==================== block 1
**Block 1: supply network**

Scale bar: 50 µm. Pins as bars on the die edge. Tap cells in grey.
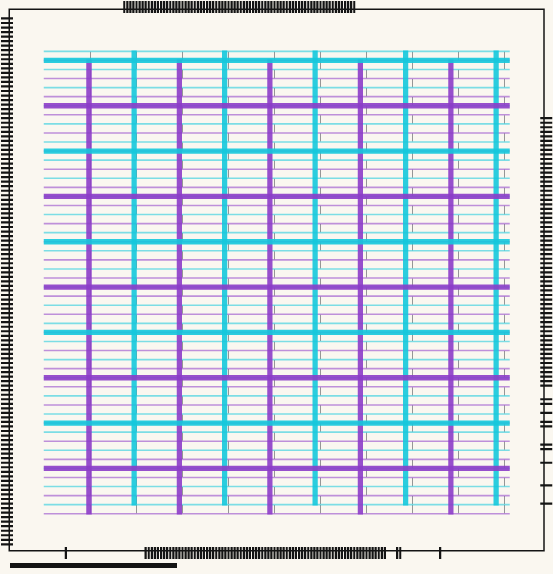

### config.mk
export PLATFORM = sky130hd
export DESIGN_NAME = eth_llc_tx_mux
export DESIGN_NICKNAME = d
export VERILOG_FILES = /design/src/rtl/eth_llc_pkg.sv /design/src/rtl/eth_llc_rr_arb.sv /design/src/rtl/eth_llc_tx_mux.sv
export SDC_FILE = /design/constraint.sdc
export NUM_CORES = 1
export LEC_CHECK = 0
export ABC_AREA = 1
export CAP_MARGIN = 20
export CORE_AREA = 10 10 150 152
export CTS_CLUSTER_SIZE = 40
export DETAILED_ROUTE_END_ITERATION = 12
export DIE_AREA = 0 0 160 162
export PLACE_DENSITY_LB_ADDON = 0.15
export SETUP_SLACK_MARGIN = 0.05
export SYNTH_ARGS = -nofsm -noshare
export SYNTH_HDL_FRONTEND = slang
export SYNTH_SLANG_ARGS = --single-unit
### constraint.sdc
create_clock -name clki -period 2.56 [get_ports clki]
set_input_delay 0.64 -clock clki [delete_from_list [all_inputs] [get_ports clki]]
set_output_delay 0.64 -clock clki [all_outputs]
set_load 0.03 [all_outputs]
### src/rtl/eth_llc_pkg.sv
// Shared types and constants for the Ethernet LLC transmit multiplexer.
package eth_llc_pkg;

  localparam int unsigned NUM_CH  = 4;
  localparam int unsigned CH_W    = 2;
  localparam int unsigned HDR_LEN = 15;

  localparam logic [47:0] DEF_DST_MAC  = 48'hFFFF_FFFF_FFFF;
  localparam logic [47:0] DEF_SRC_MAC  = 48'h0011_2233_4455;
  localparam logic [15:0] DEF_ETH_TYPE = 16'h88B5;

  typedef enum logic [1:0] {
    IDLE = 2'd0,
    HDR  = 2'd1,
    DATA = 2'd2
  } state_e;

  // Bytes carried by a beat: full beat unless last; a last beat with no keep bits still sends one byte.
  function automatic logic [3:0] beat_bytes(input logic last, input logic [7:0] keep);
    logic [3:0] n;
    n = 4'd8;
    if (last) begin
      n = 4'd1;
      for (int unsigned i = 0; i < 8; i++) begin
        if (keep[i]) n = 4'(i + 1);
      end
    end
    return n;
  endfunction

endpackage

### src/rtl/eth_llc_rr_arb.sv
// Four-way round-robin arbiter; pointer advances past the channel whose frame completed.
module eth_llc_rr_arb
  import eth_llc_pkg::*;
(
  input  logic              clk_i,
  input  logic              rst_ni,
  input  logic [NUM_CH-1:0] req_i,
  input  logic              upd_i,
  input  logic [CH_W-1:0]   upd_ch_i,
  output logic              gnt_vld_o,
  output logic [CH_W-1:0]   gnt_o
);

  logic [CH_W-1:0] ptr_q, ptr_d;
  logic [CH_W-1:0] cand;

  always_comb begin
    gnt_vld_o = 1'b0;
    gnt_o     = ptr_q;
    cand      = ptr_q;
    for (int unsigned k = 0; k < NUM_CH; k++) begin
      cand = ptr_q + CH_W'(k);
      if (!gnt_vld_o && req_i[cand]) begin
        gnt_vld_o = 1'b1;
        gnt_o     = cand;
      end
    end
  end

  always_comb begin
    ptr_d = ptr_q;
    if (upd_i) ptr_d = upd_ch_i + CH_W'(1);
  end

  always_ff @(posedge clk_i or negedge rst_ni) begin
    if (!rst_ni) ptr_q <= '0;
    else         ptr_q <= ptr_d;
  end

endmodule

### src/rtl/eth_llc_tx_mux.sv
// Muxes four AXI-Stream user channels into one byte-wide MAC stream, prefixing each frame with a 15-byte header.
module eth_llc_tx_mux
  import eth_llc_pkg::*;
#(
  parameter logic [47:0] DST_MAC  = DEF_DST_MAC,
  parameter logic [47:0] SRC_MAC  = DEF_SRC_MAC,
  parameter logic [15:0] ETH_TYPE = DEF_ETH_TYPE
) (
  input  logic                 clki,
  input  logic                 arst_ni,
  input  logic [NUM_CH-1:0]    s_axis_tvalid_user,
  output logic [NUM_CH-1:0]    s_axis_tready_user,
  input  logic [NUM_CH-1:0]    s_axis_tlast_user,
  input  logic [NUM_CH*8-1:0]  s_axis_tkeep_user,
  input  logic [NUM_CH*64-1:0] s_axis_tdata_user,
  output logic                 m_axis_tvalid_mac,
  input  logic                 m_axis_tready_mac,
  output logic                 m_axis_tlast_mac,
  output logic [7:0]           m_axis_tdata_mac,
  output logic                 keep_err_o,
  output logic [31:0]          frame_cnt_o
);

  state_e          state_q, state_d;
  logic [CH_W-1:0] grant_q, grant_d;
  logic [3:0]      hdr_idx_q, hdr_idx_d;
  logic [63:0]     buf_q, buf_d;
  logic [3:0]      rem_q, rem_d;
  logic            buf_last_q, buf_last_d;
  logic            last_ld_q, last_ld_d;
  logic            keep_err_q, keep_err_d;
  logic [31:0]     frame_cnt_q, frame_cnt_d;

  logic                gnt_vld;
  logic [CH_W-1:0]     gnt;
  logic                frame_done;
  logic                mac_acc;
  logic                buf_full;
  logic                can_load;
  logic                load;
  logic [63:0]         sel_data;
  logic [7:0]          sel_keep;
  logic                sel_last;
  logic [HDR_LEN*8-1:0] hdr_vec;
  logic [6:0]          hdr_off;

  eth_llc_rr_arb u_arb (
    .clk_i     (clki),
    .rst_ni    (arst_ni),
    .req_i     (s_axis_tvalid_user),
    .upd_i     (frame_done),
    .upd_ch_i  (grant_q),
    .gnt_vld_o (gnt_vld),
    .gnt_o     (gnt)
  );

  assign sel_data = s_axis_tdata_user[{grant_q, 6'b0} +: 64];
  assign sel_keep = s_axis_tkeep_user[{grant_q, 3'b0} +: 8];
  assign sel_last = s_axis_tlast_user[grant_q];

  assign hdr_vec  = {DST_MAC, SRC_MAC, ETH_TYPE, 6'b0, grant_q};
  assign hdr_off  = 7'((HDR_LEN - 1 - 32'(hdr_idx_q)) * 8);
  assign buf_full = (rem_q != 4'd0);
  assign mac_acc  = m_axis_tvalid_mac && m_axis_tready_mac;

  // The single beat buffer may refill in the same cycle its final byte leaves, keeping DATA gap-free.
  assign can_load = (state_q != IDLE) && !last_ld_q &&
                    (!buf_full || (state_q == DATA && mac_acc && rem_q == 4'd1));
  assign load     = can_load && s_axis_tvalid_user[grant_q];

  always_comb begin
    s_axis_tready_user          = '0;
    s_axis_tready_user[grant_q] = can_load;
  end

  always_comb begin
    m_axis_tvalid_mac = 1'b0;
    m_axis_tlast_mac  = 1'b0;
    m_axis_tdata_mac  = '0;
    case (state_q)
      HDR: begin
        m_axis_tvalid_mac = 1'b1;
        m_axis_tdata_mac  = hdr_vec[hdr_off +: 8];
      end
      DATA: begin
        m_axis_tvalid_mac = buf_full;
        m_axis_tdata_mac  = buf_q[7:0];
        m_axis_tlast_mac  = buf_full && buf_last_q && (rem_q == 4'd1);
      end
      default: ;
    endcase
  end

  always_comb begin
    state_d     = state_q;
    grant_d     = grant_q;
    hdr_idx_d   = hdr_idx_q;
    buf_d       = buf_q;
    rem_d       = rem_q;
    buf_last_d  = buf_last_q;
    last_ld_d   = last_ld_q;
    frame_cnt_d = frame_cnt_q;
    keep_err_d  = 1'b0;
    frame_done  = 1'b0;
    case (state_q)
      IDLE: begin
        if (gnt_vld) begin
          state_d   = HDR;
          grant_d   = gnt;
          hdr_idx_d = '0;
        end
      end
      HDR: begin
        if (mac_acc) begin
          if (hdr_idx_q == 4'(HDR_LEN - 1)) state_d = DATA;
          else                              hdr_idx_d = hdr_idx_q + 4'd1;
        end
      end
      DATA: begin
        if (mac_acc) begin
          rem_d = rem_q - 4'd1;
          buf_d = {8'h00, buf_q[63:8]};
          if (m_axis_tlast_mac) begin
            state_d     = IDLE;
            frame_done  = 1'b1;
            last_ld_d   = 1'b0;
            frame_cnt_d = frame_cnt_q + 32'd1;
          end
        end
      end
      default: state_d = IDLE;
    endcase
    if (load) begin
      buf_d      = sel_data;
      rem_d      = beat_bytes(sel_last, sel_keep);
      buf_last_d = sel_last;
      keep_err_d = sel_last && (sel_keep == '0);
      if (sel_last) last_ld_d = 1'b1;
    end
  end

  always_ff @(posedge clki or negedge arst_ni) begin
    if (!arst_ni) begin
      state_q     <= IDLE;
      grant_q     <= '0;
      hdr_idx_q   <= '0;
      buf_q       <= '0;
      rem_q       <= '0;
      buf_last_q  <= 1'b0;
      last_ld_q   <= 1'b0;
      keep_err_q  <= 1'b0;
      frame_cnt_q <= '0;
    end else begin
      state_q     <= state_d;
      grant_q     <= grant_d;
      hdr_idx_q   <= hdr_idx_d;
      buf_q       <= buf_d;
      rem_q       <= rem_d;
      buf_last_q  <= buf_last_d;
      last_ld_q   <= last_ld_d;
      keep_err_q  <= keep_err_d;
      frame_cnt_q <= frame_cnt_d;
    end
  end

  assign keep_err_o  = keep_err_q;
  assign frame_cnt_o = frame_cnt_q;

endmodule
==================== block 2
**src/rtl/clock_pkg.sv**
```systemverilog
// Shared types, digit limits and field validation for the BCD time-of-day counter.
package clock_pkg;

  typedef logic [3:0] bcd_t;

  localparam bcd_t SEC_TENS_MAX         = 4'd5;
  localparam bcd_t MIN_TENS_MAX         = 4'd5;
  localparam bcd_t UNITS_MAX            = 4'd9;
  localparam bcd_t HOUR_TENS_MAX        = 4'd2;
  localparam bcd_t HOUR_UNITS_MAX_AT_20 = 4'd3;

  // One hh or mm field: tens within range, units a BCD digit, and units capped when
  // tens sits at its maximum (e.g. 2x hours stop at 23).
  function automatic logic bcd_time_valid(input bcd_t tens, input bcd_t units,
                                          input bcd_t tens_max, input bcd_t units_max_at_top);
    return (tens <= tens_max) && (units <= UNITS_MAX) &&
           !((tens == tens_max) && (units > units_max_at_top));
  endfunction

endpackage

```
**src/rtl/bcd_digit_cnt.sv**
```systemverilog
// Single BCD digit counter, mod (max+1), with synchronous load taking priority over inc.
module bcd_digit_cnt
  import clock_pkg::*;
(
  input  logic       clk,
  input  logic       reset,
  input  logic       inc,
  input  logic       load,
  input  logic [3:0] load_val,
  input  logic [3:0] max,
  output logic [3:0] q,
  output logic       carry
);

  bcd_t q_q, q_d;

  always_comb begin
    q_d = q_q;
    if (load) begin
      q_d = load_val;
    end else if (inc) begin
      q_d = (q_q == max) ? 4'd0 : q_q + 4'd1;
    end
  end

  assign carry = inc && (q_q == max);
  assign q     = q_q;

  always_ff @(posedge clk or posedge reset) begin
    if (reset) begin
      q_q <= 4'd0;
    end else begin
      q_q <= q_d;
    end
  end

endmodule

```
**src/rtl/time_keeper.sv**
```systemverilog
// 24-hour BCD hh:mm:ss counter with 1 Hz prescaler and synchronised set mode.
// Optional alarm comparator enabled by defining TIME_KEEPER_ALARM_MATCH_EN.
module time_keeper
  import clock_pkg::*;
#(
  parameter int unsigned CLK_DIV     = 50_000_000,
  parameter int unsigned SYNC_STAGES = 2
`ifdef TIME_KEEPER_ALARM_MATCH_EN
  ,
  parameter int unsigned RING_SEC    = 60
`endif
) (
  input  logic       clk,
  input  logic       reset,
  input  logic       set_mode,
  input  logic [3:0] set_h1,
  input  logic [3:0] set_h0,
  input  logic [3:0] set_m1,
  input  logic [3:0] set_m0,
`ifdef TIME_KEEPER_ALARM_MATCH_EN
  input  logic [3:0] al_h1,
  input  logic [3:0] al_h0,
  input  logic [3:0] al_m1,
  input  logic [3:0] al_m0,
  input  logic       al_enable,
  output logic       alarm_ring,
`endif
  output logic [3:0] h1,
  output logic [3:0] h0,
  output logic [3:0] m1,
  output logic [3:0] m0,
  output logic [3:0] s1,
  output logic [3:0] s0,
  output logic       sec_tick,
  output logic       min_roll
);

  localparam int unsigned PW = (CLK_DIV > 2) ? $clog2(CLK_DIV) : 1;
  localparam logic [PW-1:0] PRESC_LAST = PW'(CLK_DIV - 1);

  logic [SYNC_STAGES-1:0] sync_q, sync_d;
  logic [PW-1:0]          presc_q, presc_d;
  logic                   sec_tick_q, sec_tick_d;
  logic                   min_roll_q, min_roll_d;
  logic                   set_s, inc;
  logic                   hour_ok, min_ok;
  bcd_t                   h0_max;
  logic                   c_s0, c_s1, c_m0, c_m1, c_h0, c_h1;
  logic                   unused_h1_carry;

  assign set_s = sync_q[SYNC_STAGES-1];
  // Set mode takes priority: no increment in any cycle where set_s is high.
  assign inc   = !set_s && (presc_q == PRESC_LAST);

  always_comb begin
    sync_d     = {sync_q[SYNC_STAGES-2:0], set_mode};
    presc_d    = presc_q + PW'(1);
    if (set_s || (presc_q == PRESC_LAST)) begin
      presc_d = '0;
    end
    sec_tick_d = inc;
    min_roll_d = c_s1;
  end

  always_ff @(posedge clk or posedge reset) begin
    if (reset) begin
      sync_q     <= '0;
      presc_q    <= '0;
      sec_tick_q <= 1'b0;
      min_roll_q <= 1'b0;
    end else begin
      sync_q     <= sync_d;
      presc_q    <= presc_d;
      sec_tick_q <= sec_tick_d;
      min_roll_q <= min_roll_d;
    end
  end

  assign sec_tick = sec_tick_q;
  assign min_roll = min_roll_q;

  assign hour_ok = bcd_time_valid(set_h1, set_h0, HOUR_TENS_MAX, HOUR_UNITS_MAX_AT_20);
  assign min_ok  = bcd_time_valid(set_m1, set_m0, MIN_TENS_MAX, UNITS_MAX);
  assign h0_max  = (h1 == HOUR_TENS_MAX) ? HOUR_UNITS_MAX_AT_20 : UNITS_MAX;

  bcd_digit_cnt u_s0 (
    .clk(clk), .reset(reset), .inc(inc), .load(set_s), .load_val(4'd0),
    .max(UNITS_MAX), .q(s0), .carry(c_s0)
  );
  bcd_digit_cnt u_s1 (
    .clk(clk), .reset(reset), .inc(c_s0), .load(set_s), .load_val(4'd0),
    .max(SEC_TENS_MAX), .q(s1), .carry(c_s1)
  );
  bcd_digit_cnt u_m0 (
    .clk(clk), .reset(reset), .inc(c_s1), .load(set_s), .load_val(min_ok ? set_m0 : 4'd0),
    .max(UNITS_MAX), .q(m0), .carry(c_m0)
  );
  bcd_digit_cnt u_m1 (
    .clk(clk), .reset(reset), .inc(c_m0), .load(set_s), .load_val(min_ok ? set_m1 : 4'd0),
    .max(MIN_TENS_MAX), .q(m1), .carry(c_m1)
  );
  bcd_digit_cnt u_h0 (
    .clk(clk), .reset(reset), .inc(c_m1), .load(set_s), .load_val(hour_ok ? set_h0 : 4'd0),
    .max(h0_max), .q(h0), .carry(c_h0)
  );
  bcd_digit_cnt u_h1 (
    .clk(clk), .reset(reset), .inc(c_h0), .load(set_s), .load_val(hour_ok ? set_h1 : 4'd0),
    .max(HOUR_TENS_MAX), .q(h1), .carry(c_h1)
  );

  assign unused_h1_carry = c_h1;

`ifdef TIME_KEEPER_ALARM_MATCH_EN
  localparam int unsigned RW = (RING_SEC > 1) ? $clog2(RING_SEC + 1) : 1;

  logic          ring_q, ring_d;
  logic [RW-1:0] ring_cnt_q, ring_cnt_d;
  logic          al_match;
  bcd_t          nm0, nm1, nh0, nh1;

  always_comb begin
    // hh:mm after the minute rollover; only meaningful when c_s1 is high.
    nm0      = c_m0 ? 4'd0 : m0 + 4'd1;
    nm1      = c_m0 ? (c_m1 ? 4'd0 : m1 + 4'd1) : m1;
    nh0      = c_m1 ? (c_h0 ? 4'd0 : h0 + 4'd1) : h0;
    nh1      = c_h0 ? (c_h1 ? 4'd0 : h1 + 4'd1) : h1;
    al_match = c_s1 && ({nh1, nh0, nm1, nm0} == {al_h1, al_h0, al_m1, al_m0});

    ring_d     = ring_q;
    ring_cnt_d = ring_cnt_q;
    if (!al_enable || set_s) begin
      ring_d     = 1'b0;
      ring_cnt_d = '0;
    end else if (al_match) begin
      ring_d     = 1'b1;
      ring_cnt_d = RW'(RING_SEC);
    end else if (inc && ring_q) begin
      if (ring_cnt_q <= RW'(1)) begin
        ring_d     = 1'b0;
        ring_cnt_d = '0;
      end else begin
        ring_cnt_d = ring_cnt_q - RW'(1);
      end
    end
  end

  always_ff @(posedge clk or posedge reset) begin
    if (reset) begin
      ring_q     <= 1'b0;
      ring_cnt_q <= '0;
    end else begin
      ring_q     <= ring_d;
      ring_cnt_q <= ring_cnt_d;
    end
  end

  assign alarm_ring = ring_q;
`endif

endmodule

```
**config.mk**
```make
export PLATFORM = sky130hd
export DESIGN_NAME = time_keeper
export DESIGN_NICKNAME = d
export VERILOG_FILES = /design/src/rtl/clock_pkg.sv /design/src/rtl/bcd_digit_cnt.sv /design/src/rtl/time_keeper.sv
export SDC_FILE = /design/constraint.sdc
export NUM_CORES = 1
export LEC_CHECK = 0
export CORE_MARGIN = 2
export CORE_UTILIZATION = 31
export DETAILED_ROUTE_END_ITERATION = 12
export GPL_TIMING_DRIVEN = 0
export SETUP_SLACK_MARGIN = 0.15
export SLEW_MARGIN = 30
export SYNTH_ARGS = -nofsm -noshare
export SYNTH_HDL_FRONTEND = slang
export SYNTH_SLANG_ARGS = --single-unit
```
**constraint.sdc**
```tcl
create_clock -name clk -period 3.58 [get_ports clk]
set_clock_uncertainty 0.05 [all_clocks]
set_input_delay 1.074 -clock clk [delete_from_list [all_inputs] [get_ports clk]]
set_output_delay 1.074 -clock clk [all_outputs]
set_load 0.005 [all_outputs]
```
==================== block 3
File: config.mk
export PLATFORM = sky130hd
export DESIGN_NAME = approx_adder_sweep_ctrl
export DESIGN_NICKNAME = d
export VERILOG_FILES = /design/src/rtl/approx_eval_pkg.sv /design/src/rtl/approx_err_calc.sv /design/src/rtl/approx_adder_sweep_ctrl.sv
export SDC_FILE = /design/constraint.sdc
export NUM_CORES = 1
export LEC_CHECK = 0
export ABC_AREA = 1
export CAP_MARGIN = 20
export CORE_ASPECT_RATIO = 1.4
export CORE_UTILIZATION = 41
export CTS_BUF_LIST = sky130_fd_sc_hd__clkbuf_16
export DETAILED_ROUTE_END_ITERATION = 10
export PLACE_DENSITY = 0.77
export SKIP_CTS_REPAIR_TIMING = 1
export SYNTH_ARGS = -nofsm -noshare
export SYNTH_HDL_FRONTEND = slang
export SYNTH_SLANG_ARGS = --single-unit
export TNS_END_PERCENT = 50
File: constraint.sdc
create_clock -name clk -period 6.3 [get_ports clk]
set_input_delay 1.26 -clock clk [delete_from_list [all_inputs] [get_ports clk]]
set_output_delay 1.26 -clock clk [all_outputs]
set_load 0.02 [all_outputs]
File: src/rtl/approx_eval_pkg.sv
// ---------------------------------------------------------------------------
// approx_eval_pkg
// Shared types and helpers for the approximate-arithmetic evaluation
// sequencers (adder sweep today, multiplier sweep later).
//   sweep_state_e : IDLE / SWEEP / DONE state encoding of a sweep controller
//   mag_t         : wide unsigned magnitude container used by abs_diff
//   abs_diff()    : |exact - approx| of two unsigned values.  Callers
//                   zero-extend into mag_t and slice the result back to
//                   their own sum width, so one function serves every W.
// ---------------------------------------------------------------------------
package approx_eval_pkg;

   typedef enum logic [1:0] {
      IDLE  = 2'd0,
      SWEEP = 2'd1,
      DONE  = 2'd2
   } sweep_state_e;

   localparam int MAG_W = 32;
   typedef logic [MAG_W-1:0] mag_t;

   // Comparing before subtracting gives the same magnitude as a signed
   // (width+1)-bit difference followed by an absolute value, with no overflow.
   function automatic mag_t abs_diff(input mag_t exact, input mag_t approx);
      return (exact >= approx) ? (exact - approx) : (approx - exact);
   endfunction

endpackage

File: src/rtl/approx_err_calc.sv
// ---------------------------------------------------------------------------
// approx_err_calc
// Combinational error evaluator for one adder sweep vector.
// Parameters: W  - addend width (sum width W+1)
// Ports:
//   vec     in  2W   sweep vector, a = vec[W-1:0], b = vec[2W-1:W]
//   dut_sum in  W+1  approximate sum returned by the adder under test
//   exact   out W+1  exact a + b (zero-extended)
//   err     out W+1  |exact - dut_sum|
// ---------------------------------------------------------------------------
module approx_err_calc
   import approx_eval_pkg::*;
#(
   parameter int W = 2
) (
   input  logic [2*W-1:0] vec,
   input  logic [W:0]     dut_sum,
   output logic [W:0]     exact,
   output logic [W:0]     err
);

   logic [W-1:0] op_a;
   logic [W-1:0] op_b;
   mag_t         diff_full;
   logic         unused_diff_hi;

   assign op_a  = vec[W-1:0];
   assign op_b  = vec[2*W-1:W];
   assign exact = {1'b0, op_a} + {1'b0, op_b};

   assign diff_full = abs_diff(mag_t'(exact), mag_t'(dut_sum));
   // Both inputs fit in W+1 bits, so the magnitude does too.
   assign err            = diff_full[W:0];
   assign unused_diff_hi = |diff_full[MAG_W-1:W+1];

endmodule

File: src/rtl/approx_adder_sweep_ctrl.sv
// ---------------------------------------------------------------------------
// approx_adder_sweep_ctrl
// Drives every operand pair through an external combinational approximate
// W-bit adder and accumulates error statistics against a runtime threshold.
// Optional build macro: SWEEP_EARLY_ABORT_EN - the first vector whose error
// exceeds the threshold ends the sweep (after its statistics are folded in).
// Parameters: W (addend width), VW = 2*W (sweep vector width, derived)
// Ports:
//   clk, rst_n      clock, synchronous active-low reset
//   start           begin a sweep (accepted in IDLE only)
//   et              error threshold, latched when start is accepted
//   dut_a, dut_b    operands to the adder (low / high half of vec)
//   dut_sum         approximate sum from the adder
//   busy            high in SWEEP
//   done            one-cycle pulse, results final
//   pass            max_err <= latched et, valid from done to next start
//   max_err         largest absolute error seen
//   err_cnt         number of vectors with nonzero error
//   first_fail_vec  first vec whose error exceeded et (0 if none)
//   fail_seen       some vector exceeded et
// Handshake: start is a level sampled on the rising edge only while IDLE;
// done is a single-cycle strobe, and results stay stable until the next
// accepted start.
// ---------------------------------------------------------------------------
module approx_adder_sweep_ctrl
   import approx_eval_pkg::*;
#(
   parameter int W  = 2,
   parameter int VW = 2 * W
) (
   input  logic          clk,
   input  logic          rst_n,
   input  logic          start,
   input  logic [W:0]    et,
   output logic [W-1:0]  dut_a,
   output logic [W-1:0]  dut_b,
   input  logic [W:0]    dut_sum,
   output logic          busy,
   output logic          done,
   output logic          pass,
   output logic [W:0]    max_err,
   output logic [VW:0]   err_cnt,
   output logic [VW-1:0] first_fail_vec,
   output logic          fail_seen
);

   localparam logic [VW-1:0] VEC_ONE = VW'(1);
   localparam logic [VW:0]   CNT_ONE = (VW + 1)'(1);

   sweep_state_e  state_q, state_d;
   logic [VW-1:0] vec_q, vec_d;
   logic [W:0]    et_q, et_d;
   logic [W:0]    max_err_q, max_err_d;
   logic [VW:0]   err_cnt_q, err_cnt_d;
   logic [VW-1:0] ffv_q, ffv_d;
   logic          fail_seen_q, fail_seen_d;
   logic          pass_q, pass_d;

   logic [W:0]    err;
   logic [W:0]    exact_unused;
   logic          over_et;
   logic          go_done;

   approx_err_calc #(.W(W)) u_err_calc (
      .vec     (vec_q),
      .dut_sum (dut_sum),
      .exact   (exact_unused),
      .err     (err)
   );

   assign over_et = (err > et_q);

   always_comb begin
      state_d     = state_q;
      vec_d       = vec_q;
      et_d        = et_q;
      max_err_d   = max_err_q;
      err_cnt_d   = err_cnt_q;
      ffv_d       = ffv_q;
      fail_seen_d = fail_seen_q;
      pass_d      = pass_q;
      go_done     = 1'b0;

      case (state_q)
         IDLE: begin
            if (start) begin
               state_d     = SWEEP;
               vec_d       = '0;
               et_d        = et;
               max_err_d   = '0;
               err_cnt_d   = '0;
               ffv_d       = '0;
               fail_seen_d = 1'b0;
               pass_d      = 1'b0;
            end
         end
         SWEEP: begin
            if (err > max_err_q) max_err_d = err;
            if (err != '0)       err_cnt_d = err_cnt_q + CNT_ONE;
            if (over_et && !fail_seen_q) begin
               ffv_d       = vec_q;
               fail_seen_d = 1'b1;
            end
            go_done = (vec_q == '1);
`ifdef SWEEP_EARLY_ABORT_EN
            if (over_et) go_done = 1'b1;
`endif
            if (go_done) begin
               state_d = DONE;
               // Uses max_err_d so the final vector is already included.
               pass_d  = (max_err_d <= et_q);
            end else begin
               vec_d = vec_q + VEC_ONE;
            end
         end
         DONE: begin
            state_d = IDLE;
            vec_d   = '0;
         end
         default: state_d = IDLE;
      endcase
   end

   always_ff @(posedge clk) begin
      if (!rst_n) begin
         state_q     <= IDLE;
         vec_q       <= '0;
         et_q        <= '0;
         max_err_q   <= '0;
         err_cnt_q   <= '0;
         ffv_q       <= '0;
         fail_seen_q <= 1'b0;
         pass_q      <= 1'b0;
      end else begin
         state_q     <= state_d;
         vec_q       <= vec_d;
         et_q        <= et_d;
         max_err_q   <= max_err_d;
         err_cnt_q   <= err_cnt_d;
         ffv_q       <= ffv_d;
         fail_seen_q <= fail_seen_d;
         pass_q      <= pass_d;
      end
   end

   assign dut_a          = vec_q[W-1:0];
   assign dut_b          = vec_q[VW-1:W];
   assign busy           = (state_q == SWEEP);
   assign done           = (state_q == DONE);
   assign pass           = pass_q;
   assign max_err        = max_err_q;
   assign err_cnt        = err_cnt_q;
   assign first_fail_vec = ffv_q;
   assign fail_seen      = fail_seen_q;

endmodule


==> notes/layouts.md <==
Pictures saved along the way, in no particular order.

I/O nets highlighted.
image #1
Scale bar: 50 µm.
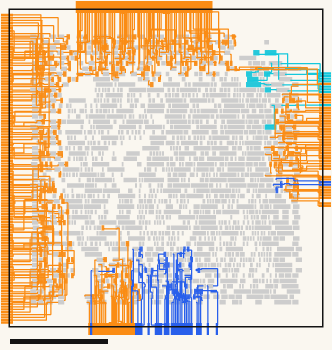
image #2
Scale bar: 20 µm.
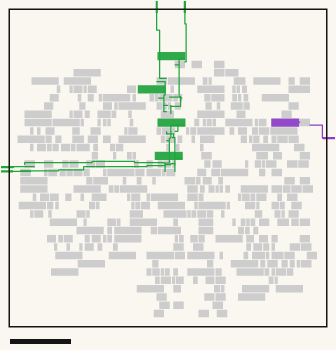
image #3
Scale bar: 20 µm.
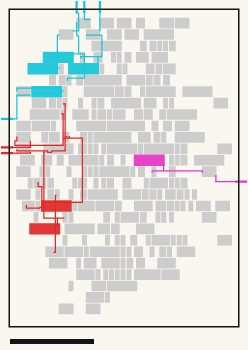
| picture | from |
|---|---|
| image #3 | block 3 |
| image #1 | block 1 |
| image #2 | block 2 |

Key to image #2:
purple -> `min_roll`  # bits 1, direction output, edge east, end cells 1, buffers 1, wire 10.0 µm
green -> `s0`  # bits 4, direction output, edge 2 north, 2 west, end cells 4, buffers 4, wire 250 µm

**Block 1: cell outlines without signal wires**

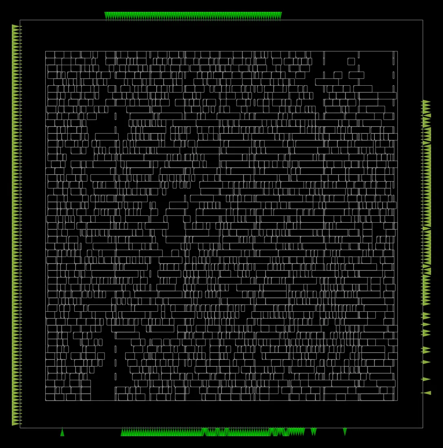
tap cell count: 265
core box area: 19400 µm²
Filler cells: 1647
number of cells in the finished layout apart from fillers: 1943

Notes on 'supply network' of block 1 above:
purple -> VSS
cyan -> VDD
met4 straps = 10
met5 straps = 10
tap cells = 265
Peak supply drop: 710 µV
Die Height: 162 µm
die width: 160 µm

==> flow_metrics.tcl, block 1 <==
# place-and-route summary
set metrics [dict create \
    simple_gate_area_share_pct 33.1 \
    chip_area_in_the_yosys_report_um2 8640 \
    synth-seq-cells 113 \
    max_cap_violations 0 \
    share_clk_of_total_power_pct 18.5 \
    synth_adder_area_share_pct 2.32 \
    synth-async-reset-ratio_pct 100 \
    clock_tree_from_tritoncts "yes" \
    critPathArrivalTime_ns 2.08 \
    setup_viol 12 \
    status "finished with violations" \
    violations "negative setup slack" \
    detailedRoute.firstIterationViolations 885 \
    dominant_kind_of_combinational_cell "simple AND/OR/NAND/NOR gates" \
    ant_nets 0 \
    most_instantiated_logic_cell_after_routing "sky130_fd_sc_hd__clkdlybuf4s50_1" \
    final_critical_path_setup_slack_ns -0.157 \
    floorplan.io_pins 346 \
    worstPathMaxFanout 7 \
    globalplace.congestion 0.927 \
    grt_resource_usage_total_pct 24.6 \
    setup.reg_to_reg.worst_slack_ns 0.27 \
    post-place-cells 1894 \
    p_sw_share_pct 45.0 \
    clock.latency.late_pin_ns 0.42 \
]
block 1: final cells by class:
type | count | area [µm²]
fillers | 1647 | 5770
inverters | 94 | 358
repair buffers | 407 | 4150
multi-input cells | 1033 | 5370
clock buffers | 22 | 474
flip-flops and latches | 113 | 2840
clock inverters | 9 | 106
well taps | 265 | 332
block 1: logic make-up after synthesis:
| kind of cell | after synthesis |
|---|---|
| adder cells (fa/ha/maj) | 16 |
| buffers and inverters | 186 |
| AND/OR/NAND/NOR | 678 |
| XOR/XNOR | 36 |
| flip-flops | 113 |
| AND-OR/OR-AND | 303 |
block 1: path summary, 6_finish.rpt:
path                              start                   to  depth (start not counted)
min reg2reg                   buf_q[59]            buf_q[59]                          2
min                             arst_ni       frame_cnt_o[0]                          1
max                        hdr_idx_q[1]  m_axis_tdata_mac[0]                          8
max reg2reg                  grant_q[0]             buf_q[4]                          8
min in group clki             buf_q[59]            buf_q[59]                          2
max in group asynchronous       arst_ni             rem_q[0]                          2
block 1: per-layer routing:
metal / wire length, µm / up-vias
met4: 498 / 0
li1: - / 5125
met5: 0 / -
met2: 17100 / 412
met1: 13400 / 4773
met3: 2740 / 43
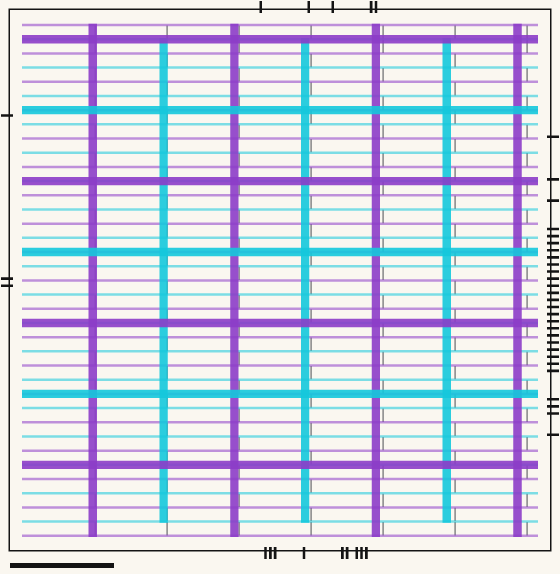
**Above:** block 2 (supply network).
Scale bar: 20 µm. Pins as bars on the die edge. Tap cells in grey.
purple -> VSS
cyan -> VDD
met5 straps = 7
signal pins = 45
core box area: 9680 µm²
Die Height: 104 µm
die width: 104 µm
Peak supply drop: 155 µV

**Block 2: register map, names as in the netlist**

Scale bar: 20 µm. Other sequential cells in the stronger grey, the rest of the logic in the fainter grey.
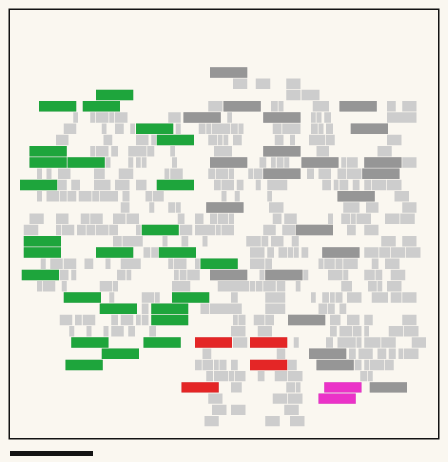
magenta -> `sync_q`  # sequential cells 2
red -> `u_m1.q`  # sequential cells 4, where south
green -> `presc_q`  # sequential cells 26
not coloured = 22
end-of-flow core utilization: 39.2%
Flop area: 1350 µm²
fraction of standard cell area that is sequential: 35.6%
Sequential Power: 0.646 mW

==> flow_metrics.tcl, block 2 <==
# place-and-route summary
set metrics [dict create \
    status "complete, no violations" \
    setup.reg_to_reg.worst_slack_ns 0.86 \
    mappedNetlistArea_um2 3070 \
    die_area_um2 10700 \
    number_of_iterations_in_the_first_detailed_routing_pass 4 \
    timing_max_transition_violations_final 0 \
    clock.latency.late_pin_ns 0.31 \
    setup_repair_after_global_routing_missed_its_margin "false" \
    fin_crit_sh_pct 76.9 \
    cpLargestDelayFamily "simple AND/OR/NAND/NOR gates" \
    aoi_share_pct 11.7 \
    worst_pin_slew_ns 0.761 \
    floorplan.core_util_pct 31.7 \
    drc_errors_left 0 \
    setup_tns_ns 0 \
    max_cap_violations 0 \
    clock_sink_count 54 \
    groute.layer.met1.usage_pct 19.7 \
    antenna_found_initial 0 \
    wire_length_of_the_first_global_routing_pass_um 13100 \
    critPathCapture "u_h0.q[3]" \
    yosys.cell_types.count 59 \
    critical_path.endpoint_type "register" \
    synth_top_flop_cell "sky130_fd_sc_hd__dfrtp_1" \
]
==> block 2: per-stage QoR <==
step	power [mW]	area, µm²	hold slack [ns]	setup WS [ns]
2_1_floorplan	0.719	3070	0.281	1.04
3_3_place_gp	0.784	3680	0.284	0.0292
3_5_place_dp	0.790	3710	0.286	0.482
4_1_cts	1.15	3800	0.318	0.814
5_1_grt	1.20	3800	0.329	0.616
6_report	1.14	3800	0.313	0.825
==> block 2: final cells by class <==
type / count / area, µm²
plain buffers: 13 / 56.3
clock buffers: 7 / 86.3
clock inverters: 1 / 5.00
fillers: 995 / 5890
inverters: 11 / 43.8
multi-input cells: 250 / 1630
flip-flops and latches: 54 / 1350
well taps: 133 / 166
repair buffers: 45 / 460
==> block 2: metal layers <==
metal	vias up	part of all wire [%]	routed length [µm]
met4	0	0.76	58
met1	1291	46	3550
met5	-	0	0
met2	67	47	3620
li1	1289	-	-
met3	6	5.9	452
==> block 2: power breakdown <==
part           switching [mW]  total, mW  internal [mW]
Clock                   0.208      0.365          0.157
Combinational          0.0611      0.131         0.0697
Sequential             0.0217      0.646          0.624
**Block 3: local utilization**

Scale bar: 20 µm. 5 x 8 tiles, from white (low) to dark blue (high), 0 to 100% covered.
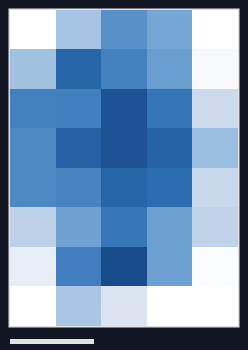
densest ninth of the die = centre
mean over tiles = 47%
nearly empty tiles = 15%
fullest tile = 89%
core box area: 3640 µm²
end-of-flow core utilization: 53.9%
starting density of the core: 43.1%

==> flow_metrics.tcl, block 3 <==
# place-and-route summary
set metrics [dict create \
    globalplace.congestion 0.780 \
    crit_path_cell_trace "clkdlybuf4s50_1, inv_1, ha_1, fa_1, inv_1, nand2_1, nand2_1, nand3_1, nand2_2, inv_1, ha_1, nand2_1, inv_2, nand2_1, a22oi_2, nand2_1, o21a_1, ha_1, a21oi_1, o21ai_0, a21oi_1" \
    yosys.cell_types.count 31 \
    post_synth_inst_count 211 \
    grt_start_max_net_pins 15 \
    worst_pin_slew_ns 0.467 \
    share_clk_of_total_power_pct 29.2 \
    post-route-cell-area_um2 1960 \
    die_height_um 75.2 \
    power_frac_comb_pct 36.0 \
    die_area_um2 4080 \
    synth_adder_area_share_pct 17.4 \
    floorplan.io_pins 29 \
    max-clock-path-buffers 2 \
    timing.slew.headroom_pct 68.9 \
    num-nets-final 269 \
    antenna_found_initial 0 \
    setup.reg_to_reg.worst_slack_ns 2.47 \
    status "complete, no violations" \
    setup_tns_ns 0 \
    number_of_iterations_in_the_first_detailed_routing_pass 4 \
    p_sw_share_pct 34.3 \
    clkbuf_count 3 \
    grt_most_used_layer "met2" \
    critPathLaunchType "input port" \
    top_signal_layer_used "met4" \
    cp_num_buf_inv 5 \
    layout.sequential_cells 23 \
]
[block 3: flip-flops by register name, summed over array words and instances (netlist names)]
signal,cells
err_cnt,5
first_fail_vec,4
vec_q,4
et_q,3
max_err,3
state_q,2
fail_seen,1
pass,1
[block 3: cells by family (layout without fill, tap and decap cells)]
logic type | Yosys count | in the layout
AOI/OAI and AO/OA | 37 | 37
buffers and inverters | 40 | 68
and+or+nand+nor | 88 | 88
xor gates and xnor gates | 3 | 3
DFF | 23 | 23
adders and majority gates | 20 | 20
[block 3: power by group through the flow]
stage	clock, mW	sequential (mW)	combinational, mW
5_1_grt	0.146	0.167	0.193
4_1_cts	0.138	0.166	0.171
2_1_floorplan	0	0.175	0.119
3_5_place_dp	0	0.169	0.170
6_report	0.138	0.165	0.171
3_3_place_gp	0	0.168	0.166
[block 3: how the worst max path moves through the flow]
stage,from,end,slack (ns),depth (start not counted)
finish,dut_sum[0],pass,2.09,21
global placement,dut_sum[0],pass,1.90,20
global route,dut_sum[0],pass,1.82,21
CTS,dut_sum[0],pass,2.08,21
floorplan,dut_sum[0],pass,2.51,19
detailed placement,dut_sum[0],pass,1.82,21

==================== block 4
[config.mk]
export PLATFORM = sky130hd
export DESIGN_NAME = txs_burst_sched
export DESIGN_NICKNAME = d
export VERILOG_FILES = /design/src/rtl/txs_burst_sched.sv
export SDC_FILE = /design/constraint.sdc
export NUM_CORES = 1
export LEC_CHECK = 0
export ABC_AREA = 1
export CAP_MARGIN = 20
export CORE_AREA = 5 5 228 230
export DETAILED_ROUTE_END_ITERATION = 8
export DIE_AREA = 0 0 233 235
export PLACE_DENSITY = 0.5
export SLEW_MARGIN = 20
export SYNTH_ARGS = -nofsm -noshare
export SYNTH_HDL_FRONTEND = slang
export SYNTH_SLANG_ARGS = --single-unit
[constraint.sdc]
create_clock -name clk125 -period 1.95 [get_ports clk125]
set_clock_uncertainty 0.1 [all_clocks]
set_input_delay 0.195 -clock clk125 [delete_from_list [all_inputs] [get_ports clk125]]
set_output_delay 0.195 -clock clk125 [all_outputs]
set_load 0.02 [all_outputs]
[src/rtl/txs_burst_sched.sv]
// txs_burst_sched: round-robin scheduler of 128-bit Avalon-MM burst writes onto the PCIe TXS port
// clk125/npor: clock and asynchronous active-low reset
// enable, ptr_reset: allow new grants; clear ring pointers and burst counters
// req/req_data/ack: three FWFT requesters (req = a full burst is buffered, ack = pop one beat)
// txs_*: Avalon-MM burst master toward the TXS port
// irq_clr/irq/irq_pending: per-requester interrupt every IRQ_EVERY completed bursts
// wr_ptr: next burst index of each requester ring, flattened like req_data
module txs_burst_sched #(
    parameter int BURST_LEN   = 8,
    parameter int ADDR_W      = 22,
    parameter int RING_BURSTS = 8192,
    parameter int PTR_W       = $clog2(RING_BURSTS),
    parameter int IRQ_EVERY   = 64
) (
    input  logic                 clk125,
    input  logic                 npor,
    input  logic                 enable,
    input  logic                 ptr_reset,
    input  logic [2:0]           req,
    input  logic [383:0]         req_data,
    output logic [2:0]           ack,
    output logic [ADDR_W-1:0]    txs_address,
    output logic                 txs_write,
    output logic [5:0]           txs_burstcount,
    output logic [127:0]         txs_writedata,
    input  logic                 txs_waitrequest,
    input  logic [2:0]           irq_clr,
    output logic                 irq,
    output logic [2:0]           irq_pending,
    output logic [3*PTR_W-1:0]   wr_ptr
);
    localparam int OFS   = $clog2(BURST_LEN * 16);
    localparam int CNT_W = $clog2(IRQ_EVERY + 1);
    typedef enum logic {IDLE, BURST} state_t;
    state_t            state, state_n;
    logic [1:0]        grant, last, pick, nx1, nx2;
    logic [5:0]        beat_cnt;
    logic [PTR_W-1:0]  ptr [3];
    logic [CNT_W-1:0]  bcnt [3];
    logic [2:0]        irq_set;
    logic              pend, clr, go, accept, done;
    logic [ADDR_W-1:0] addr_n;
    // A ptr_reset seen mid-burst is remembered in pend and applied once back in IDLE.
    always_comb begin
        nx1     = last == 2'd2 ? 2'd0 : last + 2'd1;
        nx2     = nx1 == 2'd2 ? 2'd0 : nx1 + 2'd1;
        pick    = req[nx1] ? nx1 : req[nx2] ? nx2 : last;
        clr     = ptr_reset | pend;
        go      = state == IDLE && enable && |req && !clr;
        accept  = state == BURST && !txs_waitrequest;
        done    = accept && beat_cnt == 6'(BURST_LEN - 1);
        state_n = state == IDLE ? (go ? BURST : IDLE) : (done ? IDLE : BURST);
        addr_n  = {pick, {(ADDR_W-2){1'b0}}} | (ADDR_W'(ptr[pick]) << OFS);
        for (int i = 0; i < 3; i++)
            irq_set[i] = done && grant == 2'(i) && bcnt[i] == CNT_W'(IRQ_EVERY - 1);
    end
    assign txs_write      = state == BURST;
    assign ack            = accept ? 3'b001 << grant : 3'b000;
    assign txs_burstcount = 6'(BURST_LEN);
    assign txs_writedata  = req_data[128*grant +: 128];
    for (genvar i = 0; i < 3; i++) begin : g_ptr
        assign wr_ptr[PTR_W*i +: PTR_W] = ptr[i];
    end
    always_ff @(posedge clk125 or negedge npor) begin
        if (!npor) begin
            state       <= IDLE;
            grant       <= 2'd0;
            last        <= 2'd2;
            beat_cnt    <= '0;
            txs_address <= '0;
            pend        <= 1'b0;
            irq_pending <= '0;
            irq         <= 1'b0;
            for (int i = 0; i < 3; i++) begin
                ptr[i]  <= '0;
                bcnt[i] <= '0;
            end
        end else begin
            state       <= state_n;
            irq         <= |irq_pending;
            irq_pending <= (irq_pending & ~irq_clr) | irq_set;
            pend        <= state == BURST && (pend || ptr_reset);
            if (go) begin
                grant       <= pick;
                txs_address <= addr_n;
                beat_cnt    <= '0;
            end
            if (accept)
                beat_cnt <= beat_cnt + 6'd1;
            if (done) begin
                last        <= grant;
                ptr[grant]  <= ptr[grant] + 1'b1;
                bcnt[grant] <= irq_set[grant] ? '0 : bcnt[grant] + 1'b1;
            end
            if (state == IDLE && clr)
                for (int i = 0; i < 3; i++) begin
                    ptr[i]  <= '0;
                    bcnt[i] <= '0;
                end
        end
    end
endmodule

==================== block 5
### config.mk
export PLATFORM = sky130hd
export DESIGN_NAME = display_scheduler
export DESIGN_NICKNAME = d
export VERILOG_FILES = /design/src/rtl/display_scheduler.sv
export SDC_FILE = /design/constraint.sdc
export NUM_CORES = 1
export LEC_CHECK = 0
export ABC_AREA = 0
export CAP_MARGIN = 5
export CORE_MARGIN = 2
export CORE_UTILIZATION = 50
export CTS_CLUSTER_SIZE = 20
export DETAILED_ROUTE_END_ITERATION = 8
export GPL_TIMING_DRIVEN = 0
export HOLD_SLACK_MARGIN = 0.05
export PLACE_DENSITY = 0.83
export SLEW_MARGIN = 10
export SYNTH_ARGS = -nofsm -noshare
export SYNTH_HDL_FRONTEND = slang
export SYNTH_SLANG_ARGS = --single-unit
export TNS_END_PERCENT = 20
### constraint.sdc
create_clock -name clk -period 2.7 [get_ports clk]
set_clock_uncertainty 0.1 [all_clocks]
set_input_delay 0.27 -clock clk [delete_from_list [all_inputs] [get_ports clk]]
set_output_delay 0.27 -clock clk [all_outputs]
set_load 0.01 [all_outputs]
### src/rtl/display_scheduler.sv
// Two-requester display scheduler: round-robin grant, signed 8-bit to
// sign + 3 BCD digits by double dabble, result held for DWELL cycles.
//
// Ports:
//   clk, rst_n         clock, synchronous active-low reset
//   req0/val0          requester 0 level request and signed value
//   req1/val1          requester 1 level request and signed value
//   gnt0/gnt1          one-cycle grant pulses
//   busy               conversion in progress
//   valid              digits hold a completed result
//   owner              requester whose result is shown
//   sign               shown value is negative
//   hunds/tens/ones    BCD digits of the magnitude
module display_scheduler #(
  parameter int unsigned DWELL = 50000000
) (
  input  logic       clk,
  input  logic       rst_n,
  input  logic       req0,
  input  logic [7:0] val0,
  input  logic       req1,
  input  logic [7:0] val1,
  output logic       gnt0,
  output logic       gnt1,
  output logic       busy,
  output logic       valid,
  output logic       owner,
  output logic       sign,
  output logic [3:0] hunds,
  output logic [3:0] tens,
  output logic [3:0] ones
);

  localparam logic [25:0] DWELL_M1 = 26'(DWELL - 1);

  typedef enum logic [1:0] {
    IDLE = 2'd0,
    CONV = 2'd1,
    SHOW = 2'd2
  } state_t;

  state_t state;
  state_t state_nx;

  logic [25:0] dwell_cnt;
  logic [2:0]  bit_cnt;
  logic        last;
  logic        sign_l;
  logic        own_l;
  logic [7:0]  sh;
  logic [11:0] bcd;

  logic        dwell_done;
  logic        grant_op;
  logic        pick1;
  logic        last_conv;
  logic [7:0]  val_w;
  logic [7:0]  mag;
  logic [11:0] bcd_adj;
  logic [11:0] bcd_nx;
  logic [7:0]  sh_nx;

  function automatic logic [3:0] add3(input logic [3:0] d);
    return (d >= 4'd5) ? d + 4'd3 : d;
  endfunction

  assign dwell_done = (dwell_cnt >= DWELL_M1);
  assign grant_op   = ((state == IDLE) ||
                       ((state == SHOW) && dwell_done)) &&
                      (req0 || req1);
  // Tie goes to whoever was not granted last.
  assign pick1      = req1 && (!req0 || !last);
  assign last_conv  = (bit_cnt == 3'd7);
  assign val_w      = pick1 ? val1 : val0;
  // -128 negates to 8'h80, which reads as 128 unsigned.
  assign mag        = val_w[7] ? (~val_w + 8'd1) : val_w;

  assign bcd_adj = {add3(bcd[11:8]),
                    add3(bcd[7:4]),
                    add3(bcd[3:0])};
  assign {bcd_nx, sh_nx} = {bcd_adj[10:0], sh, 1'b0};

  always_ff @(posedge clk) begin
    if (!rst_n) begin
      state <= IDLE;
    end else begin
      state <= state_nx;
    end
  end

  always_comb begin
    state_nx = state;
    unique case (state)
      IDLE: if (grant_op)  state_nx = CONV;
      CONV: if (last_conv) state_nx = SHOW;
      SHOW: if (grant_op)  state_nx = CONV;
      default:             state_nx = IDLE;
    endcase
  end

  always_comb begin
    busy = (state == CONV);
  end

  always_ff @(posedge clk) begin
    if (!rst_n) begin
      gnt0      <= 1'b0;
      gnt1      <= 1'b0;
      last      <= 1'b1;
      sign_l    <= 1'b0;
      own_l     <= 1'b0;
      sh        <= 8'd0;
      bcd       <= 12'd0;
      bit_cnt   <= 3'd0;
      dwell_cnt <= 26'd0;
      valid     <= 1'b0;
      owner     <= 1'b0;
      sign      <= 1'b0;
      hunds     <= 4'd0;
      tens      <= 4'd0;
      ones      <= 4'd0;
    end else begin
      gnt0 <= grant_op && !pick1;
      gnt1 <= grant_op && pick1;
      if (grant_op) begin
        last    <= pick1;
        own_l   <= pick1;
        sign_l  <= val_w[7];
        sh      <= mag;
        bcd     <= 12'd0;
        bit_cnt <= 3'd0;
      end else if (state == CONV) begin
        sh      <= sh_nx;
        bcd     <= bcd_nx;
        bit_cnt <= bit_cnt + 3'd1;
        if (last_conv) begin
          hunds     <= bcd_nx[11:8];
          tens      <= bcd_nx[7:4];
          ones      <= bcd_nx[3:0];
          sign      <= sign_l;
          owner     <= own_l;
          valid     <= 1'b1;
          dwell_cnt <= 26'd0;
        end
      end else if (state == SHOW) begin
        if (!dwell_done) dwell_cnt <= dwell_cnt + 26'd1;
      end
    end
  end

endmodule

==================== block 6
**src/rtl/cache_ctrl_pkg.sv**
```systemverilog
// Shared types and select encodings for the L1 cache control path.
package cache_ctrl_pkg;

  typedef enum logic [1:0] {
    IDLE,
    COMPARE,
    WB,
    FILL
  } state_e;

  localparam logic [1:0] WEN_NONE = 2'b00;
  localparam logic [1:0] WEN_LINE = 2'b01;
  localparam logic [1:0] WEN_BYTE = 2'b10;

  localparam logic DIN_PMEM = 1'b0;
  localparam logic DIN_CPU  = 1'b1;

  // lru_out = 1 names way1 as the victim, so its dirty bit decides write-back.
  function automatic logic victim_dirty(input logic lru_out,
                                        input logic dirty1,
                                        input logic dirty2);
    return lru_out ? dirty1 : dirty2;
  endfunction

endpackage

```
**src/rtl/cache_control_sat_counter.sv**
```systemverilog
// Saturating up-counter used for the cache hit/miss statistics.
module sat_counter #(
  parameter int unsigned CNT_WIDTH = 16
) (
  input  logic                 clk,
  input  logic                 rst,
  input  logic                 inc,
  output logic [CNT_WIDTH-1:0] count
);

  logic [CNT_WIDTH-1:0] count_q;
  logic [CNT_WIDTH-1:0] count_d;

  always_comb begin
    count_d = count_q;
    if (inc && (count_q != '1)) begin
      count_d = count_q + 1'b1;
    end
  end

  always_ff @(posedge clk) begin
    if (!rst) begin
      count_q <= '0;
    end else begin
      count_q <= count_d;
    end
  end

  assign count = count_q;

endmodule

```
**src/rtl/cache_control.sv**
```systemverilog
// Control FSM for the 2-way write-back L1 cache: handshakes, datapath selects,
// array loads and hit/miss statistics.
module cache_control
  import cache_ctrl_pkg::*;
#(
  parameter int unsigned CNT_WIDTH = 16
) (
  input  logic                 clk,
  input  logic                 rst,
  input  logic                 mem_read,
  input  logic                 mem_write,
  input  logic                 hit1,
  input  logic                 hit2,
  input  logic                 dirty1,
  input  logic                 dirty2,
  input  logic                 lru_out,
  input  logic                 pmem_resp,
  output logic                 mem_resp,
  output logic                 pmem_read,
  output logic                 pmem_write,
  output logic                 lru,
  output logic                 data_way_sel,
  output logic                 pmem_address_sel,
  output logic                 data1_datain_sel,
  output logic                 data2_datain_sel,
  output logic [1:0]           data1_write_en_sel,
  output logic [1:0]           data2_write_en_sel,
  output logic                 tag1_load,
  output logic                 tag2_load,
  output logic                 valid1_load,
  output logic                 valid2_load,
  output logic                 dirty1_load,
  output logic                 dirty2_load,
  output logic                 dirty_in,
  output logic                 lru_load,
  output logic                 lru_in,
  output logic [CNT_WIDTH-1:0] hit_count,
  output logic [CNT_WIDTH-1:0] miss_count
);

  state_e state_q, state_d;
  logic   refill_q, refill_d;
  logic   hit_inc;
  logic   miss_inc;

  assign lru = lru_out;

  always_ff @(posedge clk) begin
    if (!rst) begin
      state_q  <= IDLE;
      refill_q <= 1'b0;
    end else begin
      state_q  <= state_d;
      refill_q <= refill_d;
    end
  end

  always_comb begin
    state_d            = state_q;
    refill_d           = refill_q;
    hit_inc            = 1'b0;
    miss_inc           = 1'b0;
    mem_resp           = 1'b0;
    pmem_read          = 1'b0;
    pmem_write         = 1'b0;
    data_way_sel       = 1'b0;
    pmem_address_sel   = 1'b0;
    data1_datain_sel   = DIN_PMEM;
    data2_datain_sel   = DIN_PMEM;
    data1_write_en_sel = WEN_NONE;
    data2_write_en_sel = WEN_NONE;
    tag1_load          = 1'b0;
    tag2_load          = 1'b0;
    valid1_load        = 1'b0;
    valid2_load        = 1'b0;
    dirty1_load        = 1'b0;
    dirty2_load        = 1'b0;
    dirty_in           = 1'b0;
    lru_load           = 1'b0;
    lru_in             = 1'b0;

    case (state_q)
      IDLE: begin
        if (mem_read || mem_write) begin
          state_d  = COMPARE;
          refill_d = 1'b0;
        end
      end

      COMPARE: begin
        if (hit1 || hit2) begin
          mem_resp     = 1'b1;
          state_d      = IDLE;
          data_way_sel = hit2 & ~hit1;
          lru_load     = 1'b1;
          lru_in       = ~hit1;
          // A hit on the re-compare after a refill is the same request, not a new hit.
          hit_inc      = ~refill_q;
          if (mem_write) begin
            dirty_in = 1'b1;
            if (hit1) begin
              data1_datain_sel   = DIN_CPU;
              data1_write_en_sel = WEN_BYTE;
              dirty1_load        = 1'b1;
            end else begin
              data2_datain_sel   = DIN_CPU;
              data2_write_en_sel = WEN_BYTE;
              dirty2_load        = 1'b1;
            end
          end
        end else begin
          miss_inc = 1'b1;
          state_d  = victim_dirty(lru_out, dirty1, dirty2) ? WB : FILL;
        end
      end

      WB: begin
        pmem_write       = 1'b1;
        pmem_address_sel = 1'b1;
        data_way_sel     = ~lru_out;
        if (pmem_resp) begin
          state_d = FILL;
        end
      end

      FILL: begin
        pmem_read = 1'b1;
        if (pmem_resp) begin
          refill_d = 1'b1;
          state_d  = COMPARE;
          if (lru_out) begin
            data1_write_en_sel = WEN_LINE;
            tag1_load          = 1'b1;
            valid1_load        = 1'b1;
            dirty1_load        = 1'b1;
          end else begin
            data2_write_en_sel = WEN_LINE;
            tag2_load          = 1'b1;
            valid2_load        = 1'b1;
            dirty2_load        = 1'b1;
          end
        end
      end

      default: state_d = IDLE;
    endcase
  end

  sat_counter #(.CNT_WIDTH(CNT_WIDTH)) u_hit_cnt (
    .clk   (clk),
    .rst   (rst),
    .inc   (hit_inc),
    .count (hit_count)
  );

  sat_counter #(.CNT_WIDTH(CNT_WIDTH)) u_miss_cnt (
    .clk   (clk),
    .rst   (rst),
    .inc   (miss_inc),
    .count (miss_count)
  );

endmodule

```
**config.mk**
```make
export PLATFORM = sky130hd
export DESIGN_NAME = cache_control
export DESIGN_NICKNAME = d
export VERILOG_FILES = /design/src/rtl/cache_ctrl_pkg.sv /design/src/rtl/cache_control_sat_counter.sv /design/src/rtl/cache_control.sv
export SDC_FILE = /design/constraint.sdc
export NUM_CORES = 1
export LEC_CHECK = 0
export CORE_MARGIN = 5
export CORE_UTILIZATION = 50
export DETAILED_ROUTE_END_ITERATION = 10
export GPL_TIMING_DRIVEN = 0
export PLACE_DENSITY_LB_ADDON = 0.2
export REMOVE_ABC_BUFFERS = 1
export SYNTH_ARGS = -nofsm -noshare
export SYNTH_HDL_FRONTEND = slang
export SYNTH_SLANG_ARGS = --single-unit
```
**constraint.sdc**
```tcl
create_clock -name clk -period 4.6 [get_ports clk]
set_input_delay 0.92 -clock clk [delete_from_list [all_inputs] [get_ports clk]]
set_output_delay 0.92 -clock clk [all_outputs]
set_load 0.03 [all_outputs]
```
==================== block 7
<file path="config.mk">
export PLATFORM = sky130hd
export DESIGN_NAME = led_seq_ctrl
export DESIGN_NICKNAME = d
export VERILOG_FILES = /design/src/rtl/led_seq_ctrl.sv
export SDC_FILE = /design/constraint.sdc
export NUM_CORES = 1
export LEC_CHECK = 0
export CORE_UTILIZATION = 52
export DETAILED_ROUTE_END_ITERATION = 10
export PLACE_DENSITY = 0.71
export SYNTH_ARGS = -nofsm -noshare
export SYNTH_HDL_FRONTEND = slang
export SYNTH_SLANG_ARGS = --single-unit
</file>
<file path="constraint.sdc">
create_clock -name clk -period 5.4 [get_ports clk]
set_input_delay 0.54 -clock clk [delete_from_list [all_inputs] [get_ports clk]]
set_output_delay 0.54 -clock clk [all_outputs]
set_load 0.005 [all_outputs]
</file>
<file path="src/rtl/led_seq_ctrl.sv">
// LED sequencing controller: steady on/off, continuous blink and finite-burst blink
// with a shared prescaled timebase and a one-command handshake.
module led_seq_ctrl #(
    parameter int unsigned PRESCALE = 100000
) (
    input  logic       clk,
    input  logic       rst,
    input  logic       cmd_valid,
    output logic       cmd_ready,
    input  logic [1:0] cmd_mode,
    input  logic [2:0] cmd_rate,
    input  logic [7:0] cmd_count,
    output logic       LED,
    output logic       busy,
    output logic       done
);

    localparam int unsigned PW = (PRESCALE > 2) ? $clog2(PRESCALE) : 1;
    localparam logic [PW-1:0] PRESC_LAST = PW'(PRESCALE - 1);

    localparam logic [1:0] MODE_OFF   = 2'd0;
    localparam logic [1:0] MODE_ON    = 2'd1;
    localparam logic [1:0] MODE_BLINK = 2'd2;
    localparam logic [1:0] MODE_BURST = 2'd3;

    typedef enum logic [1:0] {
        StIdle,
        StSteady,
        StPhOn,
        StPhOff
    } state_t;

    state_t        state;
    logic [PW-1:0] presc;
    logic [9:0]    phase;
    logic [7:0]    remaining;
    logic [1:0]    mode;
    logic [2:0]    rate;

    logic       tick;
    logic       accept;
    logic       in_phase;
    logic       phase_end;
    logic [9:0] hp_last;

    assign cmd_ready = ~busy;
    assign accept    = cmd_valid & cmd_ready;
    assign tick      = (presc == PRESC_LAST);
    assign in_phase  = (state == StPhOn) || (state == StPhOff);
    // HP-1 as a mask of the low (rate+3) bits; rate 7 gives all ten bits set.
    assign hp_last   = ~(10'h3FF << ({1'b0, rate} + 4'd3));
    assign phase_end = tick && in_phase && (phase == hp_last);

    always_ff @(posedge clk) begin
        if (rst) begin
            state     <= StIdle;
            presc     <= '0;
            phase     <= '0;
            remaining <= '0;
            mode      <= MODE_OFF;
            rate      <= '0;
            LED       <= 1'b0;
            busy      <= 1'b0;
            done      <= 1'b0;
        end else begin
            done  <= 1'b0;
            presc <= tick ? '0 : presc + PW'(1);

            if (accept) begin
                presc     <= '0;
                phase     <= '0;
                mode      <= cmd_mode;
                rate      <= cmd_rate;
                remaining <= (cmd_mode == MODE_BURST) ? cmd_count : 8'd0;
                case (cmd_mode)
                    MODE_OFF: begin
                        state <= StIdle;
                        LED   <= 1'b0;
                        busy  <= 1'b0;
                    end
                    MODE_ON: begin
                        state <= StSteady;
                        LED   <= 1'b1;
                        busy  <= 1'b0;
                    end
                    MODE_BLINK: begin
                        state <= StPhOn;
                        LED   <= 1'b1;
                        busy  <= 1'b0;
                    end
                    MODE_BURST: begin
                        if (cmd_count == 8'd0) begin
                            state <= StIdle;
                            LED   <= 1'b0;
                            busy  <= 1'b0;
                            done  <= 1'b1;
                        end else begin
                            state <= StPhOn;
                            LED   <= 1'b1;
                            busy  <= 1'b1;
                        end
                    end
                endcase
            end else if (tick && in_phase) begin
                if (phase_end) begin
                    phase <= '0;
                    if (state == StPhOn) begin
                        state <= StPhOff;
                        LED   <= 1'b0;
                    end else if (mode != MODE_BURST) begin
                        state <= StPhOn;
                        LED   <= 1'b1;
                    end else if (remaining <= 8'd1) begin
                        // Last blink: guard with <= so the count can never wrap.
                        state     <= StIdle;
                        remaining <= 8'd0;
                        LED       <= 1'b0;
                        busy      <= 1'b0;
                        done      <= 1'b1;
                    end else begin
                        state     <= StPhOn;
                        remaining <= remaining - 8'd1;
                        LED       <= 1'b1;
                    end
                end else begin
                    phase <= phase + 10'd1;
                end
            end
        end
    end

endmodule

</file>
==================== block 8
### src/rtl/mips_ctrl_pkg.sv
// mips_ctrl_pkg: shared encodings for the multicycle MIPS controller
package mips_ctrl_pkg;
  typedef enum logic [2:0] {
    S_IDLE   = 3'd0,
    S_FETCH  = 3'd1,
    S_DECODE = 3'd2,
    S_EXEC   = 3'd3,
    S_MEM    = 3'd4,
    S_WB     = 3'd5,
    S_HALT   = 3'd6,
    S_ERR    = 3'd7
  } state_t;
  localparam logic [1:0] GP_ALU   = 2'b00;
  localparam logic [1:0] GP_MEM   = 2'b01;
  localparam logic [1:0] GP_SHIFT = 2'b10;
  localparam logic [1:0] GP_LINK  = 2'b11;
  localparam logic [1:0] PC_PLUS4  = 2'b00;
  localparam logic [1:0] PC_BRANCH = 2'b01;
  localparam logic [1:0] PC_JUMP   = 2'b10;
  localparam logic [1:0] PC_JR     = 2'b11;
endpackage

### src/rtl/mem_wait_timer.sv
// mem_wait_timer: clearable saturating wait counter; limit_hit flags the last tolerated wait cycle
module mem_wait_timer #(
  parameter int LIMIT = 15
) (
  input  logic clk,
  input  logic rst_n,
  input  logic i_clr,
  input  logic i_en,
  output logic o_limit_hit
);
  localparam int W = $clog2(LIMIT + 1);
  logic [W-1:0] r_cnt;
  always_ff @(posedge clk or negedge rst_n) begin
    if (!rst_n) r_cnt <= '0;
    else if (i_clr) r_cnt <= '0;
    else if (i_en && r_cnt != W'(LIMIT)) r_cnt <= r_cnt + W'(1);
  end
  // hit while the LIMIT-th consecutive wait cycle is in progress
  assign o_limit_hit = i_en && (r_cnt >= W'(LIMIT - 1));
endmodule

### src/rtl/mips_cycle_controller.sv
// mips_cycle_controller: multicycle FETCH/DECODE/EXEC/MEM/WB sequencer with memory handshake
module mips_cycle_controller
  import mips_ctrl_pkg::*;
#(
  parameter int MEM_TIMEOUT = 15,
  parameter int CNT_W       = 32
) (
  input  logic             clk,
  input  logic             rst,
  input  logic             start,
  input  logic             halt_req,
  input  logic             GP_WE_dec,
  input  logic             DM_WE_dec,
  input  logic [1:0]       GP_MUX_SEL,
  input  logic             mem_ack,
  output logic             mem_req,
  output logic             mem_is_fetch,
  output logic             ir_we,
  output logic             pc_we,
  output logic             gp_we,
  output logic             dm_we,
  output logic [2:0]       state,
  output logic             bus_err,
  output logic [CNT_W-1:0] retired,
  output logic [CNT_W-1:0] cycles
);
  state_t     r_state, w_next;
  logic       w_limit;
  logic       w_active;
  logic [CNT_W-1:0] r_retired, r_cycles;
  assign mem_req      = (r_state == S_FETCH) || (r_state == S_MEM);
  assign mem_is_fetch = (r_state != S_MEM);
  assign ir_we        = (r_state == S_FETCH) && mem_ack;
  assign pc_we        = (r_state == S_WB);
  assign gp_we        = (r_state == S_WB) && GP_WE_dec;
  assign dm_we        = (r_state == S_MEM) && DM_WE_dec;
  assign bus_err      = (r_state == S_ERR);
  assign state        = r_state;
  assign retired      = r_retired;
  assign cycles       = r_cycles;
  assign w_active     = !(r_state inside {S_IDLE, S_HALT, S_ERR});
  // FETCH and MEM are never adjacent, so clearing outside them equals clearing on entry
  mem_wait_timer #(.LIMIT(MEM_TIMEOUT)) u_timer (
    .clk         (clk),
    .rst_n       (rst),
    .i_clr       (!mem_req),
    .i_en        (mem_req && !mem_ack),
    .o_limit_hit (w_limit)
  );
  always_comb begin
    w_next = r_state;
    case (r_state)
      S_IDLE, S_HALT: w_next = start ? S_FETCH : r_state;
      S_FETCH:        w_next = mem_ack ? S_DECODE : (w_limit ? S_ERR : S_FETCH);
      S_DECODE:       w_next = S_EXEC;
      S_EXEC:         w_next = (DM_WE_dec || GP_MUX_SEL == GP_MEM) ? S_MEM : S_WB;
      S_MEM:          w_next = mem_ack ? S_WB : (w_limit ? S_ERR : S_MEM);
      S_WB:           w_next = halt_req ? S_HALT : S_FETCH;
      default:        w_next = S_ERR;
    endcase
  end
  always_ff @(posedge clk or negedge rst) begin
    if (!rst) begin
      r_state   <= S_IDLE;
      r_retired <= '0;
      r_cycles  <= '0;
    end else begin
      r_state   <= w_next;
      r_retired <= r_retired + CNT_W'(r_state == S_WB);
      r_cycles  <= r_cycles + CNT_W'(w_active);
    end
  end
endmodule

### config.mk
export PLATFORM = sky130hd
export DESIGN_NAME = mips_cycle_controller
export DESIGN_NICKNAME = d
export VERILOG_FILES = /design/src/rtl/mips_ctrl_pkg.sv /design/src/rtl/mem_wait_timer.sv /design/src/rtl/mips_cycle_controller.sv
export SDC_FILE = /design/constraint.sdc
export NUM_CORES = 1
export LEC_CHECK = 0
export CAP_MARGIN = 15
export CORE_ASPECT_RATIO = 0.9
export CORE_UTILIZATION = 50
export DETAILED_ROUTE_END_ITERATION = 7
export PLACE_DENSITY = 0.81
export SETUP_SLACK_MARGIN = 0.15
export SYNTH_ARGS = -nofsm -noshare
export SYNTH_HDL_FRONTEND = slang
export SYNTH_SLANG_ARGS = --single-unit
### constraint.sdc
create_clock -name clk -period 5.2 [get_ports clk]
set_input_delay 1.3 -clock clk [delete_from_list [all_inputs] [get_ports clk]]
set_output_delay 1.3 -clock clk [all_outputs]
set_load 0.03 [all_outputs]
**Block 6: supply network**

Scale bar: 20 µm. Pins as bars on the die edge. Tap cells in grey.
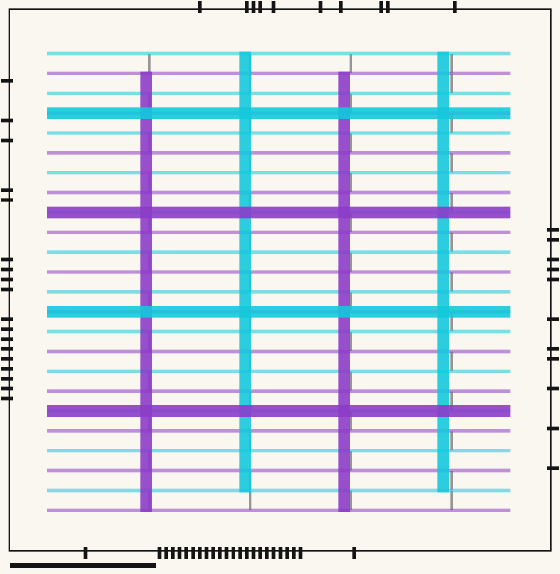
cyan -> VDD
purple -> VSS
met4 straps = 4
tap cells = 50
Die Height: 74.0 µm
die width: 74.0 µm
core box area: 3970 µm²
Peak supply drop: 146 µV

==> flow_metrics.tcl, block 6 <==
# place-and-route summary
set metrics [dict create \
    power_frac_comb_pct 12.8 \
    worstHoldPathType "reg -> reg" \
    power_top_consumer "sequential cells" \
    clkbuf_count 6 \
    achievable-frequency_mhz 272 \
    xor_xnor_fraction_of_synth_area_pct 0 \
    ys_top_cells_by_count "35 x sky130_fd_sc_hd__dfxtp_1, 25 x sky130_fd_sc_hd__a21oi_1, 25 x sky130_fd_sc_hd__nand2_1" \
    routed_via_density 5.94 \
    comb_area_share_pct 44.7 \
    nMultiInputCombCells 195 \
    clock_area_share_pct 4.22 \
    report.power.total_mw 0.691 \
    worstPathMaxFanout 7 \
    timing.critical_path.slowest_stage_cell "sky130_fd_sc_hd__clkdlybuf4s50_1" \
    clock_tree_from_tritoncts "yes" \
    status "complete, no violations" \
    hold_viol_final 0 \
    post_synth_inst_count 252 \
    critPathArrivalTime_ns 2.76 \
    cts_post_setup_buffers_inserted 0 \
    clock_sink_count 35 \
    share_clk_of_total_power_pct 41.9 \
    number_of_iterations_in_the_first_detailed_routing_pass 4 \
    number_of_port_buffers 62 \
    pg_seq_mw 0.313 \
    n_tap_cell 50 \
    htree_levels 2 \
    routed_wirelength_um 5160 \
    crit_path_cell_trace "clkdlybuf4s50_1, and3b_2, and2_1, or2_2, clkdlybuf4s50_1" \
    dominant_kind_of_combinational_cell "simple AND/OR/NAND/NOR gates" \
    chip_area_in_the_yosys_report_um2 2050 \
    setup.reg_to_reg.worst_slack_ns 2.14 \
    stdcell_count 359 \
    wl_per_cell_um 14.4 \
    logic_area_um2 1250 \
]
## block 6: routing by layer
metal  vias up  wire length, µm  global-route usage [%]
met3         4              239                    4.86
li1       1067                -                       -
met2        49             2490                    31.7
met1      1014             2390                    25.9
met5         -                0                       0
met4         0               43                    5.43
## block 6: placed cells by master (no fill, tap or decap), types with 7 or more instances in the layout
master / Yosys / layout
sky130_fd_sc_hd__nand2b_1: 9 / 9
sky130_fd_sc_hd__o21ai_0: 9 / 9
sky130_fd_sc_hd__or4_1: 17 / 17
sky130_fd_sc_hd__a21oi_1: 25 / 25
sky130_fd_sc_hd__ha_1: 7 / 7
sky130_fd_sc_hd__clkdlybuf4s50_1: 0 / 62
sky130_fd_sc_hd__mux2i_1: 7 / 7
sky130_fd_sc_hd__nand3_1: 12 / 12
sky130_fd_sc_hd__inv_1: 8 / 8
sky130_fd_sc_hd__o31ai_1: 13 / 13
sky130_fd_sc_hd__nand2_1: 25 / 25
sky130_fd_sc_hd__nand4_1: 9 / 9
sky130_fd_sc_hd__dfxtp_1: 35 / 35
## block 6: flip-flops by register name, summed over array words and instances (netlist names)
register / count
u_hit_cnt.count: 16
u_miss_cnt.count: 16
state_q: 2
refill_q: 1
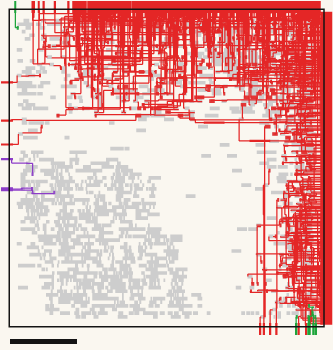
**Above:** block 4 (I/O nets highlighted).
Scale bar: 50 µm.
purple -> `ack`  # bits 3, direction output, edge west, end cells 3, buffers 3, wire 80.5 µm
red -> `req_data`  # bits 384, direction input, edge 204 north, 171 east, 6 south, 3 west, end cells 384, buffers 385, wire 20.5 mm
green -> `txs_burstcount`  # bits 6, direction output, edge 5 south, 1 north, end cells 6, buffers 0, wire 63.3 µm
number of port buffers: 584
number of top-level design ports: 598

==> flow_metrics.tcl, block 4 <==
# place-and-route summary
set metrics [dict create \
    cts_post_setup_buffers_inserted 33 \
    number_of_cells_upsized_or_downsized_after_cts 442 \
    layout-area-overhead-vs-synth_pct 160 \
    post_cts_hold_buffer_count 1 \
    synth_top_flop_cell "sky130_fd_sc_hd__dfrtp_1" \
    stdcell_count 2606 \
    yosys.cell_types.count 39 \
    groute.layer.met1.usage_pct 33.6 \
    worstPathMaxFanout 8 \
    achievable-frequency_mhz 451 \
    grt_use_met2_pct 36.4 \
    ant_nets 0 \
    final_critical_path_setup_slack_ns -0.268 \
    critical_path.endpoint_type "output pin" \
    grt_ovf 0 \
    violations "negative setup slack" \
    setup_repair_after_global_routing_missed_its_margin "true" \
    mappedNetlistArea_um2 7240 \
    globalplace.congestion 1.04 \
    setup_viol 179 \
    path_class "reg -> out" \
    post_synth_inst_count 1213 \
    worstPathRequired_ns 1.65 \
    status "finished with violations" \
]
## block 4: logic make-up (layout without fill, tap and decap cells)
logic type,Yosys count,after routing,synth area share (%)
simple gates,883,883,52.2
flops,89,89,30.8
compound gates,80,80,6.67
fa+ha+maj,3,3,0.519
buf+inv,152,854,9.23
xor+xnor,4,4,0.484
other cells,2,21,0.104
## block 4: worst paths after layout
| kind | to | start | slack (ns) |
|---|---|---|---|
| worst max-delay path | txs_writedata[54] | grant[0] | -0.27 |
| worst min-delay path | txs_address[9] | npor | 0.21 |
| worst max register to register | bcnt[16] | txs_address[21] | -0.15 |
| worst min register to register | bcnt[5] | bcnt[5] | 0.41 |
| max in group asynchronous | wr_ptr[8] | npor | 0.83 |
| min in group clk125 | irq_pending[2] | irq_clr[2] | 0.30 |
## block 4: final cells by class
type / count / share of cell area, %
multi-input cells: 983 / 32.9
flip-flops and latches: 89 / 11.9
inverters: 79 / 1.60
well taps: 672 / 4.47
clock inverters: 5 / 0.326
clock buffers: 11 / 1.34
diodes: 8 / 0.106
repair buffers: 759 / 47.4
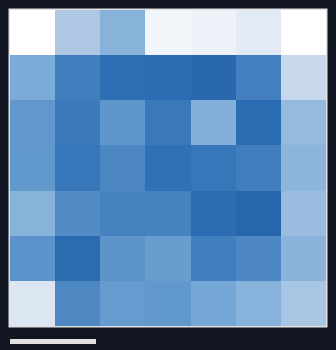
**Above:** block 7 (local utilization).
Scale bar: 20 µm. 7 x 7 tiles, from white (low) to dark blue (high), 0 to 100% covered.
fullest tile = 78%
densest ninth of the die = centre
tiles over 75% full = 12%
emptiest ninth of the die = north-east
mean over tiles = 53%
core box area: 4850 µm²
starting density of the core: 55.3%
end-of-flow core utilization: 61.4%

==> flow_metrics.tcl, block 7 <==
# place-and-route summary
set metrics [dict create \
    routed_wirelength_um 5230 \
    period_needed_ns 3.18 \
    placed_cell_area_um2 2870 \
    crit_path_cell_trace "inv_1, ha_1, nor2b_1, o21ai_1, a2111oi_2, o2111ai_2, nor4_4, nand2_1, a32o_1" \
    critical_path.endpoint_type "register" \
    clk-power_mw 0.249 \
    globalplace.congestion 0.827 \
    cts_post_setup_buffers_inserted 0 \
    critPathCapture "busy" \
    filler_cell_count 434 \
    leakage_nw 1.08 \
    ant_nets 0 \
    grt_resource_usage_total_pct 21.4 \
    status "complete, no violations" \
    number_of_iterations_in_the_first_detailed_routing_pass 4 \
    timing.critical_path.slowest_stage_cell "sky130_fd_sc_hd__nor4_4" \
    fin_crit_sh_pct 58.9 \
    hp-start "presc[0]" \
    worst_r2r_endpoint "busy" \
    mostFrequentLayoutCells "45 x sky130_fd_sc_hd__dfxtp_1, 36 x sky130_fd_sc_hd__nor2_1, 28 x sky130_fd_sc_hd__nand2_1, 19 x sky130_fd_sc_hd__clkdlybuf4s50_1" \
    clkSlewWorstSetupHoldPaths_ns 0.08 \
    critPathArrivalTime_ns 3.36 \
    timing.hold.worst_endpoint "presc[0]" \
    wire_length_of_the_first_global_routing_pass_um 9290 \
    drc_errors_left 0 \
    htree_levels 2 \
    share_clk_of_total_power_pct 34.0 \
    power_top_consumer "sequential cells" \
    synthesis.area_per_instance_um2 8.43 \
    wl_per_cell_um 13.1 \
    drive_gt1_share_pct 7.21 \
    m1WireLength_um 2720 \
    max-clock-path-buffers 2 \
    powerDensity_nw_per_um2 246 \
    synthesis.nets 345 \
    grt_start_max_net_pins 27 \
    die_area_um2 5440 \
    routed_via_density 5.50 \
    groute.layer.met1.usage_pct 29.2 \
]
[block 7: critical path, delay by kind of cell (launching register included)]
kind | cells | cell delay [ns]
simple gates | 3 | 1.13
compound gates | 4 | 1.04
flops | 1 | 0.45
fa+ha+maj | 1 | 0.36
buf+inv | 1 | 0.09
[block 7: sequential cells by signal, summed over array words and instances (netlist names)]
| register | count |
|---|---|
| LED | 1 |
| busy | 1 |
| done | 1 |
| mode | 2 |
| phase | 10 |
| presc | 17 |
| rate | 3 |
| remaining | 8 |
| state | 2 |
[block 7: final cells by class]
type / instances / area [µm²] / area share, %
clock buffer: 6 / 72.6 / 2.44
clock inverter: 2 / 38.8 / 1.30
inverter: 14 / 52.6 / 1.76
multi-input combinational: 246 / 1630 / 54.8
sequential: 45 / 901 / 30.3
tap: 67 / 83.8 / 2.82
timing repair buffer: 20 / 198 / 6.64
[block 7: kinds of logic (layout without fill, tap and decap cells)]
group | count (synthesis) | count (layout) | synth area share, %
simple gates | 134 | 134 | 26.8
compound gates | 73 | 73 | 19.5
flops | 45 | 45 | 33.6
buf+inv | 27 | 42 | 5.51
xor+xnor | 23 | 23 | 7.52
fa+ha+maj | 11 | 11 | 5.14
mux | 5 | 5 | 1.87
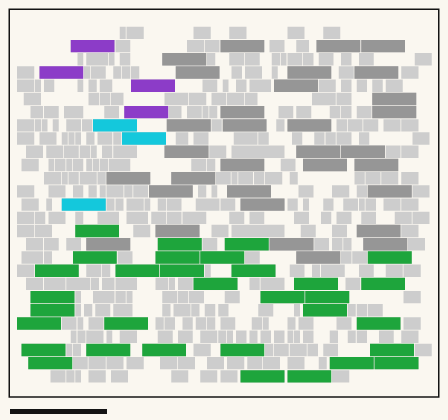
**Above:** block 8 (register map, names as in the netlist).
Scale bar: 20 µm. Other sequential cells in the stronger grey, the rest of the logic in the fainter grey.
green -> `retired`  # sequential cells 32
cyan -> `state`  # sequential cells 3
purple -> `u_timer.r_cnt`  # sequential cells 4, where north-west
not coloured = 32
Flop area: 1780 µm²
end-of-flow core utilization: 71.0%

**Block 8: local utilization**

Scale bar: 20 µm. 9 x 8 tiles, from white (low) to dark blue (high), 0 to 100% covered.
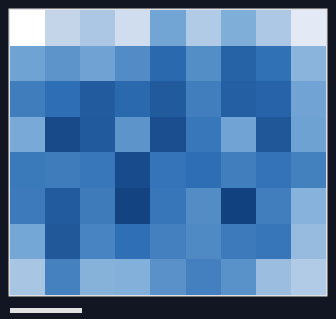
mean over tiles = 62%
fullest tile = 93%
emptiest ninth of the die = north-west
nearly empty tiles = 1.4%
tiles over 75% full = 24%
starting density of the core: 53.1%
core box area: 6280 µm²

==> flow_metrics.tcl, block 8 <==
# place-and-route summary
set metrics [dict create \
    status "complete, no violations" \
    powerDensity_nw_per_um2 387 \
    ys_top_cells_by_count "71 x sky130_fd_sc_hd__dfrtp_1, 46 x sky130_fd_sc_hd__xnor2_1, 26 x sky130_fd_sc_hd__nand3_1" \
    grt_start_max_net_pins 39 \
    htree_levels 3 \
    synth-seq-cells 71 \
    numCtsBuffers 9 \
    critPathArrivalTime_ns 2.74 \
    post-route-cell-area_um2 4460 \
    stdcell_count 486 \
    max-clock-path-buffers 2 \
    share_clk_of_total_power_pct 27.1 \
    enable_flop_cells 0 \
    via_count 2643 \
    met2RoutedLength_um 3330 \
    synth-async-reset-ratio_pct 100 \
    achievable-frequency_mhz 248 \
    yosys.cell_count.top_type "sky130_fd_sc_hd__dfrtp_1" \
    setup_repair_after_global_routing_missed_its_margin "false" \
    grt_most_used_layer "met2" \
]
==> block 8: cells by family (layout without fill, tap and decap cells) <==
family,after synthesis,after routing,synth area share (%)
multiplexers,1,1,0.337
AND-OR/OR-AND,18,18,3.41
adder cells (fa/ha/maj),6,6,2.25
XOR/XNOR,63,63,16.5
buffers and inverters,17,108,2.02
AND/OR/NAND/NOR,132,132,22.2
flip-flops,71,71,53.2
==> block 8: final cells by class <==
type	instances	area [µm²]
clock buffer	9	124
sequential	71	1780
multi-input combinational	220	1500
clock inverter	5	83.8
inverter	8	30.0
timing repair buffer	86	841
fill	478	1820
tap	87	109
==> block 8: flip-flops by register name, summed over array words and instances, names as in the netlist <==
| name | flops |
|---|---|
| u_timer.r_cnt | 4 |
| retired | 32 |
| cycles | 32 |
| state | 3 |
==> block 8: worst paths after layout <==
| check | from | endpoint | depth (start not counted) |
|---|---|---|---|
| min | retired[31] | retired[31] | 1 |
| max | mem_ack | ir_we | 4 |
| min reg2reg | retired[31] | retired[31] | 1 |
| max in group asynchronous | rst | cycles[2] | 2 |
| max reg2reg | state[2] | retired[19] | 7 |
| min in group asynchronous | rst | retired[8] | 1 |
**Block 5: register map, names as in the netlist**

Scale bar: 20 µm. Other sequential cells in the stronger grey, the rest of the logic in the fainter grey.
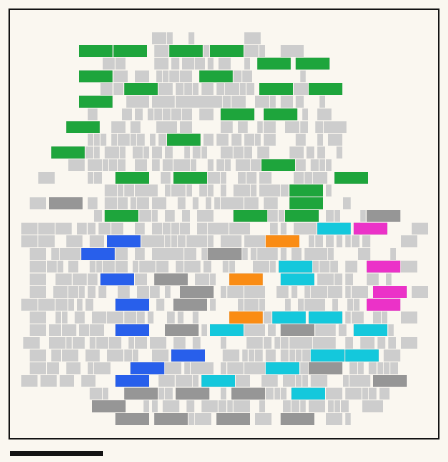
orange -> `bit_cnt`  # sequential cells 3
magenta -> `tens`  # sequential cells 4
blue -> `sh`  # sequential cells 8
green -> `dwell_cnt`  # sequential cells 26
cyan -> `bcd`  # sequential cells 12
end-of-flow core utilization: 61.6%
Flop area: 1420 µm²

==> flow_metrics.tcl, block 5 <==
# place-and-route summary
set metrics [dict create \
    synth_seq_share_pct 36.9 \
    die_height_um 91.7 \
    antenna_found_initial 0 \
    status "complete, no violations" \
    num-nets-final 551 \
    routed_wirelength_um 9510 \
    min_delay_path_depth 2 \
    powerDensity_nw_per_um2 595 \
    worst_r2r_endpoint "dwell_cnt[24]" \
    clock.latency.late_pin_ns 0.35 \
    cts-root-buf "sky130_fd_sc_hd__clkbuf_8" \
    placeableCoreArea_um2 7370 \
    dominant-cell-class "combinational gates" \
    path_class "reg -> reg" \
    layout.sequential_cells 71 \
    layout-area-overhead-vs-synth_pct 17.9 \
    yosys.cell_types.count 52 \
    nonClkBufAreaFrac_pct 10.1 \
    floorplan.io_pins 38 \
    critPathCapture "dwell_cnt[24]" \
    logic_area_um2 2300 \
]
block 5: kinds of logic (layout without fill, tap and decap cells):
group           count (synthesis)  in the layout  synth area share, %
simple gates                  187            187                 23.9
compound gates                116            116                 20.2
flops                          71             71                 36.9
buf+inv                        36             88                 3.64
xor+xnor                       22             22                 5.01
mux                            21             21                 5.46
fa+ha+maj                      15             15                 4.88
block 5: where the power goes:
part	leakage, nW	internal [mW]	total, mW	switching [mW]
clock network	0.0878	0.405	0.803	0.399
registers	0.575	1.12	1.17	0.0501
logic	0.893	0.282	0.729	0.447
block 5: flip-flops by register name, summed over array words and instances, names as in the netlist:
name       count
bcd           12
bit_cnt        3
dwell_cnt     26
gnt0           1
gnt1           1
hunds          4
last           1
ones           4
own_l          1
owner          1
sh             8
sign           1
sign_l         1
state          2
tens           4
valid          1
block 5: layer usage:
layer	share of wire [%]	global-route usage [%]	up-vias
met2	46	37.9	144
li1	-	-	1780
met1	46	29.3	1717
met5	0	0	-
met4	2.3	10.3	0
met3	5.9	3.86	22
block 5: timing repair:
| item | CTS | global route |
|---|---|---|
| gates resized | 1 | 1 |
| setup endpoints to repair | 1 | 1 |
| setup buffers | 0 | 0 |

==> layout pictures side by side <==
Cell outlines without signal wires.
Plate I
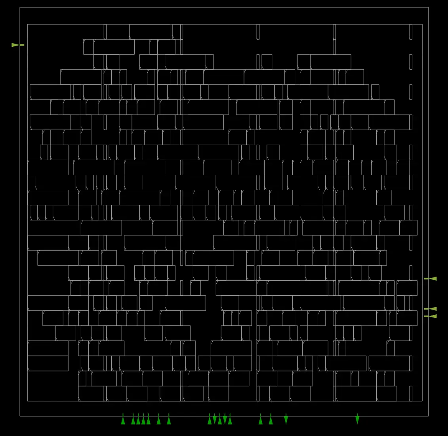
Plate II
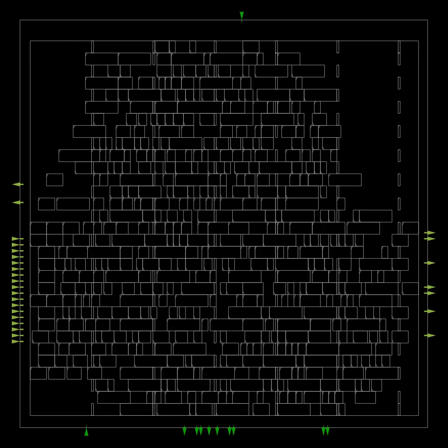
Plate III
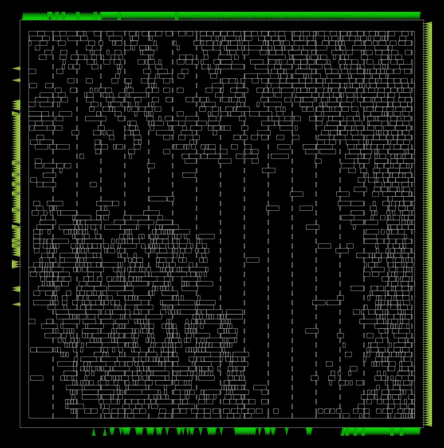
Plate IV
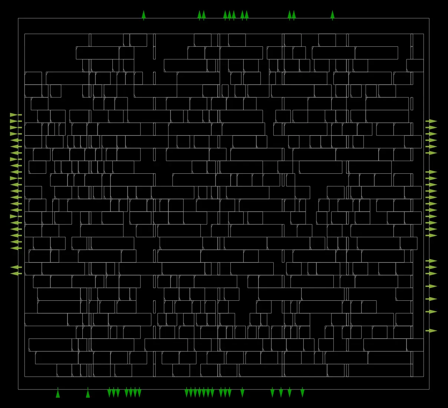
Plate V
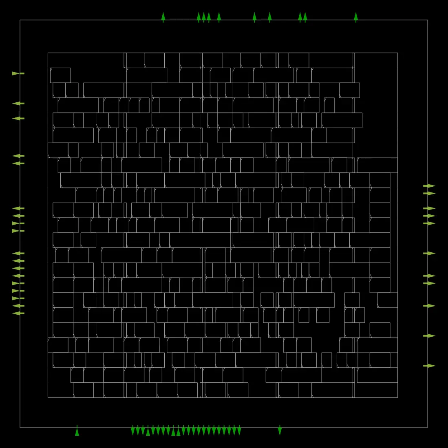
- Plate II = block 5
- Plate IV = block 8
- Plate I = block 7
- Plate V = block 6
- Plate III = block 4
- most sequential cells: Plate III
- most cells: Plate III


==================== block 9
**Block 9: cell outlines without signal wires**

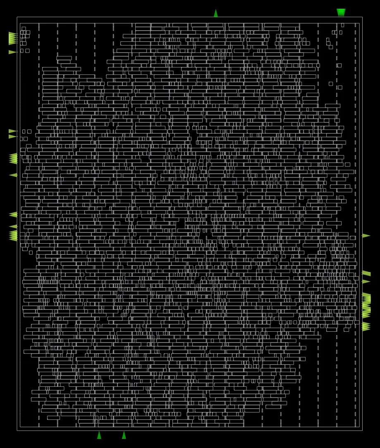

**config.mk**
```make
export PLATFORM = sky130hd
export DESIGN_NAME = glb_iact_bank
export DESIGN_NICKNAME = d
export VERILOG_FILES = /design/src/rtl/glb_iact_bank.sv
export SDC_FILE = /design/constraint.sdc
export NUM_CORES = 1
export LEC_CHECK = 0
export CORE_ASPECT_RATIO = 1.2
export CORE_MARGIN = 2
export CORE_UTILIZATION = 57
export DETAILED_ROUTE_END_ITERATION = 7
export HOLD_SLACK_MARGIN = 0.06
export PLACE_DENSITY = 0.73
export SLEW_MARGIN = 20
export SYNTH_ARGS = -nofsm -noshare
export SYNTH_HDL_FRONTEND = slang
export SYNTH_SLANG_ARGS = --single-unit
```
**constraint.sdc**
```tcl
create_clock -name clock -period 7.5 [get_ports clock]
set_clock_uncertainty 0.2 [all_clocks]
set_input_delay 1.5 -clock clock [delete_from_list [all_inputs] [get_ports clock]]
set_output_delay 1.5 -clock clock [all_outputs]
set_load 0.05 [all_outputs]
```
**src/rtl/glb_iact_bank.sv**
```systemverilog
// glb_iact_bank: one global-buffer bank holding an input-activation stream.
// A loader writes a stream (write_en pulse, then valid/ready beats ending with
// in_last); the PE array then replays it any number of times via read_en.
// Optional macro GLB_BANK_OVF_TRUNC_EN: when defined, a stream that runs past
// DEPTH is cut off at the last address; otherwise the excess beats are
// accepted and dropped until in_last.
module glb_iact_bank #(
    parameter int DATA_W = 16,
    parameter int DEPTH  = 64,
    localparam int ADDR_W = $clog2(DEPTH)
) (
    input  logic              clock,
    input  logic              reset,
    input  logic              write_en,
    input  logic              in_valid,
    output logic              in_ready,
    input  logic [DATA_W-1:0] in_data,
    input  logic              in_last,
    output logic              write_done,
    input  logic              read_en,
    output logic              out_valid,
    input  logic              out_ready,
    output logic [DATA_W-1:0] out_data,
    output logic              out_last,
    output logic              read_done,
    output logic [ADDR_W:0]   length,
    output logic              overflow
);

    localparam int CNT_W = ADDR_W + 1;
    localparam logic [CNT_W-1:0] ONE       = CNT_W'(1);
    localparam logic [CNT_W-1:0] DEPTH_CNT = CNT_W'(DEPTH);
`ifdef GLB_BANK_OVF_TRUNC_EN
    localparam logic [CNT_W-1:0] LAST_ADDR = CNT_W'(DEPTH - 1);
`endif

    typedef enum logic [1:0] {IDLE, WRITE, READ, HOLD} state_t;

    state_t state_reg, state_next;

    logic [DATA_W-1:0] mem [DEPTH];
    logic [DATA_W-1:0] ram_q;

    logic [CNT_W-1:0] wr_ptr_reg;
    logic [CNT_W-1:0] rd_ptr_reg;
    logic [CNT_W-1:0] length_reg;
    logic             overflow_reg;
    logic             out_valid_reg;
    logic             write_done_reg;
    logic             read_done_reg;

    logic              in_beat;
    logic              wr_store;
    logic              wr_trunc;
    logic              wr_end;
    logic              rd_first;
    logic              rd_load;
    logic              rd_end;
    logic              rd_empty;
    logic              rd_is_last;
    logic [ADDR_W-1:0] rd_addr;

    // State register
    always_ff @(posedge clock) begin
        if (reset) state_reg <= IDLE;
        else       state_reg <= state_next;
    end

    // Next-state and per-cycle control decode
    always_comb begin
        state_next = state_reg;
        in_beat    = 1'b0;
        wr_store   = 1'b0;
        wr_trunc   = 1'b0;
        wr_end     = 1'b0;
        rd_first   = 1'b0;
        rd_load    = 1'b0;
        rd_end     = 1'b0;
        rd_empty   = 1'b0;
        rd_is_last = (rd_ptr_reg == length_reg - ONE);
        case (state_reg)
            IDLE: begin
                if (write_en)     state_next = WRITE;
                else if (read_en) state_next = READ;
            end
            WRITE: begin
                in_beat  = in_valid;
                // Beats past the last address are acknowledged but not stored
                wr_store = in_valid && (wr_ptr_reg < DEPTH_CNT);
`ifdef GLB_BANK_OVF_TRUNC_EN
                wr_trunc = in_valid && !in_last && (wr_ptr_reg == LAST_ADDR);
`endif
                wr_end   = in_valid && (in_last || wr_trunc);
                if (wr_end) state_next = IDLE;
            end
            READ: begin
                if (!out_valid_reg) begin
                    // Entry cycle: fetch address 0, or finish at once if empty
                    if (length_reg == '0) begin
                        rd_empty   = 1'b1;
                        state_next = HOLD;
                    end else begin
                        rd_first = 1'b1;
                        rd_load  = 1'b1;
                    end
                end else if (out_ready) begin
                    if (rd_is_last) begin
                        rd_end     = 1'b1;
                        state_next = HOLD;
                    end else begin
                        rd_load = 1'b1;
                    end
                end
            end
            HOLD: begin
                // Wait for the controller to drop read_en so one request = one read
                if (!read_en) state_next = IDLE;
            end
            default: state_next = IDLE;
        endcase
    end

    assign rd_addr = rd_first ? '0 : ADDR_W'(rd_ptr_reg + ONE);

    // Write pointer, stored length, overflow flag and write completion pulse
    always_ff @(posedge clock) begin
        if (reset) begin
            wr_ptr_reg     <= '0;
            length_reg     <= '0;
            overflow_reg   <= 1'b0;
            write_done_reg <= 1'b0;
        end else begin
            write_done_reg <= 1'b0;
            if (state_reg == IDLE && write_en) begin
                wr_ptr_reg   <= '0;
                length_reg   <= '0;
                overflow_reg <= 1'b0;
            end else if (in_beat) begin
                if (!wr_store || wr_trunc) overflow_reg <= 1'b1;
                if (wr_store)              wr_ptr_reg   <= wr_ptr_reg + ONE;
                if (wr_end) begin
                    write_done_reg <= 1'b1;
                    length_reg     <= wr_store ? wr_ptr_reg + ONE : DEPTH_CNT;
                end
            end
        end
    end

    // Read pointer, output-valid and read completion pulse
    always_ff @(posedge clock) begin
        if (reset) begin
            rd_ptr_reg    <= '0;
            out_valid_reg <= 1'b0;
            read_done_reg <= 1'b0;
        end else begin
            read_done_reg <= rd_end | rd_empty;
            if ((state_reg == IDLE && !write_en && read_en) || rd_first) begin
                rd_ptr_reg <= '0;
            end else if (rd_load) begin
                rd_ptr_reg <= rd_ptr_reg + ONE;
            end
            if (rd_first)    out_valid_reg <= 1'b1;
            else if (rd_end) out_valid_reg <= 1'b0;
        end
    end

    // Storage array: write port from the loader, registered read port that
    // only advances on a fetch so a stalled beat keeps its data
    always_ff @(posedge clock) begin
        if (wr_store) mem[wr_ptr_reg[ADDR_W-1:0]] <= in_data;
        if (rd_load)  ram_q <= mem[rd_addr];
    end

    assign in_ready   = (state_reg == WRITE);
    assign out_valid  = out_valid_reg;
    assign out_data   = out_valid_reg ? ram_q : '0;
    assign out_last   = out_valid_reg && rd_is_last;
    assign write_done = write_done_reg;
    assign read_done  = read_done_reg;
    assign length     = length_reg;
    assign overflow   = overflow_reg;

endmodule

```
==================== block 10
`src/rtl/vx_writeback_arb_pkg.sv`:
```
// Shared types and helpers for the writeback arbiter.
//   sel_width() : source-index width, never less than one bit
//   wb_tag_t    : packet framing bits stored alongside each payload beat
//   lock_state_e: packet-atomicity lock FSM states
package vx_writeback_arb_pkg;

  function automatic int unsigned sel_width(input int unsigned n);
    return (n > 1) ? $clog2(n) : 1;
  endfunction

  typedef struct packed {
    logic sop;
    logic eop;
  } wb_tag_t;

  typedef enum logic [0:0] {
    StUnlocked,
    StLocked
  } lock_state_e;

endpackage

```
`src/rtl/vx_writeback_arb_if.sv`:
```
// Writeback arbiter bus bundle.
//   in_*      : NUM_INPUTS source streams (valid/ready, flat payload, sop/eop)
//   out_*     : merged commit-side stream plus the source index of each beat
//   proto_err : sticky framing-violation flag
// master = the surrounding system (sources + commit), slave = the arbiter.
interface vx_writeback_arb_if
  import vx_writeback_arb_pkg::*;
#(
  parameter int unsigned NUM_INPUTS = 4,
  parameter int unsigned DATAW      = 128,
  parameter int unsigned SEL_W      = sel_width(NUM_INPUTS)
) ();

  logic [NUM_INPUTS-1:0]       in_valid;
  logic [NUM_INPUTS-1:0]       in_ready;
  logic [NUM_INPUTS*DATAW-1:0] in_data;
  logic [NUM_INPUTS-1:0]       in_sop;
  logic [NUM_INPUTS-1:0]       in_eop;
  logic                        out_valid;
  logic                        out_ready;
  logic [DATAW-1:0]            out_data;
  logic                        out_sop;
  logic                        out_eop;
  logic [SEL_W-1:0]            out_sel;
  logic                        proto_err;

  modport master (
    output in_valid, in_data, in_sop, in_eop, out_ready,
    input  in_ready, out_valid, out_data, out_sop, out_eop, out_sel, proto_err
  );

  modport slave (
    input  in_valid, in_data, in_sop, in_eop, out_ready,
    output in_ready, out_valid, out_data, out_sop, out_eop, out_sel, proto_err
  );

endinterface

```
`src/rtl/vx_writeback_arb_fifo.sv`:
```
// Per-source synchronous FIFO, Depth x Width, no read bypass.
//   clk, reset_n : clock, async active-low reset (pointers/count only)
//   push, wdata  : write strobe (ignored when full) and word
//   pop, rdata   : read strobe (ignored when empty) and head word
//   full, empty  : occupancy flags, purely from registered state
module vx_writeback_arb_fifo #(
  parameter int unsigned Depth = 2,
  parameter int unsigned Width = 130
) (
  input  logic             clk,
  input  logic             reset_n,
  input  logic             push,
  input  logic [Width-1:0] wdata,
  input  logic             pop,
  output logic [Width-1:0] rdata,
  output logic             full,
  output logic             empty
);

  localparam int unsigned PtrW = (Depth > 1) ? $clog2(Depth) : 1;
  localparam int unsigned CntW = PtrW + 1;

  logic [Width-1:0] mem_q [Depth];
  logic [PtrW-1:0]  wptr_q, rptr_q;
  logic [CntW-1:0]  cnt_q;
  logic             do_push, do_pop;

  assign full    = (cnt_q == CntW'(Depth));
  assign empty   = (cnt_q == '0);
  assign do_push = push & ~full;
  assign do_pop  = pop & ~empty;
  assign rdata   = mem_q[rptr_q];

  // Depth is a power of two, so pointers wrap by natural overflow.
  always_ff @(posedge clk or negedge reset_n) begin
    if (!reset_n) begin
      wptr_q <= '0;
      rptr_q <= '0;
      cnt_q  <= '0;
    end else begin
      if (do_push) wptr_q <= wptr_q + PtrW'(1);
      if (do_pop)  rptr_q <= rptr_q + PtrW'(1);
      unique case ({do_push, do_pop})
        2'b10:   cnt_q <= cnt_q + CntW'(1);
        2'b01:   cnt_q <= cnt_q - CntW'(1);
        default: cnt_q <= cnt_q;
      endcase
    end
  end

  always_ff @(posedge clk) begin
    if (do_push) mem_q[wptr_q] <= wdata;
  end

endmodule

```
`src/rtl/vx_writeback_arb.sv`:
```
// N-input writeback arbiter: per-source FIFOs, packet-atomic round-robin,
// registered output with valid/ready backpressure.
//   clk, reset_n : clock, async active-low reset
//   wb (slave)   : in_* source streams, out_* merged stream, proto_err
module vx_writeback_arb
  import vx_writeback_arb_pkg::*;
#(
  parameter int unsigned NUM_INPUTS = 4,
  parameter int unsigned DATAW      = 128,
  parameter int unsigned BUF_DEPTH  = 2,
  parameter int unsigned SEL_W      = sel_width(NUM_INPUTS)
) (
  input logic               clk,
  input logic               reset_n,
  vx_writeback_arb_if.slave wb
);

  localparam int unsigned WordW = DATAW + 2;

  logic [NUM_INPUTS-1:0] push, pop, full, empty;
  logic [WordW-1:0]      head [NUM_INPUTS];

  for (genvar g = 0; g < NUM_INPUTS; g++) begin : g_fifo
    assign push[g] = wb.in_valid[g] & ~full[g];
    vx_writeback_arb_fifo #(
      .Depth (BUF_DEPTH),
      .Width (WordW)
    ) u_fifo (
      .clk     (clk),
      .reset_n (reset_n),
      .push    (push[g]),
      .wdata   ({wb.in_data[g*DATAW +: DATAW], wb.in_sop[g], wb.in_eop[g]}),
      .pop     (pop[g]),
      .rdata   (head[g]),
      .full    (full[g]),
      .empty   (empty[g])
    );
  end

  assign wb.in_ready = ~full;

  lock_state_e      lock_q, lock_d;
  logic [SEL_W-1:0] lock_idx_q, lock_idx_d, rr_ptr_q, rr_ptr_d;
  logic             out_valid_q, out_valid_d, out_sop_q, out_sop_d, out_eop_q, out_eop_d;
  logic [DATAW-1:0] out_data_q, out_data_d;
  logic [SEL_W-1:0] out_sel_q, out_sel_d;
  logic [NUM_INPUTS-1:0] in_pkt_q, in_pkt_d;
  logic             err_q, err_d;

  logic             grant_valid, load, do_pop;
  logic [SEL_W-1:0] grant_idx;
  logic [WordW-1:0] win_word;
  wb_tag_t          win_tag;

  always_comb begin : p_arb
    int unsigned c;
    c           = 0;
    grant_valid = 1'b0;
    grant_idx   = '0;
    if (lock_q == StLocked) begin
      // Mid-packet: only the owning source may proceed.
      grant_valid = ~empty[lock_idx_q];
      grant_idx   = lock_idx_q;
    end else begin
      for (int unsigned k = 0; k < NUM_INPUTS; k++) begin
        c = 32'(rr_ptr_q) + k;
        if (c >= NUM_INPUTS) c = c - NUM_INPUTS;
        if (!grant_valid && !empty[SEL_W'(c)]) begin
          grant_valid = 1'b1;
          grant_idx   = SEL_W'(c);
        end
      end
    end
  end

  assign win_word = head[grant_idx];
  assign win_tag  = win_word[1:0];
  assign load     = ~out_valid_q | wb.out_ready;
  assign do_pop   = load & grant_valid;

  always_comb begin
    pop            = '0;
    pop[grant_idx] = do_pop;
  end

  always_comb begin
    out_valid_d = out_valid_q;
    out_data_d  = out_data_q;
    out_sop_d   = out_sop_q;
    out_eop_d   = out_eop_q;
    out_sel_d   = out_sel_q;
    lock_d      = lock_q;
    lock_idx_d  = lock_idx_q;
    rr_ptr_d    = rr_ptr_q;
    if (load) begin
      out_valid_d = grant_valid;
      if (grant_valid) begin
        out_data_d = win_word[WordW-1:2];
        out_sop_d  = win_tag.sop;
        out_eop_d  = win_tag.eop;
        out_sel_d  = grant_idx;
      end
    end
    if (do_pop) begin
      if (win_tag.eop) begin
        lock_d   = StUnlocked;
        rr_ptr_d = (grant_idx == SEL_W'(NUM_INPUTS - 1)) ? '0 : grant_idx + SEL_W'(1);
      end else if (win_tag.sop) begin
        lock_d     = StLocked;
        lock_idx_d = grant_idx;
      end
    end
  end

  // Framing check on accepted input beats: a violation is exactly the case
  // where sop agrees with in-packet (sop inside a packet, or continuation outside).
  always_comb begin
    in_pkt_d = in_pkt_q;
    err_d    = err_q;
    for (int unsigned i = 0; i < NUM_INPUTS; i++) begin
      if (push[i]) begin
        if (wb.in_sop[i] == in_pkt_q[i]) err_d = 1'b1;
        if (wb.in_eop[i])      in_pkt_d[i] = 1'b0;
        else if (wb.in_sop[i]) in_pkt_d[i] = 1'b1;
      end
    end
  end

  always_ff @(posedge clk or negedge reset_n) begin
    if (!reset_n) begin
      lock_q      <= StUnlocked;
      lock_idx_q  <= '0;
      rr_ptr_q    <= '0;
      out_valid_q <= 1'b0;
      out_data_q  <= '0;
      out_sop_q   <= 1'b0;
      out_eop_q   <= 1'b0;
      out_sel_q   <= '0;
      in_pkt_q    <= '0;
      err_q       <= 1'b0;
    end else begin
      lock_q      <= lock_d;
      lock_idx_q  <= lock_idx_d;
      rr_ptr_q    <= rr_ptr_d;
      out_valid_q <= out_valid_d;
      out_data_q  <= out_data_d;
      out_sop_q   <= out_sop_d;
      out_eop_q   <= out_eop_d;
      out_sel_q   <= out_sel_d;
      in_pkt_q    <= in_pkt_d;
      err_q       <= err_d;
    end
  end

  assign wb.out_valid = out_valid_q;
  assign wb.out_data  = out_data_q;
  assign wb.out_sop   = out_sop_q;
  assign wb.out_eop   = out_eop_q;
  assign wb.out_sel   = out_sel_q;
  assign wb.proto_err = err_q;

endmodule

```
`src/flat_wrapper.sv`:
```
// flat-port wrapper written by rule: the top's interface ports become plain ports
module vx_writeback_arb_flat import vx_writeback_arb_pkg::*;
#(
  parameter int unsigned NUM_INPUTS = 4,
  parameter int unsigned DATAW      = 128,
  parameter int unsigned BUF_DEPTH  = 2,
  parameter int unsigned SEL_W      = sel_width(NUM_INPUTS)
)
  (clk, reset_n, wb_in_valid, wb_in_data, wb_in_sop, wb_in_eop, wb_out_ready, wb_in_ready, wb_out_valid, wb_out_data, wb_out_sop, wb_out_eop, wb_out_sel, wb_proto_err);
  vx_writeback_arb_if #(.NUM_INPUTS(NUM_INPUTS), .DATAW(DATAW), .SEL_W(SEL_W)) wb_i ();
  input logic clk;
  input logic reset_n;
  input wire logic [$bits(wb_i.in_valid)-1:0] wb_in_valid;
  input wire logic [$bits(wb_i.in_data)-1:0] wb_in_data;
  input wire logic [$bits(wb_i.in_sop)-1:0] wb_in_sop;
  input wire logic [$bits(wb_i.in_eop)-1:0] wb_in_eop;
  input wire logic [$bits(wb_i.out_ready)-1:0] wb_out_ready;
  output wire logic [$bits(wb_i.in_ready)-1:0] wb_in_ready;
  output wire logic [$bits(wb_i.out_valid)-1:0] wb_out_valid;
  output wire logic [$bits(wb_i.out_data)-1:0] wb_out_data;
  output wire logic [$bits(wb_i.out_sop)-1:0] wb_out_sop;
  output wire logic [$bits(wb_i.out_eop)-1:0] wb_out_eop;
  output wire logic [$bits(wb_i.out_sel)-1:0] wb_out_sel;
  output wire logic [$bits(wb_i.proto_err)-1:0] wb_proto_err;
  assign wb_i.in_valid = wb_in_valid;
  assign wb_i.in_data = wb_in_data;
  assign wb_i.in_sop = wb_in_sop;
  assign wb_i.in_eop = wb_in_eop;
  assign wb_i.out_ready = wb_out_ready;
  assign wb_in_ready = wb_i.in_ready;
  assign wb_out_valid = wb_i.out_valid;
  assign wb_out_data = wb_i.out_data;
  assign wb_out_sop = wb_i.out_sop;
  assign wb_out_eop = wb_i.out_eop;
  assign wb_out_sel = wb_i.out_sel;
  assign wb_proto_err = wb_i.proto_err;
  vx_writeback_arb #(.NUM_INPUTS(NUM_INPUTS), .DATAW(DATAW), .BUF_DEPTH(BUF_DEPTH), .SEL_W(SEL_W)) u_core (.clk(clk), .reset_n(reset_n), .wb(wb_i));
endmodule
```
`config.mk`:
```
export PLATFORM = sky130hd
export DESIGN_NAME = vx_writeback_arb_flat
export DESIGN_NICKNAME = d
export VERILOG_FILES = /design/src/rtl/vx_writeback_arb_pkg.sv /design/src/rtl/vx_writeback_arb_if.sv /design/src/rtl/vx_writeback_arb_fifo.sv /design/src/rtl/vx_writeback_arb.sv /design/src/flat_wrapper.sv
export SDC_FILE = /design/constraint.sdc
export NUM_CORES = 1
export LEC_CHECK = 0
export CAP_MARGIN = 20
export CORE_AREA = 2 2 418 254
export DETAILED_ROUTE_END_ITERATION = 7
export DIE_AREA = 0 0 420 256
export DONT_BUFFER_PORTS = 1
export HOLD_SLACK_MARGIN = 0.05
export PLACE_DENSITY_LB_ADDON = 0.05
export SLEW_MARGIN = 10
export SYNTH_ARGS = -nofsm -noshare
export SYNTH_HDL_FRONTEND = slang
export SYNTH_SLANG_ARGS = --single-unit
```
`constraint.sdc`:
```
create_clock -name clk -period 19.6 [get_ports clk]
set_input_delay 3.92 -clock clk [delete_from_list [all_inputs] [get_ports clk]]
set_output_delay 3.92 -clock clk [all_outputs]
set_load 0.01 [all_outputs]
```
==================== block 11
**config.mk**
```make
export PLATFORM = sky130hd
export DESIGN_NAME = status_led_driver
export DESIGN_NICKNAME = d
export VERILOG_FILES = /design/src/rtl/status_led_driver_pkg.sv /design/src/rtl/status_led_driver_tick_prescaler.sv /design/src/rtl/status_led_driver.sv
export SDC_FILE = /design/constraint.sdc
export NUM_CORES = 1
export LEC_CHECK = 0
export ABC_AREA = 1
export ABC_CLOCK_PERIOD_IN_PS = 3100
export CORE_MARGIN = 5
export CORE_UTILIZATION = 24
export CTS_BUF_LIST = sky130_fd_sc_hd__clkbuf_8
export DETAILED_ROUTE_END_ITERATION = 10
export PLACE_DENSITY = 0.38
export RECOVER_POWER = 100
export SKIP_CTS_REPAIR_TIMING = 1
export SYNTH_ARGS = -nofsm -noshare
export SYNTH_HDL_FRONTEND = slang
export SYNTH_HIERARCHICAL = 1
export SYNTH_SLANG_ARGS = --single-unit
```
**constraint.sdc**
```tcl
create_clock -name clk -period 3.1 [get_ports clk]
set_input_delay 0.31 -clock clk [delete_from_list [all_inputs] [get_ports clk]]
set_output_delay 0.31 -clock clk [all_outputs]
set_load 0.005 [all_outputs]
```
**src/rtl/status_led_driver_pkg.sv**
```systemverilog
// Shared status-code definitions for the status LED path.
// The upstream startup/output test FSM produces these codes and
// status_led_driver turns each one into a visible LED pattern.
//   STATUS_OFF  : LED dark
//   STATUS_ON   : LED solid on
//   STATUS_SLOW : slow blink
//   STATUS_FAST : fast blink
package status_led_driver_pkg;

  typedef enum logic [1:0] {
    STATUS_OFF  = 2'h0,
    STATUS_ON   = 2'h1,
    STATUS_SLOW = 2'h2,
    STATUS_FAST = 2'h3
  } status_code_t;

  // LED level for a displayed code; the blinking codes simply show the
  // current blink phase.
  function automatic logic led_level(input status_code_t code, input logic phase);
    case (code)
      STATUS_OFF: return 1'b0;
      STATUS_ON:  return 1'b1;
      default:    return phase;
    endcase
  endfunction

endpackage

```
**src/rtl/status_led_driver_tick_prescaler.sv**
```systemverilog
// tick_prescaler: free-running divider that emits a one-cycle tick every
// DIV clock cycles. Kept generic so it can also pace a UART bit clock.
// Ports:
//   clk     : system clock
//   reset_n : asynchronous active-low reset, clears the count
//   tick    : high for one clk cycle when the count reaches DIV-1
module tick_prescaler #(
  parameter int DIV = 12000
) (
  input  logic clk,
  input  logic reset_n,
  output logic tick
);

  localparam int CW = $clog2(DIV + 1);

  logic [CW-1:0] count;

  assign tick = (count == CW'(DIV - 1));

  // Count 0..DIV-1 and wrap on the tick cycle; nothing else restarts it.
  always_ff @(posedge clk or negedge reset_n) begin
    if (!reset_n) begin
      count <= '0;
    end else if (tick) begin
      count <= '0;
    end else begin
      count <= count + 1'b1;
    end
  end

endmodule

```
**src/rtl/status_led_driver.sv**
```systemverilog
// status_led_driver: turns the 2-bit status code of the upstream FSM into
// an LED pattern (off / solid / slow blink / fast blink). Codes must be
// stable for STABLE_CYCLES clocks before they are adopted, and an adopted
// code stays on display for at least HOLD_TICKS ticks.
// Ports:
//   clk          : system clock
//   reset_n      : asynchronous active-low reset
//   status       : status code from the upstream FSM (same clock domain)
//   led          : LED drive, active-high, registered
//   status_shown : code currently on display, registered
//   busy         : high while the minimum-display hold is running
module status_led_driver
  import status_led_driver_pkg::*;
#(
  parameter int TICK_DIV      = 12000,
  parameter int HOLD_TICKS    = 250,
  parameter int SLOW_TICKS    = 500,
  parameter int FAST_TICKS    = 100,
  parameter int STABLE_CYCLES = 2
) (
  input  logic       clk,
  input  logic       reset_n,
  input  logic [1:0] status,
  output logic       led,
  output logic [1:0] status_shown,
  output logic       busy
);

  // A zero hold still needs a one-bit counter.
  localparam int HOLD_W    = (HOLD_TICKS > 0) ? $clog2(HOLD_TICKS + 1) : 1;
  localparam int STAB_W    = $clog2(STABLE_CYCLES + 1);
  localparam int BLINK_MAX = (SLOW_TICKS > FAST_TICKS) ? SLOW_TICKS : FAST_TICKS;
  localparam int BLINK_W   = $clog2(BLINK_MAX + 1);

  logic               tick;
  status_code_t       status_q;
  status_code_t       shown_q;
  logic [STAB_W-1:0]  stable_cnt;
  logic [HOLD_W-1:0]  hold_cnt;
  logic [HOLD_W-1:0]  hold_nxt;
  logic [BLINK_W-1:0] blink_cnt;
  logic [BLINK_W-1:0] period_m1;
  logic               phase;
  logic               candidate_valid;
  logic               adopt;

  tick_prescaler #(
    .DIV(TICK_DIV)
  ) u_prescaler (
    .clk    (clk),
    .reset_n(reset_n),
    .tick   (tick)
  );

  assign status_shown    = shown_q;
  assign candidate_valid = (stable_cnt == STAB_W'(STABLE_CYCLES));
  assign adopt           = candidate_valid && (status_q != shown_q) && (hold_cnt == '0);
  assign period_m1       = (shown_q == STATUS_FAST) ? BLINK_W'(FAST_TICKS - 1)
                                                    : BLINK_W'(SLOW_TICKS - 1);

  // Input register plus stability counter: any change restarts the count,
  // otherwise it climbs and parks at STABLE_CYCLES.
  always_ff @(posedge clk or negedge reset_n) begin
    if (!reset_n) begin
      status_q   <= STATUS_OFF;
      stable_cnt <= '0;
    end else begin
      status_q <= status_code_t'(status);
      if (status != status_q) begin
        stable_cnt <= '0;
      end else if (stable_cnt != STAB_W'(STABLE_CYCLES)) begin
        stable_cnt <= stable_cnt + 1'b1;
      end
    end
  end

  // Next hold value; an adoption reloads it even on a tick cycle.
  always_comb begin
    hold_nxt = hold_cnt;
    if (adopt) begin
      hold_nxt = HOLD_W'(HOLD_TICKS);
    end else if (tick && (hold_cnt != '0)) begin
      hold_nxt = hold_cnt - 1'b1;
    end
  end

  // busy is registered alongside the hold counter so both change together.
  always_ff @(posedge clk or negedge reset_n) begin
    if (!reset_n) begin
      hold_cnt <= '0;
      busy     <= 1'b0;
    end else begin
      hold_cnt <= hold_nxt;
      busy     <= (hold_nxt != '0);
    end
  end

  // Display state: adoption starts every blinking code in its "on" phase;
  // non-blinking codes keep the blink machinery parked at zero.
  always_ff @(posedge clk or negedge reset_n) begin
    if (!reset_n) begin
      shown_q   <= STATUS_OFF;
      blink_cnt <= '0;
      phase     <= 1'b0;
      led       <= 1'b0;
    end else begin
      led <= led_level(shown_q, phase);
      if (adopt) begin
        shown_q   <= status_q;
        blink_cnt <= '0;
        phase     <= 1'b1;
      end else if ((shown_q == STATUS_SLOW) || (shown_q == STATUS_FAST)) begin
        if (tick) begin
          if (blink_cnt == period_m1) begin
            blink_cnt <= '0;
            phase     <= ~phase;
          end else begin
            blink_cnt <= blink_cnt + 1'b1;
          end
        end
      end else begin
        blink_cnt <= '0;
        phase     <= 1'b0;
      end
    end
  end

endmodule

```
**Block 11: I/O nets highlighted**

Scale bar: 20 µm.
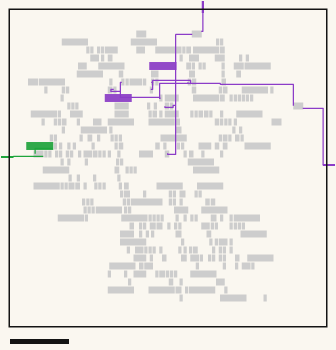
purple -> `status_shown`  # bits 2, direction output, edge 1 east, 1 north, end cells 2, buffers 2, wire 189 µm
green -> `busy`  # bits 1, direction output, edge west, end cells 1, buffers 1, wire 18.7 µm
number of port buffers: 7
number of top-level design ports: 8

==> flow_metrics.tcl, block 11 <==
# place-and-route summary
set metrics [dict create \
    status "finished with violations" \
    violations "max-capacitance violations, max-slew violations" \
    num-nets-final 334 \
    ir_drop_uv 215 \
    clock.latency.late_pin_ns 0.30 \
    top_register "u_prescaler/count" \
    fin_hold_ws_ns 0.532 \
    cts-root-buf "sky130_fd_sc_hd__clkbuf_8" \
    xor_xnor_fraction_of_synth_area_pct 4.61 \
    hold_viol_final 0 \
    timing_max_transition_violations_final 41 \
    max_cap_violations 1 \
    mappedNetlistArea_um2 2280 \
    worstPathMaxFanout 15 \
    cpLargestDelayFamily "simple AND/OR/NAND/NOR gates" \
    ys_top_cells_by_count "82 x sky130_fd_sc_hd__nand2_1, 66 x sky130_fd_sc_hd__nor2_1, 45 x sky130_fd_sc_hd__inv_1" \
    m1WireLength_um 2520 \
]
==> block 11: how the worst max path moves through the flow <==
stage / from / end / slack (ns)
floorplan: u_prescaler/count[0] / busy / 1.12
global placement: u_prescaler/count[0] / busy / 0.82
detailed placement: u_prescaler/count[0] / busy / 0.76
CTS: u_prescaler/count[0] / busy / 0.75
global route: hold_cnt[0] / phase / 0.26
finish: hold_cnt[0] / phase / 0.50
==> block 11: per-stage QoR <==
stage               instance area, µm²  total power, mW  setup slack [ns]  cells
floorplan                         2280            0.945              1.12    312
global placement                  2490             1.08             0.823    447
detailed placement                2490             1.07             0.755    447
CTS                               2620             1.56             0.748    455
global route                      2590             1.63             0.256    455
finish                            2590             1.50             0.502    455
==> block 11: layout make-up <==
type / count / area (µm²) / area share, %
multi-input cells: 226 / 1060 / 41.2
flip-flops and latches: 40 / 1000 / 38.7
inverters: 45 / 169 / 6.53
well taps: 129 / 161 / 6.24
clock buffers: 7 / 96.3 / 3.73
repair buffers: 7 / 63.8 / 2.47
clock inverters: 1 / 30.0 / 1.16
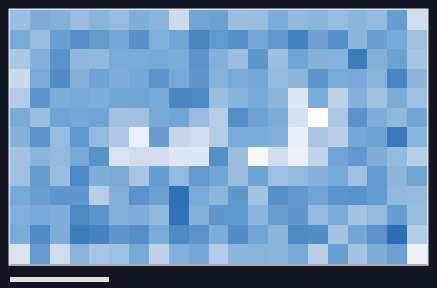
**Above:** block 10 (local utilization).
Scale bar: 100 µm. 21 x 13 tiles, from white (low) to dark blue (high), 0 to 100% covered.
mean over tiles = 47%
fullest tile = 75%
tiles over 75% full = 0.40%
starting density of the core: 44.7%
core box area: 104000 µm²
end-of-flow core utilization: 49.9%

**Block 10: register map, names as in the netlist**

Scale bar: 100 µm. Other sequential cells in the stronger grey, the rest of the logic in the fainter grey.
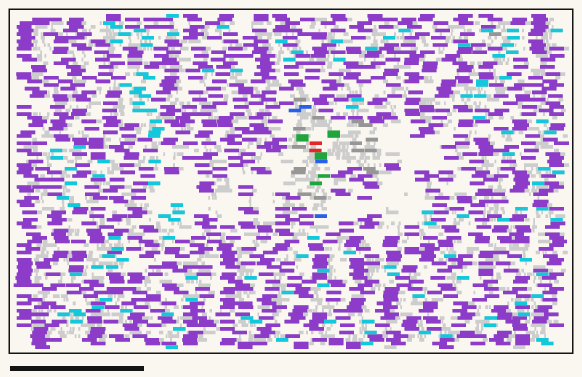
cyan -> `u_core.wb.out_data`  # sequential cells 128, where all over the die
red -> `u_core.rr_ptr_q`  # sequential cells 2
green -> `u_core.g_fifo.u_fifo.cnt_q`  # sequential cells 8, where centre
blue -> `u_core.g_fifo.u_fifo.wptr_q`  # sequential cells 4
purple -> `u_core.g_fifo.u_fifo.mem_q`  # sequential cells 1040, where all over the die
not coloured = 17
Sequential Power: 3.99 mW
Flop area: 35200 µm²

==> flow_metrics.tcl, block 10 <==
# place-and-route summary
set metrics [dict create \
    grt_ovf 0 \
    routed_wirelength_um 132000 \
    m1WireLength_um 53900 \
    n_tap_cell 1410 \
    routed-wl-met3_um 10400 \
    fin_worst_skew_ns 0.0210 \
    clkbuf_count 165 \
    largest_area_cell "sky130_fd_sc_hd__edfxtp_1" \
    worst_pin_slew_ns 1.42 \
    status "complete, no violations" \
    htree_levels 3 \
    grt_pass1_vias 24900 \
    period_needed_ns 6.54 \
    num-nets-final 3554 \
    timing.critical_path.slowest_stage_cell "sky130_fd_sc_hd__buf_4" \
    buffers 38 \
    dp_slack_ns 12.28 \
    grt_start_max_net_pins 160 \
    nonClkBufAreaFrac_pct 0.685 \
    ant_nets 0 \
    die_height_um 256 \
    drive_gt1_share_pct 7.34 \
    synth-async-reset-ratio_pct 13.3 \
]
## block 10: worst min-delay path by stage
stage	startpoint	end	slack (ns)
after floorplan	u_core.g_fifo[0].u_fifo.wptr_q	u_core.g_fifo[0].u_fifo.wptr_q	0.46
after global placement	u_core.g_fifo[3].u_fifo.cnt_q[1]	u_core.g_fifo[3].u_fifo.cnt_q[1]	0.48
after detailed placement	u_core.g_fifo[3].u_fifo.cnt_q[1]	u_core.g_fifo[3].u_fifo.cnt_q[1]	0.50
after CTS	u_core.g_fifo[3].u_fifo.cnt_q[1]	u_core.g_fifo[3].u_fifo.cnt_q[1]	0.51
after global routing	u_core.g_fifo[3].u_fifo.cnt_q[1]	u_core.g_fifo[3].u_fifo.cnt_q[1]	0.54
final	u_core.g_fifo[3].u_fifo.cnt_q[1]	u_core.g_fifo[3].u_fifo.cnt_q[1]	0.51
## block 10: kinds of logic after synthesis
kind of cell / count (synthesis)
buffers and inverters: 184
muxes: 525
DFF: 1199
AOI/OAI and AO/OA: 163
and+or+nand+nor: 944
xor gates and xnor gates: 24
adders and majority gates: 5
**Block 9: register map, names as in the netlist**

Scale bar: 100 µm. Other sequential cells in the stronger grey, the rest of the logic in the fainter grey.
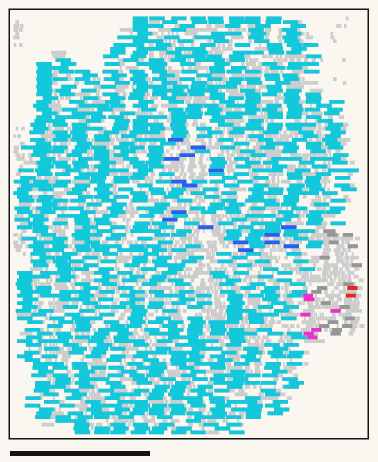
cyan -> `mem`  # sequential cells 1024, where all over the die
magenta -> `wr_ptr_reg`  # sequential cells 7
blue -> `ram_q`  # sequential cells 16, where centre
red -> `state_reg`  # sequential cells 2
end-of-flow core utilization: 64.4%
Flop area: 31800 µm²
Sequential Power: 6.55 mW
fraction of standard cell area that is sequential: 65.6%

**Block 9: supply network**

Scale bar: 100 µm. Pins as bars on the die edge. Tap cells in grey.
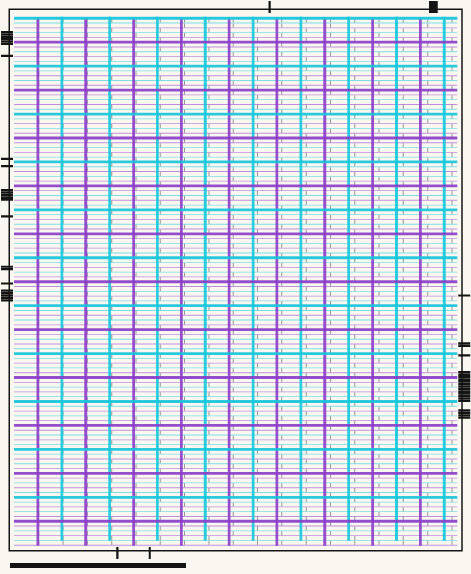
purple -> VSS
cyan -> VDD
met1 rails = 111
tap cells = 1008
rows = 110
met5 straps = 22
met4 straps = 18
core box area: 75300 µm²
Peak supply drop: 198 µV
die width: 256 µm
Die Height: 307 µm

About 'cell outlines without signal wires' of block 9:
tap cell count: 1008
Seq Cell Count: 1067

==> flow_metrics.tcl, block 9 <==
# place-and-route summary
set metrics [dict create \
    hold_viol_final 0 \
    globalRouteMet3Util_pct 9.01 \
    synthesis.nets 2928 \
    max_cap_violations 0 \
    multiplexer_share_pct 5.32 \
    max_stage_delay_ns 0.93 \
    setup_repair_after_global_routing_missed_its_margin "false" \
    post_synth_inst_count 2901 \
    setup.reg_to_reg.worst_slack_ns 2.26 \
    post-place-cells 3859 \
    critical_path.reg2reg.startpoint "rd_ptr_reg[0]" \
    via_count 27600 \
    worstPathRequired_ns 5.80 \
    timing.hold.worst_endpoint "overflow" \
    globalplace.congestion 1.01 \
    timing_max_transition_violations_final 0 \
    worst_pin_slew_ns 1.17 \
    clock_area_share_pct 6.68 \
    placed_cell_area_um2 45200 \
    comb_cell_power_mw 0.225 \
    yosysWarningCount 0 \
    htree_levels 3 \
    synth-seq-cells 1067 \
    worstRegToRegCells 11 \
    largest_area_cell "sky130_fd_sc_hd__edfxtp_1" \
    antenna-diode-count 4 \
    grt_ovf 0 \
    fin_hold_ws_ns 0.278 \
    critPathCapture "out_last" \
    status "complete, no violations" \
    floorplan.io_pins 52 \
    worst_r2r_endpoint "ram_q[6]" \
    number_of_cells_upsized_or_downsized_after_cts 0 \
]
-- block 9: synth_stat cells, drive strengths merged (11+ instances only) --
| cell | number |
|---|---|
| a211o | 13 |
| a211oi | 70 |
| a21oi | 140 |
| a221oi | 16 |
| a22oi | 17 |
| a2bb2oi | 12 |
| a311oi | 14 |
| and2 | 25 |
| and3 | 21 |
| buf | 129 |
| clkbuf | 86 |
| dfxtp | 27 |
| edfxtp | 1040 |
| mux2 | 45 |
| mux2i | 158 |
| nand2 | 157 |
| nand2b | 26 |
| nand3 | 19 |
| nand4 | 14 |
| nor2 | 193 |
| nor2b | 28 |
| nor3 | 75 |
| nor3b | 14 |
| nor4 | 30 |
| o2111ai | 11 |
| o211ai | 25 |
| o21ai | 150 |
| o221ai | 49 |
| o22ai | 89 |
| o311ai | 12 |
| o31a | 13 |
| or2 | 17 |
| or3 | 21 |
| xnor2 | 11 |
| xor2 | 14 |
-- block 9: worst max-delay path: cells and delay by family (launching register included) --
kind | cells | cell delay, ns
buf+inv | 2 | 1.03
simple gates | 2 | 0.83
flops | 1 | 0.45
fa+ha+maj | 1 | 0.23
compound gates | 2 | 0.47


==> notes/layouts.md <==
Pictures saved along the way, in no particular order.

Register map, names as in the netlist.
panel A
Scale bar: 50 µm. Other sequential cells in the stronger grey, the rest of the logic in the fainter grey.
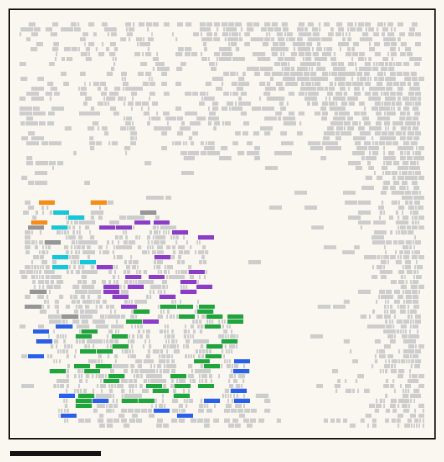
panel B
Scale bar: 20 µm. Other sequential cells in the stronger grey, the rest of the logic in the fainter grey.
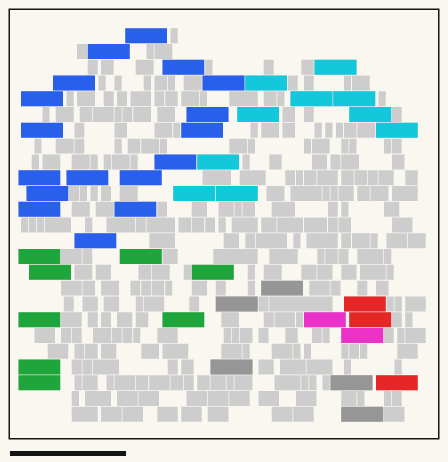
panel C
Scale bar: 20 µm. Other sequential cells in the stronger grey, the rest of the logic in the fainter grey.
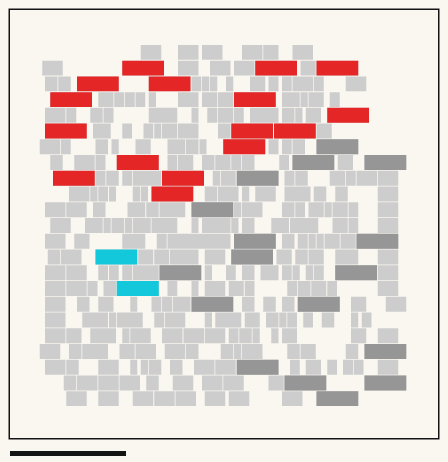
panel D
Scale bar: 20 µm. Other sequential cells in the stronger grey, the rest of the logic in the fainter grey.
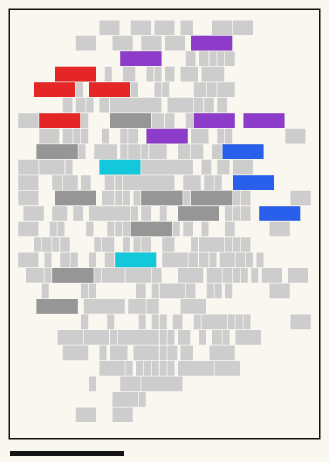
panel E
Scale bar: 20 µm. Other sequential cells in the stronger grey, the rest of the logic in the fainter grey.
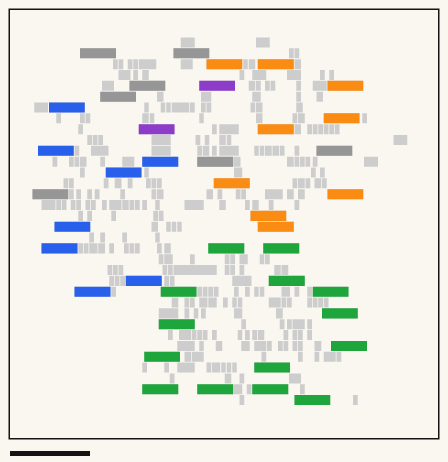
panel F
Scale bar: 50 µm. Other sequential cells in the stronger grey, the rest of the logic in the fainter grey.
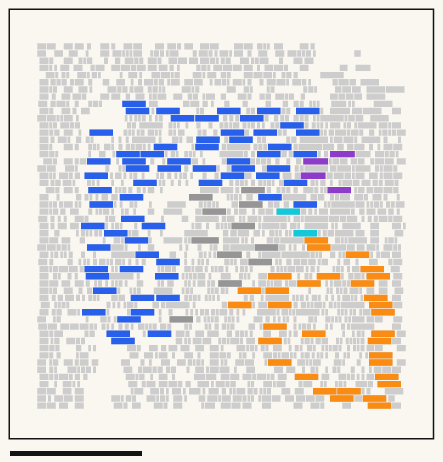
Of these, smallest die: panel D
Of these, fewest cells: panel D
panel F: block 1
panel C: block 6
panel D: block 3
panel A: block 4
panel E: block 11
panel B: block 7


==> layout pictures side by side <==
Supply network.
(a)
Scale bar: 20 µm. Pins as bars on the die edge. Tap cells in grey.
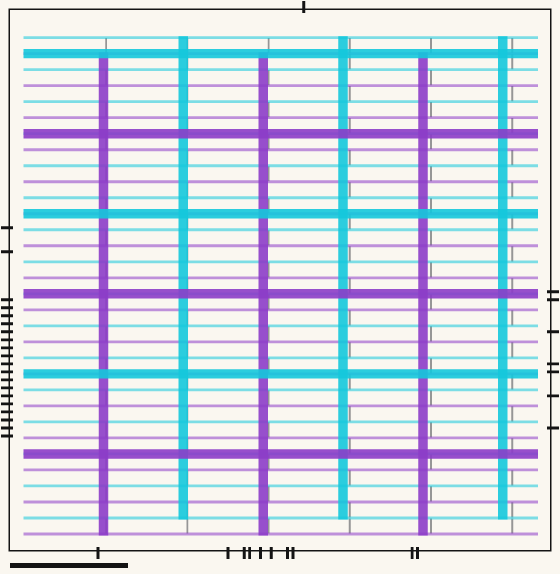
(b)
Scale bar: 50 µm. Pins as bars on the die edge. Tap cells in grey.
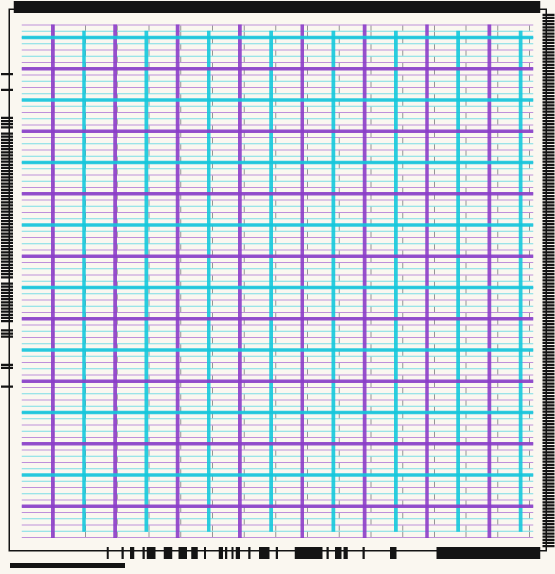
(c)
Scale bar: 20 µm. Pins as bars on the die edge. Tap cells in grey.
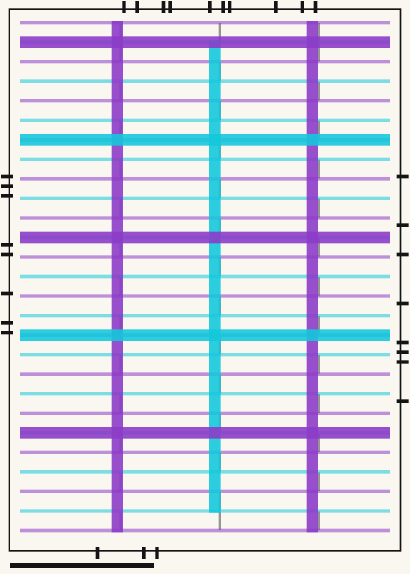
(d)
Scale bar: 100 µm. Pins as bars on the die edge. Tap cells in grey.
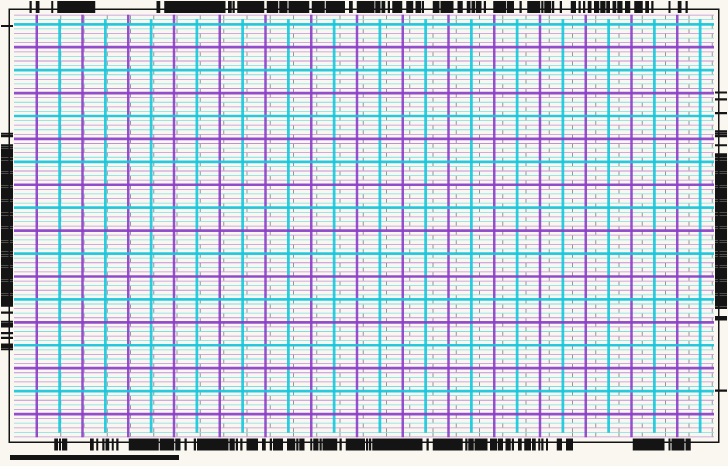
(e)
Scale bar: 20 µm. Pins as bars on the die edge. Tap cells in grey.
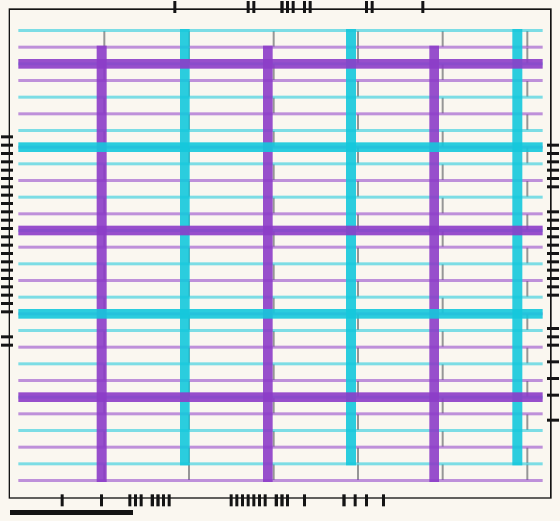
(f)
Scale bar: 20 µm. Pins as bars on the die edge. Tap cells in grey.
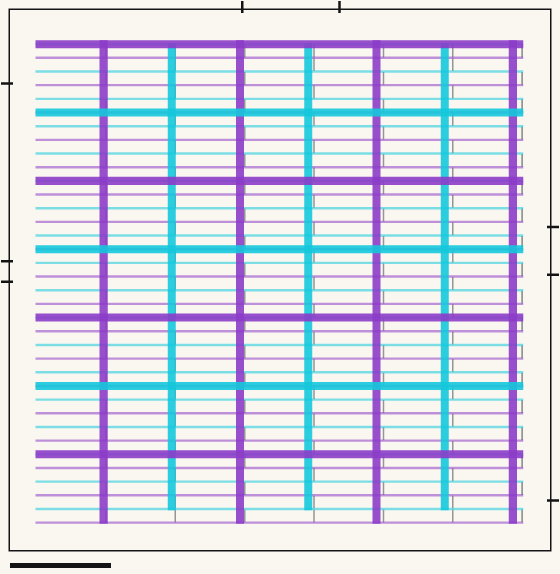
Of these, fewest pins: (f)
| picture | from |
|---|---|
| (b) | block 4 |
| (c) | block 3 |
| (f) | block 11 |
| (a) | block 5 |
| (e) | block 8 |
| (d) | block 10 |

Key to (d):
cyan -> VDD
purple -> VSS
tap cells = 1410
rows = 92
met1 rails = 93
met4 straps = 30
met5 straps = 18

Power and IR drop assume default switching activity.
